==================== design 1
Design 1, logic cells by family:
Bar = 20 µm.
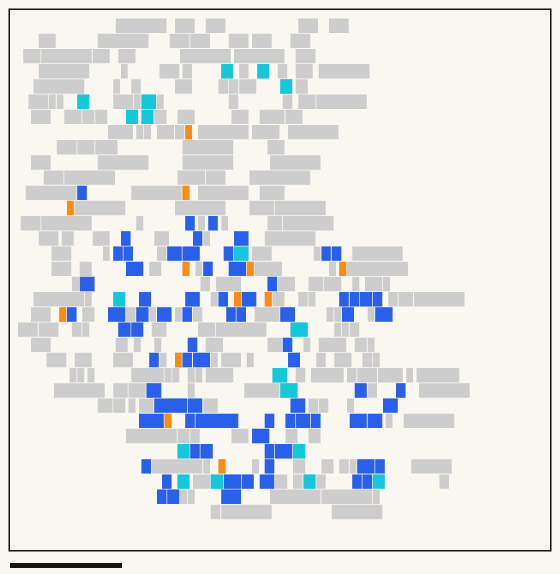

==> src/rtl/ddr3_full_seq_pkg.sv <==
// Shared state encodings and default timing for the DDR3 full-flag sequencer,
// so the register map and debug logic decode state_dbg the same way.
package ddr3_full_seq_pkg;

    typedef enum logic [2:0] {
        S_IDLE     = 3'd0,
        S_ARM      = 3'd1,
        S_FULL     = 3'd2,
        S_WAIT_HDR = 3'd3,
        S_DROP     = 3'd4,
        S_COOLDOWN = 3'd5
    } state_t;

    localparam int DEF_ASSERT_DLY   = 8;
    localparam int DEF_DEASSERT_DLY = 2;
    localparam int DEF_HDR_TIMEOUT  = 1023;
    localparam int DEF_MIN_OFF      = 4;
    localparam int DEF_CNT_W        = 16;

endpackage

==> src/rtl/ddr3_full_seq.sv <==
// Sequences the raw DDR3 full flag toward the CommandHandler: delayed assertion,
// glitch rejection, and a release hold while a data header is being built.
//
// state      | meaning
// -----------+-----------------------------------------------------------
// IDLE       | not full, waiting for full_in
// ARM        | full_in seen, counting down the assertion delay
// FULL       | full_out asserted
// WAIT_HDR   | full_in dropped mid-header, release held, timer counts up
// DROP       | counting down the release delay, full_out still high
// COOLDOWN   | full_out low for MIN_OFF clocks, full_in ignored
module ddr3_full_seq
    import ddr3_full_seq_pkg::*;
#(
    parameter int ASSERT_DLY   = DEF_ASSERT_DLY,
    parameter int DEASSERT_DLY = DEF_DEASSERT_DLY,
    parameter int HDR_TIMEOUT  = DEF_HDR_TIMEOUT,
    parameter int MIN_OFF      = DEF_MIN_OFF,
    parameter int CNT_W        = DEF_CNT_W
) (
    input  logic             clk,
    input  logic             rst_n,
    input  logic             full_in,
    input  logic             hdr_busy,
    input  logic             hdr_done,
    input  logic             clr_err,
    output logic             full_out,
    output logic             pkts_freeze,
    output logic             timeout_err,
    output logic [CNT_W-1:0] full_events,
    output logic [2:0]       state_dbg
);

    localparam logic [CNT_W-1:0] ASSERT_LD    = CNT_W'(ASSERT_DLY - 1);
    localparam logic [CNT_W-1:0] DEASSERT_LD  = CNT_W'(DEASSERT_DLY - 1);
    localparam logic [CNT_W-1:0] MIN_OFF_LD   = CNT_W'(MIN_OFF - 1);
    localparam logic [CNT_W-1:0] TIMEOUT_LAST = CNT_W'(HDR_TIMEOUT - 1);
    localparam logic [CNT_W-1:0] ONE          = CNT_W'(1);

    state_t           state;
    state_t           state_nxt;
    logic [CNT_W-1:0] timer;
    logic [CNT_W-1:0] timer_nxt;
    logic             cnt_inc;
    logic             err_set;

    // One shared timer: down-counter everywhere except WAIT_HDR, where it counts up.
    always_comb begin
        state_nxt = state;
        timer_nxt = timer;
        cnt_inc   = 1'b0;
        err_set   = 1'b0;
        case (state)
            S_IDLE: begin
                if (full_in) begin
                    state_nxt = S_ARM;
                    timer_nxt = ASSERT_LD;
                end
            end
            S_ARM: begin
                if (!full_in) begin
                    state_nxt = S_IDLE;
                end else if (timer == '0) begin
                    state_nxt = S_FULL;
                    cnt_inc   = 1'b1;
                end else begin
                    timer_nxt = timer - ONE;
                end
            end
            S_FULL: begin
                if (!full_in) begin
                    if (hdr_busy) begin
                        state_nxt = S_WAIT_HDR;
                        timer_nxt = '0;
                    end else begin
                        state_nxt = S_DROP;
                        timer_nxt = DEASSERT_LD;
                    end
                end
            end
            S_WAIT_HDR: begin
                if (full_in) begin
                    state_nxt = S_FULL;
                end else if (hdr_done) begin
                    state_nxt = S_DROP;
                    timer_nxt = DEASSERT_LD;
                end else if (timer == TIMEOUT_LAST) begin
                    state_nxt = S_COOLDOWN;
                    timer_nxt = MIN_OFF_LD;
                    err_set   = 1'b1;
                end else begin
                    timer_nxt = timer + ONE;
                end
            end
            S_DROP: begin
                if (full_in) begin
                    state_nxt = S_FULL;
                end else if (timer == '0) begin
                    state_nxt = S_COOLDOWN;
                    timer_nxt = MIN_OFF_LD;
                end else begin
                    timer_nxt = timer - ONE;
                end
            end
            S_COOLDOWN: begin
                if (timer == '0) begin
                    state_nxt = S_IDLE;
                end else begin
                    timer_nxt = timer - ONE;
                end
            end
            default: begin
                state_nxt = S_IDLE;
                timer_nxt = '0;
            end
        endcase
    end

    // Outputs are registered alongside the state so they always match its decode.
    always_ff @(posedge clk or negedge rst_n) begin
        if (!rst_n) begin
            state       <= S_IDLE;
            timer       <= '0;
            full_out    <= 1'b0;
            pkts_freeze <= 1'b0;
            timeout_err <= 1'b0;
            full_events <= '0;
            state_dbg   <= 3'd0;
        end else begin
            state       <= state_nxt;
            timer       <= timer_nxt;
            full_out    <= (state_nxt == S_FULL) || (state_nxt == S_WAIT_HDR) ||
                           (state_nxt == S_DROP);
            pkts_freeze <= (state_nxt == S_WAIT_HDR);
            state_dbg   <= state_nxt;
            if (err_set) begin
                timeout_err <= 1'b1;
            end else if (clr_err) begin
                timeout_err <= 1'b0;
            end
            if (cnt_inc && (full_events != '1)) begin
                full_events <= full_events + ONE;
            end
        end
    end

endmodule

==> config.mk <==
export PLATFORM = sky130hd
export DESIGN_NAME = ddr3_full_seq
export DESIGN_NICKNAME = d
export VERILOG_FILES = /design/src/rtl/ddr3_full_seq_pkg.sv /design/src/rtl/ddr3_full_seq.sv
export SDC_FILE = /design/constraint.sdc
export NUM_CORES = 1
export LEC_CHECK = 0
export CAP_MARGIN = 40
export CORE_UTILIZATION = 30
export CTS_BUF_LIST = sky130_fd_sc_hd__clkbuf_8 sky130_fd_sc_hd__clkbuf_16
export DETAILED_ROUTE_END_ITERATION = 7
export HOLD_SLACK_MARGIN = 0.02
export PLACE_DENSITY_LB_ADDON = 0.25
export SETUP_SLACK_MARGIN = 0.4
export SLEW_MARGIN = 0
export SYNTH_ARGS = -nofsm -noshare
export SYNTH_HDL_FRONTEND = slang
export SYNTH_SLANG_ARGS = --single-unit
==> constraint.sdc <==
create_clock -name clk -period 3.1 [get_ports clk]
set_input_delay 0.465 -clock clk [delete_from_list [all_inputs] [get_ports clk]]
set_output_delay 0.465 -clock clk [all_outputs]
set_load 0.05 [all_outputs]
==================== design 2
### src/rtl/zepto_control_unit_if.sv
// Instruction-fetch handshake between the zepto control unit (master) and instruction memory (slave).
// The request and address are held by the master until the memory acknowledges.
interface zepto_control_unit_if #(
  parameter int PC_W = 8
);
  logic            Ctrl_imem_req;
  logic [PC_W-1:0] Ctrl_pc;
  logic            Ctrl_imem_ack;
  logic [15:0]     Ctrl_imem_data;

  modport master (
    output Ctrl_imem_req, Ctrl_pc,
    input  Ctrl_imem_ack, Ctrl_imem_data
  );

  modport slave (
    input  Ctrl_imem_req, Ctrl_pc,
    output Ctrl_imem_ack, Ctrl_imem_data
  );
endinterface

### src/rtl/zepto_control_unit.sv
// Zepto multi-cycle control FSM: FETCH/DECODE/EXECUTE/WRITEBACK, 4 cycles per ALU op with same-cycle ack.
// Fetch stalls with req and PC held until imem ack; CTRL_TRACE_EN adds retired-instruction trace outputs.
module zepto_control_unit #(
  parameter int PC_W = 8
) (
  input  logic        Ctrl_clk,
  input  logic        Ctrl_rst_n,
  input  logic        Ctrl_run,
  zepto_control_unit_if.master imem,
  output logic [3:0]  Ctrl_Ra_addr,
  output logic [3:0]  Ctrl_Rb_addr,
  output logic [3:0]  Ctrl_Rd_addr,
  output logic        Ctrl_rf_we,
  output logic [3:0]  Ctrl_Ula_sel,
  output logic [15:0] Ctrl_Ula_Imm,
  output logic        Ctrl_Bsel,
  output logic [15:0] Ctrl_Bconst,
  output logic        Ctrl_illegal,
  output logic        Ctrl_halted
`ifdef CTRL_TRACE_EN
  ,
  output logic [15:0] Ctrl_retired,
  output logic [15:0] Ctrl_last_ir
`endif
);

  typedef enum logic [2:0] {
    S_IDLE,
    S_FETCH,
    S_DECODE,
    S_EXECUTE,
    S_WRITEBACK,
    S_HALT
  } state_t;

  state_t          state;
  logic [PC_W-1:0] pc;
  logic [15:0]     ir;
  logic            req;

  logic [3:0]      op;
  logic [15:0]     identity;
  logic [PC_W-1:0] jmp_target;

  assign op         = ir[15:12];
  // AND needs all-ones as its neutral operand; every other ALU op is neutral with zero.
  assign identity   = (op[2:0] == 3'd2) ? 16'hFFFF : 16'h0000;
  assign jmp_target = PC_W'(ir[7:0]);

  assign imem.Ctrl_imem_req = req;
  assign imem.Ctrl_pc       = pc;

  // Undefined opcodes: 0101..0111 and 1101.
  function automatic logic op_illegal(input logic [3:0] o);
    return (o[2:0] > 3'd4) && !(o[3] && (o[2:1] == 2'b11));
  endfunction

  always_ff @(posedge Ctrl_clk or negedge Ctrl_rst_n) begin
    if (!Ctrl_rst_n) begin
      state        <= S_IDLE;
      pc           <= '0;
      ir           <= '0;
      req          <= 1'b0;
      Ctrl_Ra_addr <= '0;
      Ctrl_Rb_addr <= '0;
      Ctrl_Rd_addr <= '0;
      Ctrl_rf_we   <= 1'b0;
      Ctrl_Ula_sel <= '0;
      Ctrl_Ula_Imm <= '0;
      Ctrl_Bsel    <= 1'b1;
      Ctrl_Bconst  <= '0;
      Ctrl_illegal <= 1'b0;
      Ctrl_halted  <= 1'b0;
`ifdef CTRL_TRACE_EN
      Ctrl_retired <= '0;
      Ctrl_last_ir <= '0;
`endif
    end else begin
      case (state)
        S_IDLE: begin
          if (Ctrl_run) begin
            req   <= 1'b1;
            state <= S_FETCH;
          end
        end
        S_FETCH: begin
          if (req && imem.Ctrl_imem_ack) begin
            ir           <= imem.Ctrl_imem_data;
            req          <= 1'b0;
            // Raised here so the pulse coincides with the DECODE cycle.
            Ctrl_illegal <= op_illegal(imem.Ctrl_imem_data[15:12]);
            state        <= S_DECODE;
          end
        end
        S_DECODE: begin
          Ctrl_illegal <= 1'b0;
          if (op_illegal(op)) begin
            pc    <= pc + PC_W'(1);
            req   <= 1'b1;
            state <= S_FETCH;
          end else if (op == 4'hF) begin
            Ctrl_halted <= 1'b1;
            state       <= S_HALT;
          end else if (op == 4'hE) begin
            pc    <= jmp_target;
            req   <= 1'b1;
            state <= S_FETCH;
`ifdef CTRL_TRACE_EN
            Ctrl_retired <= Ctrl_retired + 16'd1;
            Ctrl_last_ir <= ir;
`endif
          end else begin
            Ctrl_Ula_sel <= {1'b0, op[2:0]};
            Ctrl_Bsel    <= ~op[3];
            Ctrl_Ula_Imm <= op[3] ? {{12{ir[3]}}, ir[3:0]} : identity;
            Ctrl_Bconst  <= op[3] ? identity : 16'h0000;
            Ctrl_Ra_addr <= ir[7:4];
            Ctrl_Rb_addr <= ir[3:0];
            Ctrl_Rd_addr <= ir[11:8];
            state        <= S_EXECUTE;
          end
        end
        S_EXECUTE: begin
          Ctrl_rf_we <= 1'b1;
          state      <= S_WRITEBACK;
        end
        S_WRITEBACK: begin
          Ctrl_rf_we <= 1'b0;
          pc         <= pc + PC_W'(1);
          req        <= 1'b1;
          state      <= S_FETCH;
`ifdef CTRL_TRACE_EN
          Ctrl_retired <= Ctrl_retired + 16'd1;
          Ctrl_last_ir <= ir;
`endif
        end
        S_HALT: begin
          state <= S_HALT;
        end
        default: begin
          state <= S_IDLE;
        end
      endcase
    end
  end

endmodule

### src/flat_wrapper.sv
// flat-port wrapper written by rule: the top's interface ports become plain ports
module zepto_control_unit_flat 
#(
  parameter int PC_W = 8
)
  (Ctrl_clk, Ctrl_rst_n, Ctrl_run, Ctrl_Ra_addr, Ctrl_Rb_addr, Ctrl_Rd_addr, Ctrl_rf_we, Ctrl_Ula_sel, Ctrl_Ula_Imm, Ctrl_Bsel, Ctrl_Bconst, Ctrl_illegal, Ctrl_halted, imem_Ctrl_imem_req, imem_Ctrl_pc, imem_Ctrl_imem_ack, imem_Ctrl_imem_data);
  zepto_control_unit_if #(.PC_W(PC_W)) imem_i ();
  input  logic Ctrl_clk;
  input  logic Ctrl_rst_n;
  input  logic Ctrl_run;
  output logic [3:0] Ctrl_Ra_addr;
  output logic [3:0] Ctrl_Rb_addr;
  output logic [3:0] Ctrl_Rd_addr;
  output logic Ctrl_rf_we;
  output logic [3:0] Ctrl_Ula_sel;
  output logic [15:0] Ctrl_Ula_Imm;
  output logic Ctrl_Bsel;
  output logic [15:0] Ctrl_Bconst;
  output logic Ctrl_illegal;
  output logic Ctrl_halted;
  output wire logic [$bits(imem_i.Ctrl_imem_req)-1:0] imem_Ctrl_imem_req;
  output wire logic [$bits(imem_i.Ctrl_pc)-1:0] imem_Ctrl_pc;
  input wire logic [$bits(imem_i.Ctrl_imem_ack)-1:0] imem_Ctrl_imem_ack;
  input wire logic [$bits(imem_i.Ctrl_imem_data)-1:0] imem_Ctrl_imem_data;
  assign imem_Ctrl_imem_req = imem_i.Ctrl_imem_req;
  assign imem_Ctrl_pc = imem_i.Ctrl_pc;
  assign imem_i.Ctrl_imem_ack = imem_Ctrl_imem_ack;
  assign imem_i.Ctrl_imem_data = imem_Ctrl_imem_data;
  zepto_control_unit #(.PC_W(PC_W)) u_core (.Ctrl_clk(Ctrl_clk), .Ctrl_rst_n(Ctrl_rst_n), .Ctrl_run(Ctrl_run), .imem(imem_i), .Ctrl_Ra_addr(Ctrl_Ra_addr), .Ctrl_Rb_addr(Ctrl_Rb_addr), .Ctrl_Rd_addr(Ctrl_Rd_addr), .Ctrl_rf_we(Ctrl_rf_we), .Ctrl_Ula_sel(Ctrl_Ula_sel), .Ctrl_Ula_Imm(Ctrl_Ula_Imm), .Ctrl_Bsel(Ctrl_Bsel), .Ctrl_Bconst(Ctrl_Bconst), .Ctrl_illegal(Ctrl_illegal), .Ctrl_halted(Ctrl_halted));
endmodule
### config.mk
export PLATFORM = sky130hd
export DESIGN_NAME = zepto_control_unit_flat
export DESIGN_NICKNAME = d
export VERILOG_FILES = /design/src/rtl/zepto_control_unit_if.sv /design/src/rtl/zepto_control_unit.sv /design/src/flat_wrapper.sv
export SDC_FILE = /design/constraint.sdc
export NUM_CORES = 1
export LEC_CHECK = 0
export CAP_MARGIN = 10
export CORE_ASPECT_RATIO = 1.1
export CORE_MARGIN = 1.5
export CORE_UTILIZATION = 25
export DETAILED_ROUTE_END_ITERATION = 10
export GPL_TIMING_DRIVEN = 0
export MAX_ROUTING_LAYER = met4
export PLACE_DENSITY = 0.44
export SLEW_MARGIN = 20
export SYNTH_ARGS = -nofsm -noshare
export SYNTH_HDL_FRONTEND = slang
export SYNTH_SLANG_ARGS = --single-unit
### constraint.sdc
create_clock -name Ctrl_clk -period 2.1 [get_ports Ctrl_clk]
set_input_delay 0.525 -clock Ctrl_clk [delete_from_list [all_inputs] [get_ports Ctrl_clk]]
set_output_delay 0.525 -clock Ctrl_clk [all_outputs]
set_load 0.02 [all_outputs]
==================== design 3
## src/rtl/tri_digit_packer.sv

```systemverilog
// Packs flagged 3-bit digits into DIGITS-wide words and buffers them in a ready/valid FIFO.
// Optional per-entry parity output is enabled by defining TRI_DIGIT_PACKER_PARITY_EN.
//
// state    | meaning
// ASSEMBLE | collecting digits into asm_q, idx_q counts digits held
// push     | combinational strobe on the edge a word completes or is flushed
module tri_digit_packer #(
  parameter int DIGITS     = 4,
  parameter int FIFO_DEPTH = 4,
  localparam int W         = 3 * DIGITS,
  localparam int LEN_W     = $clog2(DIGITS + 1)
) (
  input  logic             clk,
  input  logic             rst,
  input  logic             in_flag,
  input  logic [2:0]       in_data,
  input  logic             flush,
  output logic             out_valid,
  input  logic             out_ready,
  output logic [W-1:0]     out_data,
  output logic [LEN_W-1:0] out_len,
  output logic             overflow
`ifdef TRI_DIGIT_PACKER_PARITY_EN
  ,
  output logic             out_parity
`endif
);

  localparam int IDX_W = $clog2(DIGITS);
  localparam int PTR_W = $clog2(FIFO_DEPTH);
  localparam int CNT_W = $clog2(FIFO_DEPTH + 1);

  logic [IDX_W-1:0] idx_q;
  logic [W-1:0]     asm_q;
  logic [W-1:0]     word_d;
  logic [LEN_W-1:0] len_d;
  logic             last_digit;
  logic             push;

  logic [W-1:0]     mem_data [FIFO_DEPTH];
  logic [LEN_W-1:0] mem_len  [FIFO_DEPTH];
  logic [PTR_W-1:0] wr_ptr;
  logic [PTR_W-1:0] rd_ptr;
  logic [CNT_W-1:0] count;
  logic             full;
  logic             pop;
  logic             accept;
  logic [W-1:0]     last_data_q;
  logic [LEN_W-1:0] last_len_q;

  // The incoming digit is merged before the push decision so flush+digit emits one word.
  always_comb begin
    word_d = asm_q;
    for (int d = 0; d < DIGITS; d++) begin
      if (in_flag && (idx_q == IDX_W'(d))) begin
        word_d[3*d +: 3] = in_data;
      end
    end
    len_d      = LEN_W'(idx_q) + LEN_W'(in_flag);
    last_digit = in_flag && (idx_q == IDX_W'(DIGITS - 1));
    push       = last_digit || (flush && (in_flag || (idx_q != '0)));
  end

  always_ff @(posedge clk or posedge rst) begin
    if (rst) begin
      asm_q <= '0;
      idx_q <= '0;
    end else if (push) begin
      asm_q <= '0;
      idx_q <= '0;
    end else if (in_flag) begin
      asm_q <= word_d;
      idx_q <= idx_q + IDX_W'(1);
    end
  end

  assign full      = (count == CNT_W'(FIFO_DEPTH));
  assign out_valid = (count != '0);
  assign pop       = out_valid && out_ready;
  assign accept    = push && (!full || pop);

  always_ff @(posedge clk) begin
    if (accept) begin
      mem_data[wr_ptr] <= word_d;
      mem_len[wr_ptr]  <= len_d;
    end
  end

  always_ff @(posedge clk or posedge rst) begin
    if (rst) begin
      wr_ptr      <= '0;
      rd_ptr      <= '0;
      count       <= '0;
      overflow    <= 1'b0;
      last_data_q <= '0;
      last_len_q  <= '0;
    end else begin
      if (accept) begin
        wr_ptr <= wr_ptr + PTR_W'(1);
      end
      if (pop) begin
        rd_ptr      <= rd_ptr + PTR_W'(1);
        last_data_q <= mem_data[rd_ptr];
        last_len_q  <= mem_len[rd_ptr];
      end
      case ({accept, pop})
        2'b10:   count <= count + CNT_W'(1);
        2'b01:   count <= count - CNT_W'(1);
        default: count <= count;
      endcase
      if (push && full && !pop) begin
        overflow <= 1'b1;
      end
    end
  end

  // Once drained, the outputs keep showing the last word that was handed off.
  assign out_data = out_valid ? mem_data[rd_ptr] : last_data_q;
  assign out_len  = out_valid ? mem_len[rd_ptr]  : last_len_q;

`ifdef TRI_DIGIT_PACKER_PARITY_EN
  logic mem_par [FIFO_DEPTH];
  logic last_par_q;

  always_ff @(posedge clk) begin
    if (accept) begin
      mem_par[wr_ptr] <= ^word_d;
    end
  end

  always_ff @(posedge clk or posedge rst) begin
    if (rst) begin
      last_par_q <= 1'b0;
    end else if (pop) begin
      last_par_q <= mem_par[rd_ptr];
    end
  end

  assign out_parity = out_valid ? mem_par[rd_ptr] : last_par_q;
`endif

endmodule

```

## config.mk

```make
export PLATFORM = sky130hd
export DESIGN_NAME = tri_digit_packer
export DESIGN_NICKNAME = d
export VERILOG_FILES = /design/src/rtl/tri_digit_packer.sv
export SDC_FILE = /design/constraint.sdc
export NUM_CORES = 1
export LEC_CHECK = 0
export CAP_MARGIN = 15
export CELL_PAD_IN_SITES_DETAIL_PLACEMENT = 0
export CELL_PAD_IN_SITES_GLOBAL_PLACEMENT = 1
export CORE_MARGIN = 8
export CORE_UTILIZATION = 30
export DETAILED_ROUTE_END_ITERATION = 10
export PLACE_DENSITY = 0.52
export SKIP_LAST_GASP = 1
export SYNTH_ARGS = -nofsm -noshare
export SYNTH_HDL_FRONTEND = slang
export SYNTH_SLANG_ARGS = --single-unit
export TNS_END_PERCENT = 1
```

## constraint.sdc

```tcl
create_clock -name clk -period 2.2 [get_ports clk]
set_input_delay 0.44 -clock clk [delete_from_list [all_inputs] [get_ports clk]]
set_output_delay 0.44 -clock clk [all_outputs]
set_load 0.005 [all_outputs]
```

==================== design 4
<file path="config.mk">
export PLATFORM = sky130hd
export DESIGN_NAME = alu_share_arbiter_flat
export DESIGN_NICKNAME = d
export VERILOG_FILES = /design/src/rtl/alu_pkg.sv /design/src/rtl/alu_share_arbiter_if.sv /design/src/rtl/alu_exec_unit.sv /design/src/rtl/alu_share_arbiter.sv /design/src/flat_wrapper.sv
export SDC_FILE = /design/constraint.sdc
export NUM_CORES = 1
export LEC_CHECK = 0
export CAP_MARGIN = 20
export CORE_MARGIN = 4
export CORE_UTILIZATION = 51
export CTS_CLUSTER_SIZE = 12
export DETAILED_ROUTE_END_ITERATION = 6
export PLACE_DENSITY_LB_ADDON = 0.15
export SLEW_MARGIN = 40
export SYNTH_ARGS = -nofsm -noshare
export SYNTH_HDL_FRONTEND = slang
export SYNTH_SLANG_ARGS = --single-unit
</file>
<file path="constraint.sdc">
create_clock -name clock -period 3.9 [get_ports clock]
set_input_delay 1.17 -clock clock [delete_from_list [all_inputs] [get_ports clock]]
set_output_delay 1.17 -clock clock [all_outputs]
set_load 0.01 [all_outputs]
</file>
<file path="src/rtl/alu_pkg.sv">
// alu_pkg
// Shared definitions for the shared-ALU arbiter slice.
// Contents:
//   - aluOp encodings seen on the requester side
//   - R-type funct codes understood by the ALU
//   - 4-bit ALU control codes driven into the execute datapath
//   - FSM state encoding for the arbiter
//   - alu_decode(): maps (aluOp, funct) to an ALU control code plus error flags
package alu_pkg;

  // aluOp field carried with every request
  localparam logic [1:0] ALU_OP_ADD   = 2'd0;
  localparam logic [1:0] ALU_OP_AND   = 2'd1;
  localparam logic [1:0] ALU_OP_RTYPE = 2'd2;
  localparam logic [1:0] ALU_OP_RSVD  = 2'd3;

  // funct codes recognised when aluOp selects R-type
  localparam logic [5:0] FUNCT_SLL = 6'd0;
  localparam logic [5:0] FUNCT_SRL = 6'd2;
  localparam logic [5:0] FUNCT_SRA = 6'd3;
  localparam logic [5:0] FUNCT_ADD = 6'd32;
  localparam logic [5:0] FUNCT_SUB = 6'd34;
  localparam logic [5:0] FUNCT_AND = 6'd36;
  localparam logic [5:0] FUNCT_OR  = 6'd37;
  localparam logic [5:0] FUNCT_SLT = 6'd42;

  typedef enum logic [3:0] {
    ALU_ADD = 4'd0,
    ALU_SUB = 4'd1,
    ALU_AND = 4'd2,
    ALU_OR  = 4'd3,
    ALU_SLL = 4'd4,
    ALU_SRL = 4'd5,
    ALU_SRA = 4'd6,
    ALU_SLT = 4'd7
  } alu_ctrl_e;

  typedef enum logic [1:0] {
    ST_IDLE = 2'd0,
    ST_EXEC = 2'd1,
    ST_RESP = 2'd2
  } state_e;

  typedef struct packed {
    alu_ctrl_e ctrl;
    logic      force_zero;
    logic      err;
  } alu_decode_t;

  // Unknown funct still runs an ADD so the consumer gets a defined value,
  // while the reserved aluOp forces a zero result; both raise err.
  function automatic alu_decode_t alu_decode(input logic [1:0] op, input logic [5:0] funct);
    alu_decode_t d;
    d.ctrl       = ALU_ADD;
    d.force_zero = 1'b0;
    d.err        = 1'b0;
    case (op)
      ALU_OP_ADD: d.ctrl = ALU_ADD;
      ALU_OP_AND: d.ctrl = ALU_AND;
      ALU_OP_RTYPE: begin
        case (funct)
          FUNCT_SLL: d.ctrl = ALU_SLL;
          FUNCT_SRL: d.ctrl = ALU_SRL;
          FUNCT_SRA: d.ctrl = ALU_SRA;
          FUNCT_ADD: d.ctrl = ALU_ADD;
          FUNCT_SUB: d.ctrl = ALU_SUB;
          FUNCT_AND: d.ctrl = ALU_AND;
          FUNCT_OR:  d.ctrl = ALU_OR;
          FUNCT_SLT: d.ctrl = ALU_SLT;
          default: begin
            d.ctrl = ALU_ADD;
            d.err  = 1'b1;
          end
        endcase
      end
      default: begin
        d.force_zero = 1'b1;
        d.err        = 1'b1;
      end
    endcase
    return d;
  endfunction

endpackage

</file>
<file path="src/rtl/alu_share_arbiter_if.sv">
// alu_share_arbiter_if
// Request/response bundle between the requesting pipeline stages (master)
// and the shared-ALU arbiter (slave).
// Signals:
//   req_valid   [NUM_REQ]     per-requester request strobe
//   req_ready   [NUM_REQ]     one-hot grant from the arbiter
//   req_alu_op  [2*NUM_REQ]   per-requester aluOp
//   req_funct   [6*NUM_REQ]   per-requester funct field
//   req_a/b     [32*NUM_REQ]  per-requester operands
//   resp_valid  result available
//   resp_ready  consumer accepts result
//   resp_result 32-bit ALU result
//   resp_id     [ID_W] owner of resp_result
//   resp_err    illegal aluOp or funct
interface alu_share_arbiter_if #(
  parameter int NUM_REQ = 2,
  parameter int ID_W    = 1
);
  logic [NUM_REQ-1:0]    req_valid;
  logic [NUM_REQ-1:0]    req_ready;
  logic [2*NUM_REQ-1:0]  req_alu_op;
  logic [6*NUM_REQ-1:0]  req_funct;
  logic [32*NUM_REQ-1:0] req_a;
  logic [32*NUM_REQ-1:0] req_b;
  logic                  resp_valid;
  logic                  resp_ready;
  logic [31:0]           resp_result;
  logic [ID_W-1:0]       resp_id;
  logic                  resp_err;

  modport master (
    output req_valid, req_alu_op, req_funct, req_a, req_b, resp_ready,
    input  req_ready, resp_valid, resp_result, resp_id, resp_err
  );

  modport slave (
    input  req_valid, req_alu_op, req_funct, req_a, req_b, resp_ready,
    output req_ready, resp_valid, resp_result, resp_id, resp_err
  );
endinterface

</file>
<file path="src/rtl/alu_exec_unit.sv">
// alu_exec_unit
// Purely combinational decode plus 32-bit integer datapath.
// Ports:
//   op     in  2   aluOp of the captured request
//   funct  in  6   funct field of the captured request
//   a      in  32  operand A (signed); A[4:0] is also the shift amount
//   b      in  32  operand B (signed); the value that gets shifted
//   result out 32  ALU result (ADD/SUB wrap mod 2^32)
//   err    out 1   illegal aluOp or funct
module alu_exec_unit
  import alu_pkg::*;
(
  input  logic [1:0]  op,
  input  logic [5:0]  funct,
  input  logic [31:0] a,
  input  logic [31:0] b,
  output logic [31:0] result,
  output logic        err
);

  alu_decode_t dec;
  logic [31:0] raw;

  always_comb begin
    dec = alu_decode(op, funct);
    raw = a + b;
    case (dec.ctrl)
      ALU_ADD: raw = a + b;
      ALU_SUB: raw = a - b;
      ALU_AND: raw = a & b;
      ALU_OR:  raw = a | b;
      ALU_SLL: raw = b << a[4:0];
      ALU_SRL: raw = b >> a[4:0];
      // Shifts move B by A; SRA keeps B's sign bit.
      ALU_SRA: raw = $signed(b) >>> a[4:0];
      ALU_SLT: raw = {31'd0, ($signed(a) < $signed(b))};
      default: raw = a + b;
    endcase
    result = dec.force_zero ? 32'd0 : raw;
    err    = dec.err;
  end

endmodule

</file>
<file path="src/rtl/alu_share_arbiter.sv">
// alu_share_arbiter
// Shares one 32-bit ALU among NUM_REQ requesters with a round-robin grant,
// operand capture, a one-cycle execute and a registered response that is held
// until the consumer accepts it.
// Ports:
//   clock  in   rising-edge clock
//   reset  in   synchronous, active-high reset
//   bus    slave modport of alu_share_arbiter_if (requests and response)
//   busy   out  high while an op is executing or its response is pending
module alu_share_arbiter
  import alu_pkg::*;
#(
  parameter int NUM_REQ = 2,
  parameter int ID_W    = 1
) (
  input  logic               clock,
  input  logic               reset,
  alu_share_arbiter_if.slave bus,
  output logic               busy
);

  localparam int PTR_W = (NUM_REQ > 1) ? $clog2(NUM_REQ) : 1;

  state_e state;
  state_e state_next;

  logic [PTR_W-1:0]   rr_ptr;
  logic [PTR_W-1:0]   grant_idx;
  logic               grant_found;
  logic               accept_window;
  logic               accept;
  logic [NUM_REQ-1:0] grant_onehot;

  logic [1:0]         cap_op;
  logic [5:0]         cap_funct;
  logic [31:0]        cap_a;
  logic [31:0]        cap_b;
  logic [PTR_W-1:0]   cap_id;

  logic [31:0]        exec_result;
  logic               exec_err;

  logic               resp_valid_q;
  logic [31:0]        resp_result_q;
  logic [ID_W-1:0]    resp_id_q;
  logic               resp_err_q;

  // Round-robin search: first valid requester at or after rr_ptr, wrapping.
  always_comb begin
    int idx;
    grant_found = 1'b0;
    grant_idx   = '0;
    idx         = 0;
    for (int i = 0; i < NUM_REQ; i++) begin
      idx = int'(rr_ptr) + i;
      if (idx >= NUM_REQ) begin
        idx = idx - NUM_REQ;
      end
      if (!grant_found && bus.req_valid[idx]) begin
        grant_found = 1'b1;
        grant_idx   = PTR_W'(idx);
      end
    end
  end

  // A new op may be taken when idle, or in the same cycle the pending
  // response is retired, which gives back-to-back ops every 2 cycles.
  assign accept_window = (state == ST_IDLE) || ((state == ST_RESP) && bus.resp_ready);
  assign accept        = accept_window && grant_found;

  always_ff @(posedge clock) begin
    if (reset) begin
      state <= ST_IDLE;
    end else begin
      state <= state_next;
    end
  end

  always_comb begin
    state_next = state;
    case (state)
      ST_IDLE: begin
        if (accept) begin
          state_next = ST_EXEC;
        end
      end
      ST_EXEC: state_next = ST_RESP;
      ST_RESP: begin
        if (bus.resp_ready) begin
          state_next = accept ? ST_EXEC : ST_IDLE;
        end
      end
      default: state_next = ST_IDLE;
    endcase
  end

  always_comb begin
    grant_onehot = '0;
    if (accept) begin
      grant_onehot[grant_idx] = 1'b1;
    end
    busy = (state == ST_EXEC) || (state == ST_RESP);
  end

  assign bus.req_ready = grant_onehot;

  alu_exec_unit u_exec (
    .op     (cap_op),
    .funct  (cap_funct),
    .a      (cap_a),
    .b      (cap_b),
    .result (exec_result),
    .err    (exec_err)
  );

  // Capture on accept so requesters only need valid operands in the grant
  // cycle; the response registers load from the ALU during EXEC. A reset in
  // EXEC drops the op because resp_valid is never set.
  always_ff @(posedge clock) begin
    if (reset) begin
      rr_ptr        <= '0;
      cap_op        <= '0;
      cap_funct     <= '0;
      cap_a         <= '0;
      cap_b         <= '0;
      cap_id        <= '0;
      resp_valid_q  <= 1'b0;
      resp_result_q <= '0;
      resp_id_q     <= '0;
      resp_err_q    <= 1'b0;
    end else begin
      if (accept) begin
        cap_op    <= bus.req_alu_op[grant_idx*2 +: 2];
        cap_funct <= bus.req_funct[grant_idx*6 +: 6];
        cap_a     <= bus.req_a[grant_idx*32 +: 32];
        cap_b     <= bus.req_b[grant_idx*32 +: 32];
        cap_id    <= grant_idx;
        rr_ptr    <= (grant_idx == PTR_W'(NUM_REQ - 1)) ? '0 : grant_idx + PTR_W'(1);
      end
      if (state == ST_EXEC) begin
        resp_valid_q  <= 1'b1;
        resp_result_q <= exec_result;
        resp_id_q     <= ID_W'(cap_id);
        resp_err_q    <= exec_err;
      end else if ((state == ST_RESP) && bus.resp_ready) begin
        resp_valid_q <= 1'b0;
      end
    end
  end

  assign bus.resp_valid  = resp_valid_q;
  assign bus.resp_result = resp_result_q;
  assign bus.resp_id     = resp_id_q;
  assign bus.resp_err    = resp_err_q;

endmodule

</file>
<file path="src/flat_wrapper.sv">
// flat-port wrapper written by rule: the top's interface ports become plain ports
module alu_share_arbiter_flat import alu_pkg::*;
#(
  parameter int NUM_REQ = 2,
  parameter int ID_W    = 1
)
  (clock, reset, busy, bus_req_valid, bus_req_alu_op, bus_req_funct, bus_req_a, bus_req_b, bus_resp_ready, bus_req_ready, bus_resp_valid, bus_resp_result, bus_resp_id, bus_resp_err);
  alu_share_arbiter_if #(.NUM_REQ(NUM_REQ), .ID_W(ID_W)) bus_i ();
  input  logic clock;
  input  logic reset;
  output logic busy;
  input wire logic [$bits(bus_i.req_valid)-1:0] bus_req_valid;
  input wire logic [$bits(bus_i.req_alu_op)-1:0] bus_req_alu_op;
  input wire logic [$bits(bus_i.req_funct)-1:0] bus_req_funct;
  input wire logic [$bits(bus_i.req_a)-1:0] bus_req_a;
  input wire logic [$bits(bus_i.req_b)-1:0] bus_req_b;
  input wire logic [$bits(bus_i.resp_ready)-1:0] bus_resp_ready;
  output wire logic [$bits(bus_i.req_ready)-1:0] bus_req_ready;
  output wire logic [$bits(bus_i.resp_valid)-1:0] bus_resp_valid;
  output wire logic [$bits(bus_i.resp_result)-1:0] bus_resp_result;
  output wire logic [$bits(bus_i.resp_id)-1:0] bus_resp_id;
  output wire logic [$bits(bus_i.resp_err)-1:0] bus_resp_err;
  assign bus_i.req_valid = bus_req_valid;
  assign bus_i.req_alu_op = bus_req_alu_op;
  assign bus_i.req_funct = bus_req_funct;
  assign bus_i.req_a = bus_req_a;
  assign bus_i.req_b = bus_req_b;
  assign bus_i.resp_ready = bus_resp_ready;
  assign bus_req_ready = bus_i.req_ready;
  assign bus_resp_valid = bus_i.resp_valid;
  assign bus_resp_result = bus_i.resp_result;
  assign bus_resp_id = bus_i.resp_id;
  assign bus_resp_err = bus_i.resp_err;
  alu_share_arbiter #(.NUM_REQ(NUM_REQ), .ID_W(ID_W)) u_core (.clock(clock), .reset(reset), .bus(bus_i), .busy(busy));
endmodule
</file>
Design 3, ports around the boundary:
Pins as bars across the die edge, other pins in gray.
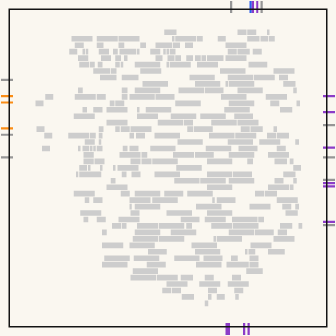
legend:
  `clk`:
    color: blue
    pins: 1
    direction: input
    edge: top
  `out_data`:
    color: purple
    pins: 12
    direction: output
    edge: 6 right, 4 bottom, 2 top
  `in_data`:
    color: orange
    pins: 3
    direction: input
    edge: left
all pins by edge: 10 right, 6 left, 5 top, 4 bottom
width of the die: 133 µm
Port Buffers: 24

Design 3, routed metal, one color a layer:
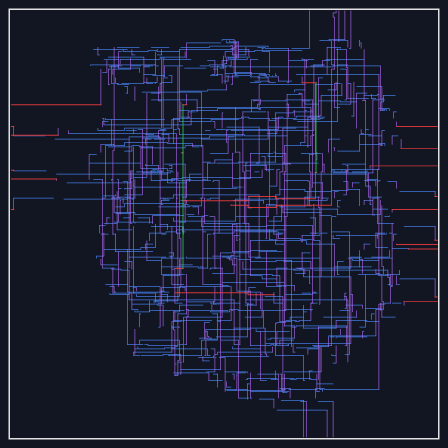
legend:
  met4:
    color: green
    wire_length: 78.9 µm
  met3:
    color: red
    wire_length: 266 µm
  met1:
    color: blue
    wire_length: 3,970 µm
  met2:
    color: purple
    wire_length: 3,460 µm

==> results.txt, design 3 <==
outcome -> complete, but fails checks
violated checks -> negative setup slack
Top cells by area -> edfxtp_1 44%, dfrtp_1 22%, mux2_2 11%
CP peak stage delay -> 0.53 ns
total iterations of the first detailed-routing run -> 4
synth unique cells -> 28
IO Count -> 25
top cells by count -> 60 x edfxtp_1, 42 x mux2_2, 37 x dfrtp_1, 12 x nor2b_1, 11 x ha_1
met1 wire length -> 3970 µm
Synth Area per Inst -> 18.1 µm²
Core Box Area -> 13,700 µm²
Required @ worst endpoint -> 1.76 ns
Hold Vio Cnt, Final -> 0
Post-DP HPWL -> 5020 µm
Antenna diodes -> 0
WHS Endpoint -> overflow
slew margin rel. -> 66.1%
worst setup margin -> -0.137 ns
Hold Startpoint -> overflow
Synth top cell by count -> edfxtp_1
Post-synth ARST share -> 38.1%
# setup viols final -> 16
type of the worst setup path -> reg2out
top cell type's share of synthesized area -> 43.8%
CP endpoint kind -> primary output
Avg WL per Cell -> 16.8 µm
Design Power -> 7.41 mW
number of setup buffers added after CTS -> 8
DRC viols -> 0
reg2reg path depth -> 11
grt ovf -> 0
max FFs per register -> 48
peak supply drop -> 0.443 mV
FP Rows -> 43
post-cts hold-fix buffer tally -> 0
Biggest register -> mem_data
DRT antenna net count -> 0
Synth mux share -> 21.2%
internal power -> 5.33 mW
Max clock buf depth -> 2
final worst-path cycle share -> 106%
pre-CTS setup slack -> -0.361 ns
synthesized cell area -> 4120 µm²
CP most frequent cell -> buf_6
==> design 3: stage by stage <==
step	utilization [%]	cells	instance area, µm²
after floorplan	-	227	4120
after CTS	37.4	466	5110
after global routing	37.1	464	5070
final	37.1	464	5070
after global placement	34.7	441	4740
after detailed placement	34.7	441	4740
==> design 3: layout make-up <==
cell class                 instances  area (µm²)
multi-input combinational        111        1300
fill                            1302        8590
inverter                           9        33.8
sequential                        97        2730
tap                              180         225
clock buffer                      12         236
clock inverter                     4        67.6
timing repair buffer              51         484
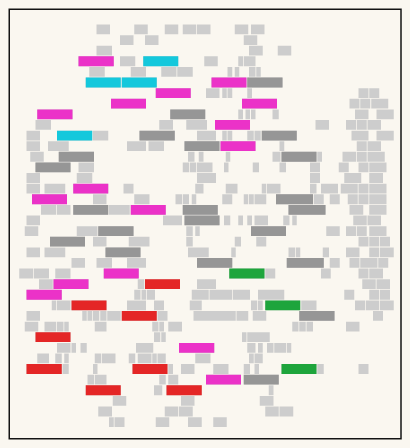
Design 2: sequential cells colored by netlist name
Other sequential cells in the stronger gray, the rest of the logic in the fainter gray.
legend:
  `u_core.Ctrl_Rd_addr`:
    color: cyan
    placed_flops: 4
  `u_core.ir`:
    color: magenta
    placed_flops: 16
  `u_core.state`:
    color: green
    placed_flops: 3
  `u_core.imem.Ctrl_pc`:
    color: red
    placed_flops: 8

Design 2, routed metal, one color a layer:
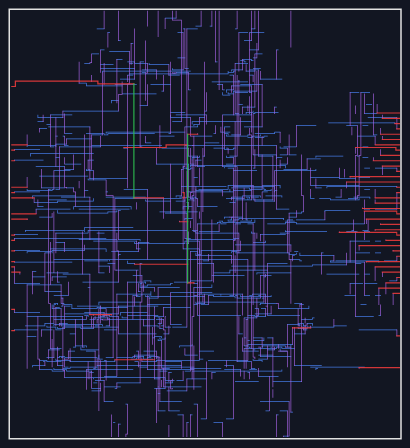
legend:
  met4:
    color: green
    wire_length: 67.3 µm
  met3:
    color: red
    wire_length: 340 µm
  met1:
    color: blue
    wire_length: 2,890 µm
  met2:
    color: purple
    wire_length: 2,820 µm
total track usage: 11.7%
via count: 1,984
Avg WL per Cell: 13.8 µm
Post-Route WL: 6110 µm

==> results.txt, design 2 <==
PostCTS Resize Cnt -> 2
number of setup buffers added after CTS -> 3
Max clock buf depth -> 2
Biggest register -> u_core.ir
Max Clk Rate -> 489 MHz
met2 wire len -> 2820 µm
clk pwr -> 759 µW
Slew Viols, Final -> 0
IO Count -> 81
Seq share, synth -> 50.3%
GPL Wtd Cong -> 0.706
Sequential Power Share -> 29.8%
PD cells -> 1700 nW/µm²
final worst-path cycle share -> 97.3%
Antenna diodes -> 0
Final Util -> 37.2%
reg2reg path depth -> 5
top cell type's share of synthesized area -> 49.3%
Fin Setup TNS -> 0 ns
outcome -> complete, no violations
reg2reg start -> u_core.state[1]
switching fraction of total power -> 39.1%
final net count -> 344
syn nets -> 253
slowest CP cell -> clkdlybuf4s50_1
ys cells -> 232
slew margin rel. -> 47.0%
# H-tree levels -> 2
Design Power -> 6.30 mW
vias in the first global route -> 1,822
met1 Resource Use GR -> 15.9%
design 2: cell type report:
cell class | count | area share, %
well taps | 120 | 4.04
clock buffers | 7 | 2.59
inverters | 6 | 0.606
plain buffers | 39 | 7.81
repair buffers | 84 | 22.8
flip-flops and latches | 52 | 35.1
multi-input cells | 135 | 26.2
clock inverters | 1 | 0.808
design 2: logic make-up after synthesis:
group,count (synthesis),synth area share [%]
simple gates,58,11.1
other cells,1,0.145
mux,33,15.1
flops,52,50.3
fa+ha+maj,1,0.483
buf+inv,45,12.1
compound gates,42,10.7
Design 4, sequential cells colored by netlist name:
Other sequential cells in the stronger gray, the rest of the logic in the fainter gray.
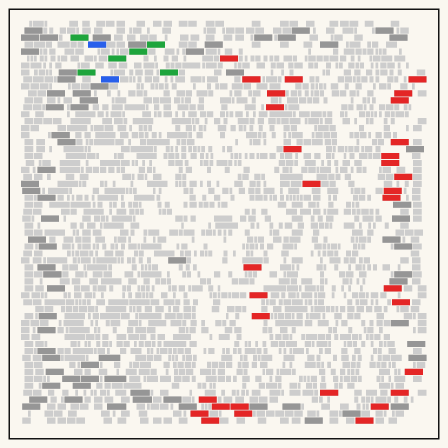
legend:
  `u_core.cap_op`:
    color: blue
    placed_flops: 2
  `u_core.cap_funct`:
    color: green
    placed_flops: 6
    where: top left
  `u_core.bus.resp_result`:
    color: red
    placed_flops: 32
not colored: 71
P_seq: 1.49 mW
Reg area: 2230 µm²
Final Util: 63.4%

Design 4, routed metal, one color a layer:
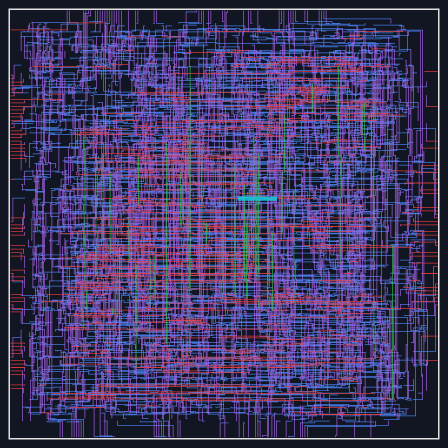
legend:
  met5:
    color: cyan
    wire_length: 13.8 µm
  met2:
    color: purple
    wire_length: 23.5 mm
  met3:
    color: red
    wire_length: 7,010 µm
  met4:
    color: green
    wire_length: 1,900 µm
  met1:
    color: blue
    wire_length: 22.6 mm

==> results.txt, design 4 <==
violated checks -> design-rule violations
DRC viols -> 14
largest net degree at the start of global routing -> 88
post-cts hold-fix buffer tally -> 0
layout cells sized above 1 -> 12.2%
Synth Area per Inst -> 7.54 µm²
fp_density -> 51.6%
main flop type -> dfxtp_1
most instantiated logic cells after routing -> 215 x nor2_1, 184 x clkdlybuf4s50_1, 140 x nand2_1
most used routing layer -> met2
vias per std cell -> 6.77
DRT antenna net count -> 0
Slew Viols, Final -> 0
Net Sw Power -> 3.07 mW
met2 wire len -> 23,500 µm
outcome -> complete, but fails checks
clock buffer count from CTS -> 9
Clk pin slew, worst setup/hold paths -> 0.08 ns
PD cells -> 408 nW/µm²
-- design 4: final cells by class --
type                    instances  area [µm²]
fillers                      2309        9170
clock inverters                 6        68.8
repair buffers                308        2820
multi-input cells            1347        9710
inverters                     105         394
flip-flops and latches        111        2230
well taps                     330         413
clock buffers                  10         229
-- design 4: cell families after synthesis --
kind of cell / share of synthesized area, %
compound gates: 31.2
simple gates: 17.3
buf+inv: 8.01
flops: 17.2
mux: 12.7
fa+ha+maj: 10.4
xor+xnor: 3.12
Design 1, routed metal, one color a layer:
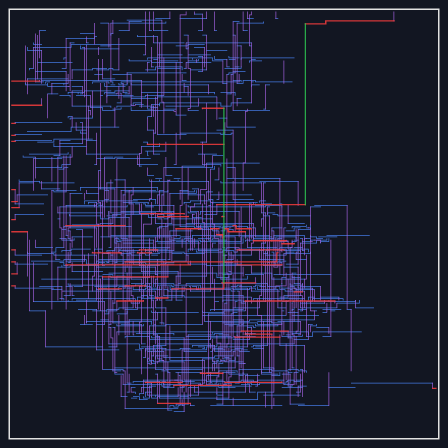
legend:
  met2:
    color: purple
    wire_length: 3,220 µm
  met3:
    color: red
    wire_length: 397 µm
  met4:
    color: green
    wire_length: 80.2 µm
  met1:
    color: blue
    wire_length: 3,530 µm

About 'logic cells by family' of design 1:
legend:
  inverters:
    color: orange
    cells: 12
  AND and OR gates:
    color: cyan
    cells: 18
  inverting AOI/OAI gates:
    color: blue
    cells: 78
most frequent logic cell in the layout: dfrtp_1
logic share of the area: 49.7%
Cell Count, Final, Fillers Out: 445

==> results.txt, design 1 <==
outcome -> complete, no violations
Port Buffers -> 27
Sequential Power Share -> 30.2%
Avg WL per Cell -> 16.2 µm
ys cells -> 315
Min-Delay Path Class -> in2async
Yosys warning total -> 0
combinational power share -> 51.4%
CP endpoint kind -> register
type of the worst setup path -> reg2reg
P_seq -> 860 µW
initial antenna violation count -> 0
Net Sw Power -> 1.39 mW
Slew Viols, Final -> 0
Synthesized registers -> 38
vias in the first global route -> 2,396
tap cell count -> 108
Synth mux share -> 0.791%
CP arrival -> 2.68 ns
Max Fanout on Critical Path -> 11
vias per std cell -> 5.63
worst setup path start -> timer[0]
final worst-path cycle share -> 80.1%
## design 1: critical path: stages (launching register included)
cell     delay (ns)
dfrtp_1        0.50
inv_1          0.14
ha_1           0.20
nor3b_1        0.37
nand3_4        0.20
o31ai_1        0.23
buf_4          0.23
or4_1          0.12
a22oi_1        0.06
a221o_1        0.32
## design 1: flip-flops by register name (all words and copies together) (netlist names)
signal / flops
full_events: 16
full_out: 1
pkts_freeze: 1
state: 3
timeout_err: 1
timer: 16

==> gallery <==
Logic cells by family.
image #1
Bar = 50 µm.
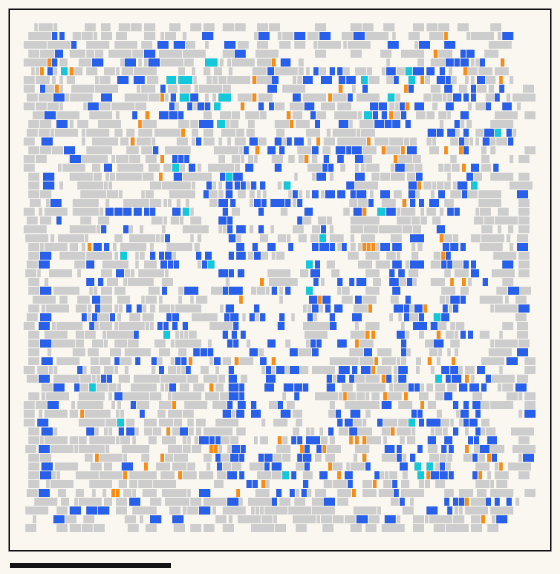
image #2
Bar = 50 µm.
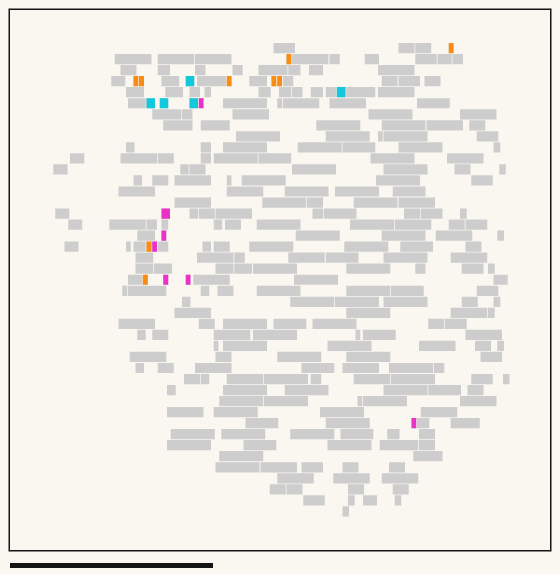
image #3
Bar = 20 µm.
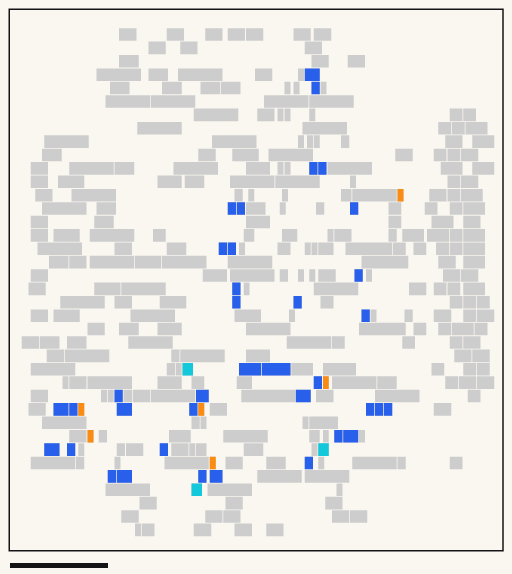
Image #2 comes from design 3.
Image #3 comes from design 2.
Image #1 comes from design 4.
The one with the most cells is image #1.
The one with the smallest die is image #3.

Key to image #3:
legend:
  AND and OR gates:
    color: cyan
    cells: 3
  inverters:
    color: orange
    cells: 6
  inverting AOI/OAI gates:
    color: blue
    cells: 37


==================== design 5
Design 5, sequential cells colored by netlist name:
Other sequential cells in the stronger gray, the rest of the logic in the fainter gray.
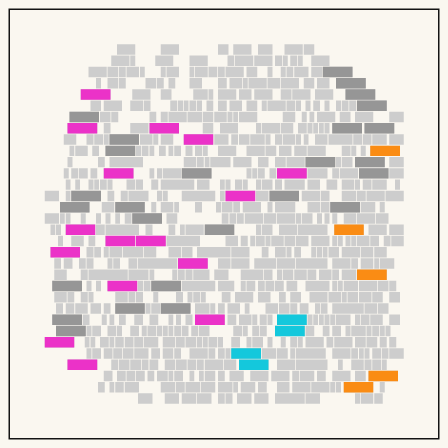

==> config.mk <==
export PLATFORM = sky130hd
export DESIGN_NAME = stark_cjb_ckpt_alloc_flat
export DESIGN_NICKNAME = d
export VERILOG_FILES = /design/src/rtl/stark_cjb_ckpt_alloc_if.sv /design/src/rtl/stark_cjb_ckpt_alloc.sv /design/src/flat_wrapper.sv
export SDC_FILE = /design/constraint.sdc
export NUM_CORES = 1
export LEC_CHECK = 0
export CORE_MARGIN = 8
export CORE_UTILIZATION = 66
export DETAILED_ROUTE_END_ITERATION = 10
export PLACE_DENSITY = 0.95
export SYNTH_ARGS = -nofsm -noshare
export SYNTH_HDL_FRONTEND = slang
export SYNTH_SLANG_ARGS = --single-unit
==> constraint.sdc <==
create_clock -name clk -period 10.8 [get_ports clk]
set_input_delay 2.16 -clock clk [delete_from_list [all_inputs] [get_ports clk]]
set_output_delay 2.16 -clock clk [all_outputs]
set_load 0.03 [all_outputs]
==> src/rtl/stark_cjb_ckpt_alloc_if.sv <==
// Decode/resolve interface of the branch checkpoint allocator.
// The master side is decode plus branch resolution; the slave side is the allocator.
interface stark_cjb_ckpt_alloc_if #(
    parameter int NCKPT = 16,
    parameter int NDEC  = 2,
    parameter int TAGW  = $clog2(NCKPT)
);
    logic [NDEC-1:0]      dec_v;
    logic [NDEC-1:0]      dec_cjb;
    logic                 dec_adv;
    logic [NDEC-1:0]      alloc_v;
    logic [NDEC*TAGW-1:0] alloc_tag;
    logic                 stall;
    logic                 res_v;
    logic [TAGW-1:0]      res_tag;
    logic                 res_misp;
    logic [TAGW:0]        free_cnt;
    logic                 full;
    logic                 err;

    modport master (
        output dec_v, dec_cjb, dec_adv, res_v, res_tag, res_misp,
        input  alloc_v, alloc_tag, stall, free_cnt, full, err
    );

    modport slave (
        input  dec_v, dec_cjb, dec_adv, res_v, res_tag, res_misp,
        output alloc_v, alloc_tag, stall, free_cnt, full, err
    );
endinterface

==> src/rtl/stark_cjb_ckpt_alloc.sv <==
// Circular pool of branch checkpoints: in-order allocation to CJB lanes,
// in-order release after resolution, and reclamation of younger entries on mispredict.
module stark_cjb_ckpt_alloc #(
    parameter int NCKPT = 16,
    parameter int NDEC  = 2,
    parameter int TAGW  = $clog2(NCKPT)
) (
    input logic                 clk,
    input logic                 rstn,
    stark_cjb_ckpt_alloc_if.slave bus
);
    localparam logic [TAGW:0] NCKPT_C = (TAGW+1)'(NCKPT);

    logic [TAGW-1:0]      head_q, head_d, tail_q, tail_d;
    logic [TAGW:0]        count_q, count_d, free_q, free_d;
    logic [NCKPT-1:0]     live_q, live_d, done_q, done_d;
    logic                 full_q, full_d, err_q, err_d;

    logic [NDEC-1:0]      req;
    logic [NDEC-1:0]      alloc_v;
    logic [NDEC*TAGW-1:0] alloc_tag;
    logic [TAGW:0]        need, n_clr;
    logic [TAGW-1:0]      k, dist_res, dist_j, slot;
    logic                 stall, misp, res_live, rel, commit;

    assign req      = bus.dec_v & bus.dec_cjb;
    assign misp     = bus.res_v & bus.res_misp;
    assign res_live = live_q[bus.res_tag];
    assign stall    = misp | (need > (NCKPT_C - count_q));
    assign commit   = bus.dec_adv & ~stall;
    assign rel      = live_q[head_q] & done_q[head_q];
    // Age is distance from head, so entries past the resolved tag are the ones to reclaim.
    assign dist_res = bus.res_tag - head_q;
    assign n_clr    = count_q - (TAGW+1)'(1) - {1'b0, dist_res};

    always_comb begin
        need = '0;
        for (int i = 0; i < NDEC; i++) begin
            if (req[i]) need = need + (TAGW+1)'(1);
        end
    end

    always_comb begin
        alloc_v   = '0;
        alloc_tag = '0;
        k         = '0;
        for (int i = 0; i < NDEC; i++) begin
            if (req[i]) begin
                if (!stall) begin
                    alloc_v[i]                  = 1'b1;
                    alloc_tag[i*TAGW +: TAGW]   = tail_q + k;
                end
                k = k + TAGW'(1);
            end
        end
    end

    // Order matters: resolve, then allocate, then release, so a same-cycle release of head wins.
    always_comb begin
        head_d  = head_q;
        tail_d  = tail_q;
        count_d = count_q;
        live_d  = live_q;
        done_d  = done_q;
        err_d   = err_q;
        dist_j  = '0;
        slot    = '0;

        if (bus.res_v) begin
            if (!res_live) begin
                err_d = 1'b1;
            end else begin
                done_d[bus.res_tag] = 1'b1;
                if (bus.res_misp) begin
                    for (int j = 0; j < NCKPT; j++) begin
                        dist_j = TAGW'(j) - head_q;
                        if (live_q[j] && (dist_j > dist_res)) begin
                            live_d[j] = 1'b0;
                            done_d[j] = 1'b0;
                        end
                    end
                    tail_d  = bus.res_tag + TAGW'(1);
                    count_d = count_d - n_clr;
                end
            end
        end

        if (commit) begin
            for (int i = 0; i < NDEC; i++) begin
                if (req[i]) begin
                    slot         = alloc_tag[i*TAGW +: TAGW];
                    live_d[slot] = 1'b1;
                    done_d[slot] = 1'b0;
                end
            end
            tail_d  = tail_q + need[TAGW-1:0];
            count_d = count_d + need;
        end

        if (rel) begin
            live_d[head_q] = 1'b0;
            done_d[head_q] = 1'b0;
            head_d         = head_q + TAGW'(1);
            count_d        = count_d - (TAGW+1)'(1);
        end

        free_d = NCKPT_C - count_d;
        full_d = (count_d == NCKPT_C);
    end

    always_ff @(posedge clk) begin
        if (!rstn) begin
            head_q  <= '0;
            tail_q  <= '0;
            count_q <= '0;
            // NOTE: live/done are pool bookkeeping, not payload storage, so they must reset.
            live_q  <= '0;
            done_q  <= '0;
            err_q   <= 1'b0;
            free_q  <= NCKPT_C;
            full_q  <= 1'b0;
        end else begin
            head_q  <= head_d;
            tail_q  <= tail_d;
            count_q <= count_d;
            live_q  <= live_d;
            done_q  <= done_d;
            err_q   <= err_d;
            free_q  <= free_d;
            full_q  <= full_d;
        end
    end

    assign bus.alloc_v   = alloc_v;
    assign bus.alloc_tag = alloc_tag;
    assign bus.stall     = stall;
    assign bus.free_cnt  = free_q;
    assign bus.full      = full_q;
    assign bus.err       = err_q;
endmodule
==> src/flat_wrapper.sv <==
// flat-port wrapper written by rule: the top's interface ports become plain ports
module stark_cjb_ckpt_alloc_flat 
#(
    parameter int NCKPT = 16,
    parameter int NDEC  = 2,
    parameter int TAGW  = $clog2(NCKPT)
)
  (clk, rstn, bus_dec_v, bus_dec_cjb, bus_dec_adv, bus_res_v, bus_res_tag, bus_res_misp, bus_alloc_v, bus_alloc_tag, bus_stall, bus_free_cnt, bus_full, bus_err);
  stark_cjb_ckpt_alloc_if #(.NCKPT(NCKPT), .NDEC(NDEC), .TAGW(TAGW)) bus_i ();
  input logic clk;
  input logic rstn;
  input wire logic [$bits(bus_i.dec_v)-1:0] bus_dec_v;
  input wire logic [$bits(bus_i.dec_cjb)-1:0] bus_dec_cjb;
  input wire logic [$bits(bus_i.dec_adv)-1:0] bus_dec_adv;
  input wire logic [$bits(bus_i.res_v)-1:0] bus_res_v;
  input wire logic [$bits(bus_i.res_tag)-1:0] bus_res_tag;
  input wire logic [$bits(bus_i.res_misp)-1:0] bus_res_misp;
  output wire logic [$bits(bus_i.alloc_v)-1:0] bus_alloc_v;
  output wire logic [$bits(bus_i.alloc_tag)-1:0] bus_alloc_tag;
  output wire logic [$bits(bus_i.stall)-1:0] bus_stall;
  output wire logic [$bits(bus_i.free_cnt)-1:0] bus_free_cnt;
  output wire logic [$bits(bus_i.full)-1:0] bus_full;
  output wire logic [$bits(bus_i.err)-1:0] bus_err;
  assign bus_i.dec_v = bus_dec_v;
  assign bus_i.dec_cjb = bus_dec_cjb;
  assign bus_i.dec_adv = bus_dec_adv;
  assign bus_i.res_v = bus_res_v;
  assign bus_i.res_tag = bus_res_tag;
  assign bus_i.res_misp = bus_res_misp;
  assign bus_alloc_v = bus_i.alloc_v;
  assign bus_alloc_tag = bus_i.alloc_tag;
  assign bus_stall = bus_i.stall;
  assign bus_free_cnt = bus_i.free_cnt;
  assign bus_full = bus_i.full;
  assign bus_err = bus_i.err;
  stark_cjb_ckpt_alloc #(.NCKPT(NCKPT), .NDEC(NDEC), .TAGW(TAGW)) u_core (.clk(clk), .rstn(rstn), .bus(bus_i));
endmodule
==================== design 6
<file path="src/rtl/mio_keypad_pkg.sv">
// Shared types and constants for the 4x4 hex keypad peripheral.
package mio_keypad_pkg;

    // Scan FSM states.
    typedef enum logic [1:0] {
        StScan,
        StDebounce,
        StHeld
    } kp_state_e;

    // Key codes indexed by {row_idx, col_idx}; entry 0 is row0/col0.
    localparam logic [15:0][3:0] KeyRom = {
        4'hD, 4'hF, 4'h0, 4'hE,   // row3: * 0 # D
        4'hC, 4'h9, 4'h8, 4'h7,   // row2
        4'hB, 4'h6, 4'h5, 4'h4,   // row1
        4'hA, 4'h3, 4'h2, 4'h1    // row0
    };

    // Read-data field positions.
    localparam int unsigned DfNotEmptyBit = 31;
    localparam int unsigned DfOverflowBit = 30;
    localparam int unsigned DfCountLsb    = 16;
    localparam int unsigned DfCountWidth  = 3;
    localparam int unsigned DfCodeLsb     = 0;

    // True when exactly one active-low row is asserted.
    function automatic logic single_low(input logic [3:0] rows);
        case (rows)
            4'b1110, 4'b1101, 4'b1011, 4'b0111: return 1'b1;
            default:                            return 1'b0;
        endcase
    endfunction

    // Index of the single low row; only meaningful when single_low() holds.
    function automatic logic [1:0] low_row_idx(input logic [3:0] rows);
        case (rows)
            4'b1101: return 2'd1;
            4'b1011: return 2'd2;
            4'b0111: return 2'd3;
            default: return 2'd0;
        endcase
    endfunction

endpackage

</file>
<file path="src/rtl/mio_keypad_fifo.sv">
// Generic synchronous FIFO with exact occupancy count; a push while full is
// accepted only when a pop happens in the same cycle.
module key_fifo #(
    parameter int unsigned WIDTH = 4,
    parameter int unsigned DEPTH = 4,
    localparam int unsigned PtrW = (DEPTH > 1) ? $clog2(DEPTH) : 1,
    localparam int unsigned CntW = $clog2(DEPTH + 1)
) (
    input  logic             clk,
    input  logic             rst_n,
    input  logic             push,
    input  logic [WIDTH-1:0] wdata,
    input  logic             pop,
    output logic [WIDTH-1:0] rdata,
    output logic             full,
    output logic             empty,
    output logic [CntW-1:0]  count
);

    logic [WIDTH-1:0] mem [DEPTH];
    logic [PtrW-1:0]  wr_ptr_q, wr_ptr_d;
    logic [PtrW-1:0]  rd_ptr_q, rd_ptr_d;
    logic [CntW-1:0]  count_q, count_d;
    logic             push_ok;
    logic             pop_ok;

    function automatic logic [PtrW-1:0] ptr_inc(input logic [PtrW-1:0] ptr);
        return (ptr == PtrW'(DEPTH - 1)) ? '0 : ptr + PtrW'(1);
    endfunction

    assign full    = (count_q == CntW'(DEPTH));
    assign empty   = (count_q == '0);
    assign count   = count_q;
    assign pop_ok  = pop && !empty;
    assign push_ok = push && (!full || pop_ok);
    assign rdata   = empty ? '0 : mem[rd_ptr_q];

    // Pointer and occupancy next-state.
    always_comb begin
        wr_ptr_d = wr_ptr_q;
        rd_ptr_d = rd_ptr_q;
        count_d  = count_q;
        if (push_ok) wr_ptr_d = ptr_inc(wr_ptr_q);
        if (pop_ok)  rd_ptr_d = ptr_inc(rd_ptr_q);
        case ({push_ok, pop_ok})
            2'b10:   count_d = count_q + CntW'(1);
            2'b01:   count_d = count_q - CntW'(1);
            default: count_d = count_q;
        endcase
    end

    // Pointer and occupancy registers.
    always_ff @(posedge clk or negedge rst_n) begin
        if (!rst_n) begin
            wr_ptr_q <= '0;
            rd_ptr_q <= '0;
            count_q  <= '0;
        end else begin
            wr_ptr_q <= wr_ptr_d;
            rd_ptr_q <= rd_ptr_d;
            count_q  <= count_d;
        end
    end

    // Storage needs no reset: the read port is masked while empty.
    always_ff @(posedge clk) begin
        if (push_ok) mem[wr_ptr_q] <= wdata;
    end

endmodule

</file>
<file path="src/rtl/mio_keypad.sv">
// 4x4 hex keypad scanner: column strobing, row synchronisation, press and
// release debounce, key decode and a small code FIFO read over the MIO bus.
module mio_keypad
    import mio_keypad_pkg::*;
#(
    parameter int unsigned CLK_DIV        = 4096,
    parameter int unsigned DEBOUNCE_TICKS = 8,
    parameter int unsigned FIFO_DEPTH     = 4
) (
    input  logic        clk,
    input  logic        rst_n,
    input  logic [3:0]  ROW,
    output logic [3:0]  COL,
    input  logic        rkey,
    output logic [31:0] d_f_key,
    output logic        key_valid
);

    localparam int unsigned TickW    = $clog2(CLK_DIV);
    localparam int unsigned DbW      = $clog2(DEBOUNCE_TICKS + 1);
    localparam int unsigned FifoCntW = $clog2(FIFO_DEPTH + 1);
    localparam logic [TickW-1:0] TickLast = TickW'(CLK_DIV - 1);
    localparam logic [DbW-1:0]   DbTarget = DbW'(DEBOUNCE_TICKS);

    logic [3:0]          row_meta_q;
    logic [3:0]          rows_s_q;
    logic [TickW-1:0]    tick_cnt_q;
    logic                tick;

    kp_state_e           state_q, state_d;
    logic [1:0]          col_idx_q, col_idx_d;
    logic [1:0]          row_idx_q, row_idx_d;
    logic [DbW-1:0]      stable_cnt_q, stable_cnt_d;
    logic [DbW-1:0]      rel_cnt_q, rel_cnt_d;
    logic [3:0]          held_pattern;
    logic [1:0]          det_row;

    logic                push;
    logic [3:0]          push_code;
    logic [3:0]          head_code;
    logic                fifo_full;
    logic                fifo_empty;
    logic [FifoCntW-1:0] fifo_count;
    logic                ovf_q, ovf_d;

    // Two-flop synchroniser for the asynchronous row returns; idle is all-high.
    always_ff @(posedge clk or negedge rst_n) begin
        if (!rst_n) begin
            row_meta_q <= 4'hF;
            rows_s_q   <= 4'hF;
        end else begin
            row_meta_q <= ROW;
            rows_s_q   <= row_meta_q;
        end
    end

    assign tick = (tick_cnt_q == TickLast);

    // Free-running scan prescaler.
    always_ff @(posedge clk or negedge rst_n) begin
        if (!rst_n) begin
            tick_cnt_q <= '0;
        end else begin
            tick_cnt_q <= tick ? '0 : tick_cnt_q + TickW'(1);
        end
    end

    assign held_pattern = ~(4'b0001 << row_idx_q);
    assign det_row      = low_row_idx(rows_s_q);

    // Scan/debounce/held transitions; only a tick can move the FSM.
    always_comb begin
        state_d      = state_q;
        col_idx_d    = col_idx_q;
        row_idx_d    = row_idx_q;
        stable_cnt_d = stable_cnt_q;
        rel_cnt_d    = rel_cnt_q;
        push         = 1'b0;
        push_code    = KeyRom[{row_idx_q, col_idx_q}];
        if (tick) begin
            unique case (state_q)
                StScan: begin
                    if (single_low(rows_s_q)) begin
                        row_idx_d    = det_row;
                        stable_cnt_d = DbW'(1);
                        if (DbTarget == DbW'(1)) begin
                            // A single stable sample is already enough.
                            push      = 1'b1;
                            push_code = KeyRom[{det_row, col_idx_q}];
                            rel_cnt_d = '0;
                            state_d   = StHeld;
                        end else begin
                            state_d = StDebounce;
                        end
                    end else begin
                        // Idle or ghosted multi-row reads both keep scanning.
                        col_idx_d = col_idx_q + 2'd1;
                    end
                end
                StDebounce: begin
                    if (rows_s_q == held_pattern) begin
                        stable_cnt_d = stable_cnt_q + DbW'(1);
                        if (stable_cnt_d == DbTarget) begin
                            push      = 1'b1;
                            rel_cnt_d = '0;
                            state_d   = StHeld;
                        end
                    end else begin
                        // Bounce: rescan the same column on the next tick.
                        state_d = StScan;
                    end
                end
                StHeld: begin
                    if (rows_s_q == 4'hF) begin
                        rel_cnt_d = rel_cnt_q + DbW'(1);
                        if (rel_cnt_d == DbTarget) begin
                            state_d   = StScan;
                            col_idx_d = col_idx_q + 2'd1;
                        end
                    end else begin
                        rel_cnt_d = '0;
                    end
                end
                default: state_d = StScan;
            endcase
        end
    end

    // Scan FSM state registers.
    always_ff @(posedge clk or negedge rst_n) begin
        if (!rst_n) begin
            state_q      <= StScan;
            col_idx_q    <= 2'd0;
            row_idx_q    <= 2'd0;
            stable_cnt_q <= '0;
            rel_cnt_q    <= '0;
        end else begin
            state_q      <= state_d;
            col_idx_q    <= col_idx_d;
            row_idx_q    <= row_idx_d;
            stable_cnt_q <= stable_cnt_d;
            rel_cnt_q    <= rel_cnt_d;
        end
    end

    assign COL = ~(4'b0001 << col_idx_q);

    key_fifo #(
        .WIDTH (4),
        .DEPTH (FIFO_DEPTH)
    ) u_fifo (
        .clk   (clk),
        .rst_n (rst_n),
        .push  (push),
        .wdata (push_code),
        .pop   (rkey),
        .rdata (head_code),
        .full  (fifo_full),
        .empty (fifo_empty),
        .count (fifo_count)
    );

    // A dropped push sets overflow and wins over the clear from a read.
    always_comb begin
        ovf_d = ovf_q;
        if (rkey) ovf_d = 1'b0;
        if (push && fifo_full && !rkey) ovf_d = 1'b1;
    end

    // Sticky overflow flag.
    always_ff @(posedge clk or negedge rst_n) begin
        if (!rst_n) begin
            ovf_q <= 1'b0;
        end else begin
            ovf_q <= ovf_d;
        end
    end

    // Read-data word assembly.
    always_comb begin
        d_f_key                               = '0;
        d_f_key[DfNotEmptyBit]                = !fifo_empty;
        d_f_key[DfOverflowBit]                = ovf_q;
        d_f_key[DfCountLsb +: DfCountWidth]   = DfCountWidth'(fifo_count);
        d_f_key[DfCodeLsb +: 4]               = head_code;
    end

    assign key_valid = !fifo_empty;

endmodule

</file>
<file path="config.mk">
export PLATFORM = sky130hd
export DESIGN_NAME = mio_keypad
export DESIGN_NICKNAME = d
export VERILOG_FILES = /design/src/rtl/mio_keypad_pkg.sv /design/src/rtl/mio_keypad_fifo.sv /design/src/rtl/mio_keypad.sv
export SDC_FILE = /design/constraint.sdc
export NUM_CORES = 1
export LEC_CHECK = 0
export CAP_MARGIN = 20
export CORE_MARGIN = 2
export CORE_UTILIZATION = 49
export CTS_CLUSTER_DIAMETER = 50
export DETAILED_ROUTE_END_ITERATION = 10
export GPL_TIMING_DRIVEN = 0
export PLACE_DENSITY_LB_ADDON = 0.3
export SETUP_SLACK_MARGIN = 0.2
export SYNTH_ARGS = -nofsm -noshare
export SYNTH_HDL_FRONTEND = slang
export SYNTH_SLANG_ARGS = --single-unit
</file>
<file path="constraint.sdc">
create_clock -name clk -period 2.4 [get_ports clk]
set_input_delay 0.48 -clock clk [delete_from_list [all_inputs] [get_ports clk]]
set_output_delay 0.48 -clock clk [all_outputs]
set_load 0.01 [all_outputs]
</file>
==================== design 7
## config.mk

```make
export PLATFORM = sky130hd
export DESIGN_NAME = alu_issue_stage
export DESIGN_NICKNAME = d
export VERILOG_FILES = /design/src/rtl/alu_issue_stage.sv
export SDC_FILE = /design/constraint.sdc
export NUM_CORES = 1
export LEC_CHECK = 0
export ABC_CLOCK_PERIOD_IN_PS = 4300
export CORE_MARGIN = 2
export CORE_UTILIZATION = 42
export DETAILED_ROUTE_END_ITERATION = 16
export GPL_ROUTABILITY_DRIVEN = 0
export PLACE_DENSITY = 0.85
export RECOVER_POWER = 25
export SLEW_MARGIN = 10
export SYNTH_ARGS = -nofsm -noshare
export SYNTH_HDL_FRONTEND = slang
export SYNTH_SLANG_ARGS = --single-unit
```

## constraint.sdc

```tcl
create_clock -name clk -period 4.3 [get_ports clk]
set_input_delay 0.645 -clock clk [delete_from_list [all_inputs] [get_ports clk]]
set_output_delay 0.645 -clock clk [all_outputs]
set_load 0.05 [all_outputs]
```

## src/rtl/alu_issue_stage.sv

```systemverilog
// ID/EX issue stage feeding alu_32: decodes a MIPS word into ALU control,
// selects the t operand and holds the result in a one-entry valid/ready register.
module alu_issue_stage #(
  parameter logic [3:0] ILLEGAL_CTRL = 4'h0,
  parameter int         CNT_WIDTH    = 8
) (
  input  logic                 clk,
  input  logic                 reset,
  input  logic                 in_valid,
  output logic                 in_ready,
  input  logic [31:0]          instr,
  input  logic [31:0]          rs_val,
  input  logic [31:0]          rt_val,
  input  logic                 flush,
  output logic                 out_valid,
  input  logic                 out_ready,
  output logic [31:0]          s,
  output logic [31:0]          t,
  output logic [3:0]           control,
  output logic [4:0]           dest_reg,
  output logic                 reg_write,
  output logic                 illegal,
  output logic [CNT_WIDTH-1:0] illegal_count
);

  logic                 out_valid_q;
  logic [31:0]          s_q, t_q;
  logic [3:0]           control_q;
  logic [4:0]           dest_q;
  logic                 reg_write_q;
  logic                 illegal_q;
  logic [CNT_WIDTH-1:0] count_q;

  logic [5:0]  opcode, funct;
  logic [31:0] imm_sext, imm_zext;
  logic [3:0]  control_d;
  logic [31:0] t_d;
  logic [4:0]  dest_d;
  logic        wr_dec, reg_write_d, illegal_d;
  logic        accept;

  assign opcode   = instr[31:26];
  assign funct    = instr[5:0];
  assign imm_sext = {{16{instr[15]}}, instr[15:0]};
  assign imm_zext = {16'b0, instr[15:0]};

  always_comb begin
    control_d = ILLEGAL_CTRL;
    t_d       = rt_val;
    dest_d    = 5'd0;
    wr_dec    = 1'b0;
    illegal_d = 1'b1;
    case (opcode)
      6'h00: begin
        control_d = ILLEGAL_CTRL;
        dest_d    = instr[15:11];
        wr_dec    = 1'b1;
        illegal_d = 1'b0;
        case (funct)
          6'h20, 6'h21: control_d = 4'h2;
          6'h22, 6'h23: control_d = 4'h6;
          6'h24:        control_d = 4'h0;
          6'h25:        control_d = 4'h1;
          6'h27:        control_d = 4'hC;
          6'h2A:        control_d = 4'h7;
          default: begin
            dest_d    = 5'd0;
            wr_dec    = 1'b0;
            illegal_d = 1'b1;
          end
        endcase
      end
      6'h08, 6'h09, 6'h23: begin
        control_d = 4'h2; t_d = imm_sext; dest_d = instr[20:16];
        wr_dec = 1'b1; illegal_d = 1'b0;
      end
      6'h0A: begin
        control_d = 4'h7; t_d = imm_sext; dest_d = instr[20:16];
        wr_dec = 1'b1; illegal_d = 1'b0;
      end
      6'h0C: begin
        control_d = 4'h0; t_d = imm_zext; dest_d = instr[20:16];
        wr_dec = 1'b1; illegal_d = 1'b0;
      end
      6'h0D: begin
        control_d = 4'h1; t_d = imm_zext; dest_d = instr[20:16];
        wr_dec = 1'b1; illegal_d = 1'b0;
      end
      6'h2B: begin
        control_d = 4'h2; t_d = imm_sext; illegal_d = 1'b0;
      end
      6'h04: begin
        control_d = 4'h6; illegal_d = 1'b0;
      end
      default: ;
    endcase
    // $0 is hardwired, so a write to it is never performed
    reg_write_d = wr_dec && (dest_d != 5'd0);
  end

  assign in_ready = !out_valid_q || out_ready;
  assign accept   = in_valid && in_ready && !flush;

  always_ff @(posedge clk) begin
    if (reset) begin
      out_valid_q <= 1'b0;
      s_q         <= '0;
      t_q         <= '0;
      control_q   <= '0;
      dest_q      <= '0;
      reg_write_q <= 1'b0;
      illegal_q   <= 1'b0;
      count_q     <= '0;
    end else begin
      if (flush) begin
        out_valid_q <= 1'b0;
      end else if (accept) begin
        out_valid_q <= 1'b1;
        s_q         <= rs_val;
        t_q         <= t_d;
        control_q   <= control_d;
        dest_q      <= dest_d;
        reg_write_q <= reg_write_d;
        illegal_q   <= illegal_d;
      end else if (out_ready) begin
        out_valid_q <= 1'b0;
      end
      if (accept && illegal_d && (count_q != '1))
        count_q <= count_q + CNT_WIDTH'(1);
    end
  end

  assign out_valid     = out_valid_q;
  assign s             = s_q;
  assign t             = t_q;
  assign control       = control_q;
  assign dest_reg      = dest_q;
  assign reg_write     = reg_write_q;
  assign illegal       = illegal_q;
  assign illegal_count = count_q;

endmodule

```

==================== design 8
<file path="src/rtl/booth_radix4_mul.sv">
// rtl/booth_radix4_mul.sv - multi-cycle radix-4 Booth multiplier, signed/unsigned, valid/ready on both sides
module booth_radix4_mul #(
  parameter int WIDTH = 8
) (
  input  logic                 clk,
  input  logic                 rst_n,
  input  logic                 in_valid,
  output logic                 in_ready,
  input  logic [WIDTH-1:0]     mul1,
  input  logic [WIDTH-1:0]     mul2,
  input  logic                 signed_mode,
  output logic                 out_valid,
  input  logic                 out_ready,
  output logic [2*WIDTH-1:0]   product
);

  localparam int EXT  = (WIDTH % 2 == 0) ? WIDTH + 2 : WIDTH + 1;
  localparam int ITER = EXT / 2;
  localparam int CW   = $clog2(ITER + 1);

  localparam logic [1:0] S_IDLE = 2'd0;
  localparam logic [1:0] S_CALC = 2'd1;
  localparam logic [1:0] S_DONE = 2'd2;

  logic [1:0]     r_state;
  logic [CW-1:0]  r_cnt;
  logic [EXT-1:0] r_m;
  logic [EXT-1:0] r_mplr;
  logic [EXT+1:0] r_a;
  logic [EXT-1:0] r_q;
  logic           r_qprev;
  logic           r_in_ready;
  logic           r_out_valid;

  logic [EXT-1:0] w_mul1_ext;
  logic [EXT-1:0] w_mul2_ext;
  logic           w_first;
  logic [EXT+1:0] w_a_cur;
  logic [EXT-1:0] w_q_cur;
  logic           w_qprev_cur;
  logic [2:0]     w_triple;
  logic [EXT+1:0] w_m_ext;
  logic [EXT+1:0] w_addend;
  logic [EXT+1:0] w_sum;
  logic [EXT+1:0] w_a_next;
  logic [EXT-1:0] w_q_next;

  assign w_mul1_ext = signed_mode ? {{(EXT-WIDTH){mul1[WIDTH-1]}}, mul1}
                                  : {{(EXT-WIDTH){1'b0}}, mul1};
  assign w_mul2_ext = signed_mode ? {{(EXT-WIDTH){mul2[WIDTH-1]}}, mul2}
                                  : {{(EXT-WIDTH){1'b0}}, mul2};

  // The accumulator is left untouched at capture so the previous product stays
  // visible until the first step; that step seeds A=0, Q=multiplier, q_prev=0.
  assign w_first     = (r_cnt == CW'(ITER));
  assign w_a_cur     = w_first ? '0 : r_a;
  assign w_q_cur     = w_first ? r_mplr : r_q;
  assign w_qprev_cur = w_first ? 1'b0 : r_qprev;
  assign w_triple    = {w_q_cur[1:0], w_qprev_cur};
  assign w_m_ext     = {{2{r_m[EXT-1]}}, r_m};

  always_comb begin
    w_addend = '0;
    case (w_triple)
      3'b001, 3'b010: w_addend = w_m_ext;
      3'b011:         w_addend = {w_m_ext[EXT:0], 1'b0};
      3'b100:         w_addend = -{w_m_ext[EXT:0], 1'b0};
      3'b101, 3'b110: w_addend = -w_m_ext;
      default:        w_addend = '0;
    endcase
  end

  assign w_sum    = w_a_cur + w_addend;
  assign w_a_next = {{2{w_sum[EXT+1]}}, w_sum[EXT+1:2]};
  assign w_q_next = {w_sum[1:0], w_q_cur[EXT-1:2]};

  always_ff @(posedge clk or negedge rst_n) begin
    if (!rst_n) begin
      r_state     <= S_IDLE;
      r_cnt       <= '0;
      r_m         <= '0;
      r_mplr      <= '0;
      r_a         <= '0;
      r_q         <= '0;
      r_qprev     <= 1'b0;
      r_in_ready  <= 1'b1;
      r_out_valid <= 1'b0;
    end else begin
      case (r_state)
        S_IDLE: begin
          if (in_valid) begin
            r_m        <= w_mul1_ext;
            r_mplr     <= w_mul2_ext;
            r_cnt      <= CW'(ITER);
            r_state    <= S_CALC;
            r_in_ready <= 1'b0;
          end
        end
        S_CALC: begin
          r_a     <= w_a_next;
          r_q     <= w_q_next;
          r_qprev <= w_q_cur[1];
          r_cnt   <= r_cnt - CW'(1);
          if (r_cnt == CW'(1)) begin
            r_state     <= S_DONE;
            r_out_valid <= 1'b1;
          end
        end
        S_DONE: begin
          if (out_ready) begin
            r_state     <= S_IDLE;
            r_out_valid <= 1'b0;
            r_in_ready  <= 1'b1;
          end
        end
        default: begin
          r_state     <= S_IDLE;
          r_out_valid <= 1'b0;
          r_in_ready  <= 1'b1;
        end
      endcase
    end
  end

  assign in_ready  = r_in_ready;
  assign out_valid = r_out_valid;
  assign product   = {r_a[2*WIDTH-EXT-1:0], r_q};

endmodule

</file>
<file path="config.mk">
export PLATFORM = sky130hd
export DESIGN_NAME = booth_radix4_mul
export DESIGN_NICKNAME = d
export VERILOG_FILES = /design/src/rtl/booth_radix4_mul.sv
export SDC_FILE = /design/constraint.sdc
export NUM_CORES = 1
export LEC_CHECK = 0
export CORE_MARGIN = 8
export CORE_UTILIZATION = 45
export CTS_CLUSTER_DIAMETER = 120
export DETAILED_ROUTE_END_ITERATION = 10
export PLACE_DENSITY = 0.67
export SLEW_MARGIN = 20
export SYNTH_ARGS = -nofsm -noshare
export SYNTH_HDL_FRONTEND = slang
export SYNTH_SLANG_ARGS = --single-unit
</file>
<file path="constraint.sdc">
create_clock -name clk -period 4.4 [get_ports clk]
set_input_delay 0.44 -clock clk [delete_from_list [all_inputs] [get_ports clk]]
set_output_delay 0.44 -clock clk [all_outputs]
set_load 0.05 [all_outputs]
</file>
Design 8, logic cells by family:
Bar = 20 µm.
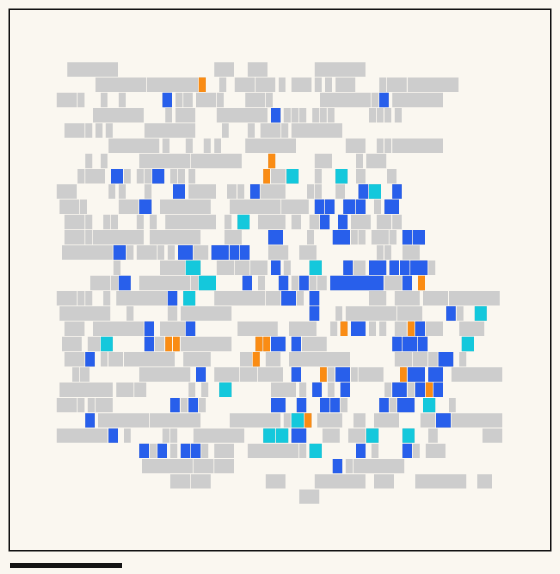
legend:
  inverters:
    color: orange
    cells: 15
  AND and OR gates:
    color: cyan
    cells: 19
  inverting AOI/OAI gates:
    color: blue
    cells: 84
logic share of the area: 46.9%
Cell Count, Final, Fillers Out: 465
most frequent logic cell in the layout: nand2_1

==> results.txt, design 8 <==
outcome -> complete, no violations
Min-Delay Path Class -> in2async
Antenna diodes -> 0
WP depth -> 14
worst hold slack -> 0.119 ns
die y size -> 96.3 µm
clock buffer count from CTS -> 5
Synth top cell by count -> nand2_1
met1 Resource Use GR -> 20.2%
startpoint class of the critical path -> register
most used routing layer -> met2
Slew Viols, Final -> 0
fill count -> 600
IO Count -> 39
main flop type -> dfrtp_1
top cells by count -> 89 x nand2_1, 45 x dfrtp_1, 32 x o21ai_0, 27 x nor2_1, 20 x a21oi_1
synthesized cell area -> 2900 µm²
Post-DP HPWL -> 5120 µm
delay-heaviest family, CP -> AND-OR/OR-AND gates
Port Buffers -> 38
CP bufs+invs -> 1
Avg WL per Cell -> 15.1 µm
design area -> 3390 µm²
Late-Pin Clk Latency -> 0.30 ns
reg2reg setup slack -> 0.56 ns
# setup viols final -> 0
final worst-path cycle share -> 87.3%
total track usage -> 16.0%
Cells after DPL -> 457
final net count -> 423
-- design 8: registers in the layout (all words and copies together) (netlist names) --
signal     count
r_qprev        1
out_valid      1
r_mplr         9
r_q           10
r_cnt          3
r_state        2
r_a           10
in_ready       1
r_m            9
-- design 8: logic make-up (layout without fill, tap and decap cells) --
kind of cell    after synthesis  in the layout  share of synthesized area (%)
mux                           1              1                          0.345
xor+xnor                     11             11                           3.32
simple gates                158            158                           23.7
compound gates               95             95                           20.7
buf+inv                      36             62                           5.48
flops                        46             46                           39.7
fa+ha+maj                    15             15                           6.73
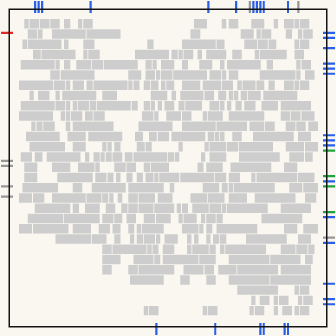
Design 6: ports around the boundary
Pins as bars across the die edge, other pins in gray.
legend:
  `d_f_key`:
    color: blue
    pins: 32
    direction: output
    edge: 15 right, 11 top, 6 bottom
  `clk`:
    color: red
    pins: 1
    direction: input
    edge: left
  `COL`:
    color: green
    pins: 4
    direction: output
    edge: right
all pins by edge: 20 right, 13 top, 6 bottom, 5 left
width of the die: 83.9 µm
Port Buffers: 20

Design 6, clock wiring as the flow saved it:
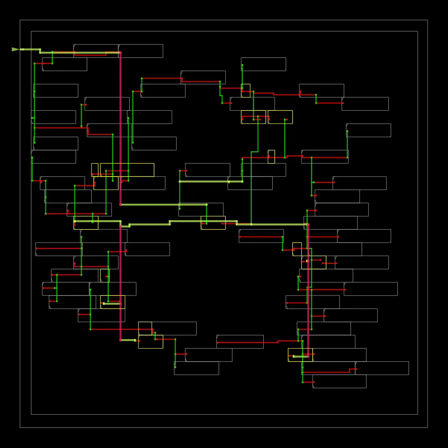
flip-flops: 58
Clock Skew: 0.00954 ns
clkbuf count: 9

==> results.txt, design 6 <==
CTS tree -> built
# H-tree levels -> 3
Required @ worst endpoint -> 2.67 ns
outcome -> complete, but fails checks
logic share of the area -> 35.5%
Synth top cell by count -> dfrtp_1
Cells after DPL -> 408
Post-DP HPWL -> 3920 µm
PostCTS Resize Cnt -> 39
via count -> 2,254
grt ovf -> 0
P&R area growth vs syn -> 30.1%
reg2reg start -> rows_s_q[2]
# setup viols final -> 1
global-route met2 utilization -> 29.3%
worst setup margin -> -0.0698 ns
violated checks -> negative setup slack
number of setup buffers added after CTS -> 15
MI comb area -> 1450 µm²
reg2reg setup slack -> -0.07 ns
reg2reg path depth -> 13
largest class -> registers
most instantiated logic cells after routing -> 50 x buf_4, 30 x dfrtp_1, 28 x nand2_1
CP endpoint kind -> register
Max Fanout on Critical Path -> 4
CP arrival -> 2.74 ns
final worst-path cycle share -> 103%
Period minus WS final -> 2.47 ns
-- design 6: metrics by stage --
step / cell area (µm²) / TNS, ns / util [%]
2_1_floorplan: 3240 / 0 / -
3_3_place_gp: 3530 / -8.49 / 56.3
3_5_place_dp: 3550 / -0.352 / 56.5
4_1_cts: 3900 / -0.0631 / 62.1
5_1_grt: 4070 / -0.308 / 64.9
6_report: 4070 / -0.0698 / 64.9
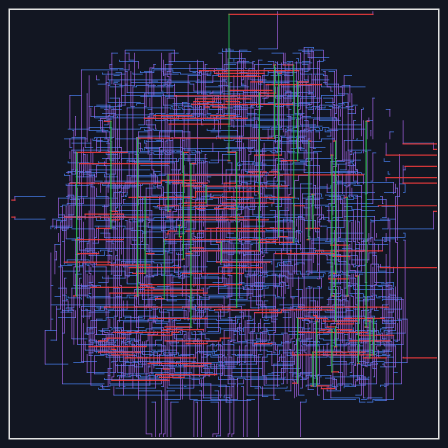
Design 5: routed metal, one color a layer
legend:
  met3:
    color: red
    wire_length: 1,430 µm
  met1:
    color: blue
    wire_length: 5,620 µm
  met4:
    color: green
    wire_length: 722 µm
  met2:
    color: purple
    wire_length: 7,020 µm

## Picture notes: 'sequential cells colored by netlist name' of design 5
legend:
  `u_core.tail_q`:
    color: cyan
    placed_flops: 4
    where: bottom middle
  `u_core.count_q`:
    color: orange
    placed_flops: 5
  `u_core.live_q`:
    color: magenta
    placed_flops: 16
not colored: 26

==> results.txt, design 5 <==
Slew Viols, Final -> 0
Yosys warning total -> 0
GPL Wtd Cong -> 1.01
Clk pin slew, worst setup/hold paths -> 0.09 ns
MI comb area -> 3710 µm²
clock sinks -> 51
Synth Area per Inst -> 8.00 µm²
IO Count -> 31
total track usage -> 28.5%
Post-DP Area -> 5370 µm²
layout cells sized above 1 -> 6.48%
top cell type's share of synthesized area -> 20.3%
Cells after DPL -> 742
EDFF count, synth -> 0
comb_multi_in -> 508
# H-tree levels -> 2
most frequent logic cell in the layout -> nand2_1
outcome -> complete, no violations
Hold Path Depth -> 2
Max clock buf depth -> 2
CP endpoint -> bus_alloc_tag[2]
yosys adder share -> 17.8%
met3 WL -> 1430 µm
Min-Delay Path Class -> reg2reg
clkbuf count -> 7
CP endpoint kind -> primary output
count of tool warnings -> 43
==> design 5: flip-flops by register name, indices dropped and copies added, names as in the netlist <==
| register | cells |
|---|---|
| u_core.done_q | 16 |
| u_core.live_q | 16 |
| u_core.count_q | 5 |
| u_core.bus.free_cnt | 4 |
| u_core.head_q | 4 |
| u_core.tail_q | 4 |
| u_core.bus.err | 1 |
| u_core.bus.full | 1 |
==> design 5: routing by layer <==
layer	vias to the layer above	GRT usage [%]
met5	-	0
met4	0	15.5
met3	68	5.29
met2	284	48.0
met1	2342	33.6
li1	2309	-
Design 7, ports around the boundary:
Pins as bars across the die edge, other pins in gray.
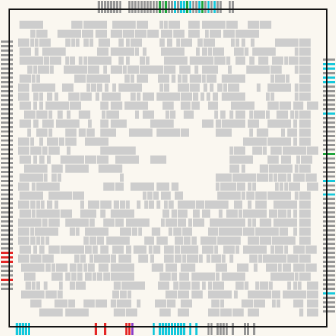
legend:
  `instr`:
    color: cyan
    pins: 32
    direction: input
    edge: 17 bottom, 8 right, 7 top
  `illegal_count`:
    color: red
    pins: 8
    direction: output
    edge: 4 bottom, 4 left
  `dest_reg`:
    color: green
    pins: 5
    direction: output
    edge: 4 top, 1 right
  `reset`:
    color: purple
    pins: 1
    direction: input
    edge: bottom
die y size: 95.6 µm
width of the die: 95.6 µm
Port Buffers: 180

Design 7, logic cells by family:
Bar = 20 µm.
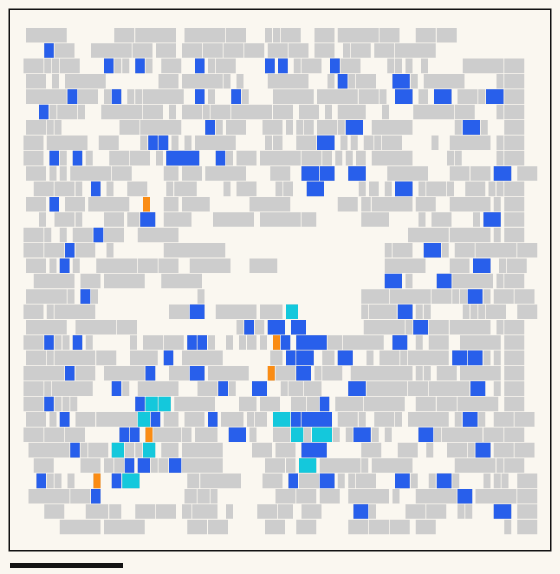
legend:
  inverters:
    color: orange
    cells: 5
  AND and OR gates:
    color: cyan
    cells: 11
  inverting AOI/OAI gates:
    color: blue
    cells: 104
    where: widely spread
logic share of the area: 30.7%
Cell Count, Final, Fillers Out: 719
most frequent logic cell in the layout: clkdlybuf4s50_1

==> results.txt, design 7 <==
post-cts hold-fix buffer tally -> 0
Hold Startpoint -> s[8]
DRT antenna net count -> 0
outcome -> complete, but fails checks
final net count -> 711
Synth top cell by count -> nand2_1
Slew Viols, Final -> 51
# H-tree levels -> 3
reg2reg path depth -> 5
via count -> 3,800
non-clk buf share -> 32.8%
DR top layer -> met4
synthesized cell area -> 3520 µm²
tap cell count -> 105
slowest CP cell -> clkdlybuf4s50_1
Worst Tran Pin Value -> 2.05 ns
Fin Setup TNS -> 0 ns
yosys stat area -> 3520 µm²
most instantiated logic cells after routing -> 168 x clkdlybuf4s50_1, 117 x nand2_1, 84 x dfxtp_1
fp_density -> 43.1%
Yosys warning total -> 0
violated checks -> max-capacitance violations, max-slew violations
CP arrival -> 3.05 ns
DR iter-0 viols -> 137
Max-Cap Viols -> 1
RSZ-0062 raised after global routing -> no
met1 Resource Use GR -> 26.8%
# setup viols final -> 0
largest net degree at the start of global routing -> 57
Synthesized registers -> 84
PostCTS Resize Cnt -> 0
Max Fanout on Critical Path -> 16
==> design 7: logic make-up (layout without fill, tap and decap cells) <==
kind of cell / Yosys count / in the layout / synth area share [%]
adders and majority gates: 1 / 1 / 0.355
muxes: 5 / 5 / 1.53
buffers and inverters: 36 / 205 / 3.91
AOI/OAI and AO/OA: 108 / 108 / 20.7
DFF: 84 / 84 / 47.7
and+or+nand+nor: 211 / 211 / 25.7


==> gallery <==
Routed metal, one color a layer.
picture 1
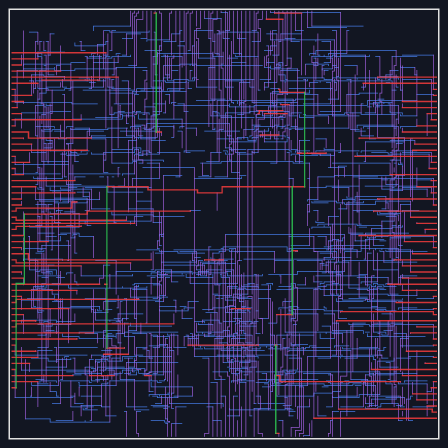
picture 2
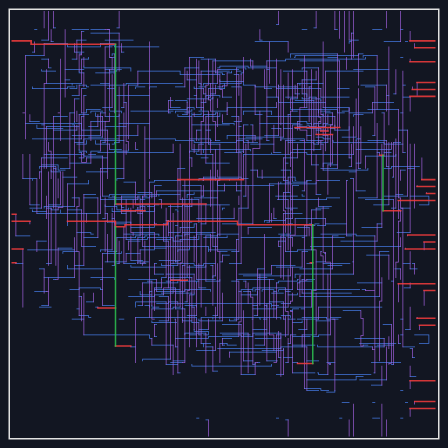
picture 3
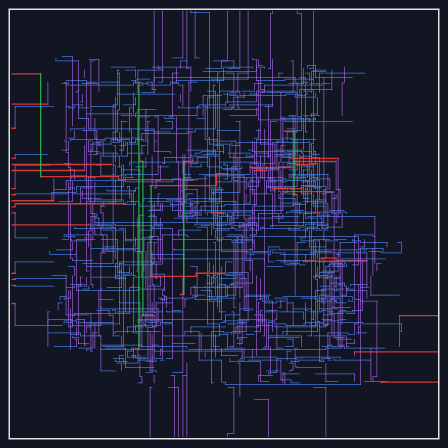
- design 6 = picture 2
- design 7 = picture 1
- design 8 = picture 3
The one with the least wire is picture 2.
The one with the most wire is picture 1.

Key to picture 3:
legend:
  met4:
    color: green
    wire_length: 182 µm
  met3:
    color: red
    wire_length: 314 µm
  met1:
    color: blue
    wire_length: 3,220 µm
  met2:
    color: purple
    wire_length: 3,320 µm


## Gallery

Ports around the boundary.
Pins as bars across the die edge, other pins in gray.
(a)
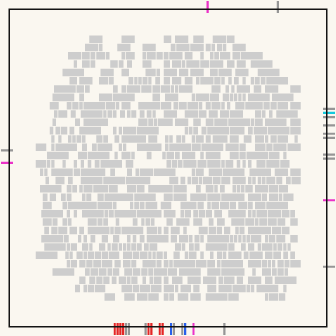
(b)
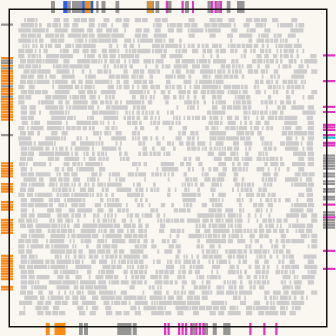
(c)
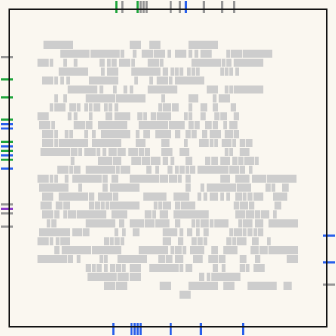
(d)
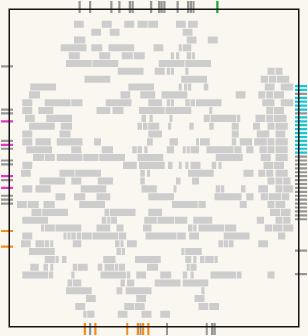
(e)
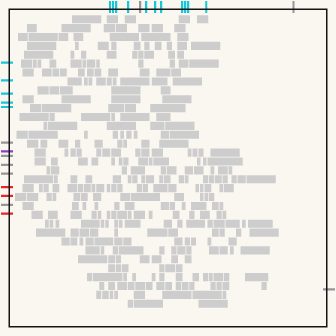
- (a) = design 5
- (d) = design 2
- (b) = design 4
- (e) = design 1
- (c) = design 8
- most pins: (b)

No activity file was given, so power comes from the tool's default toggle rates.
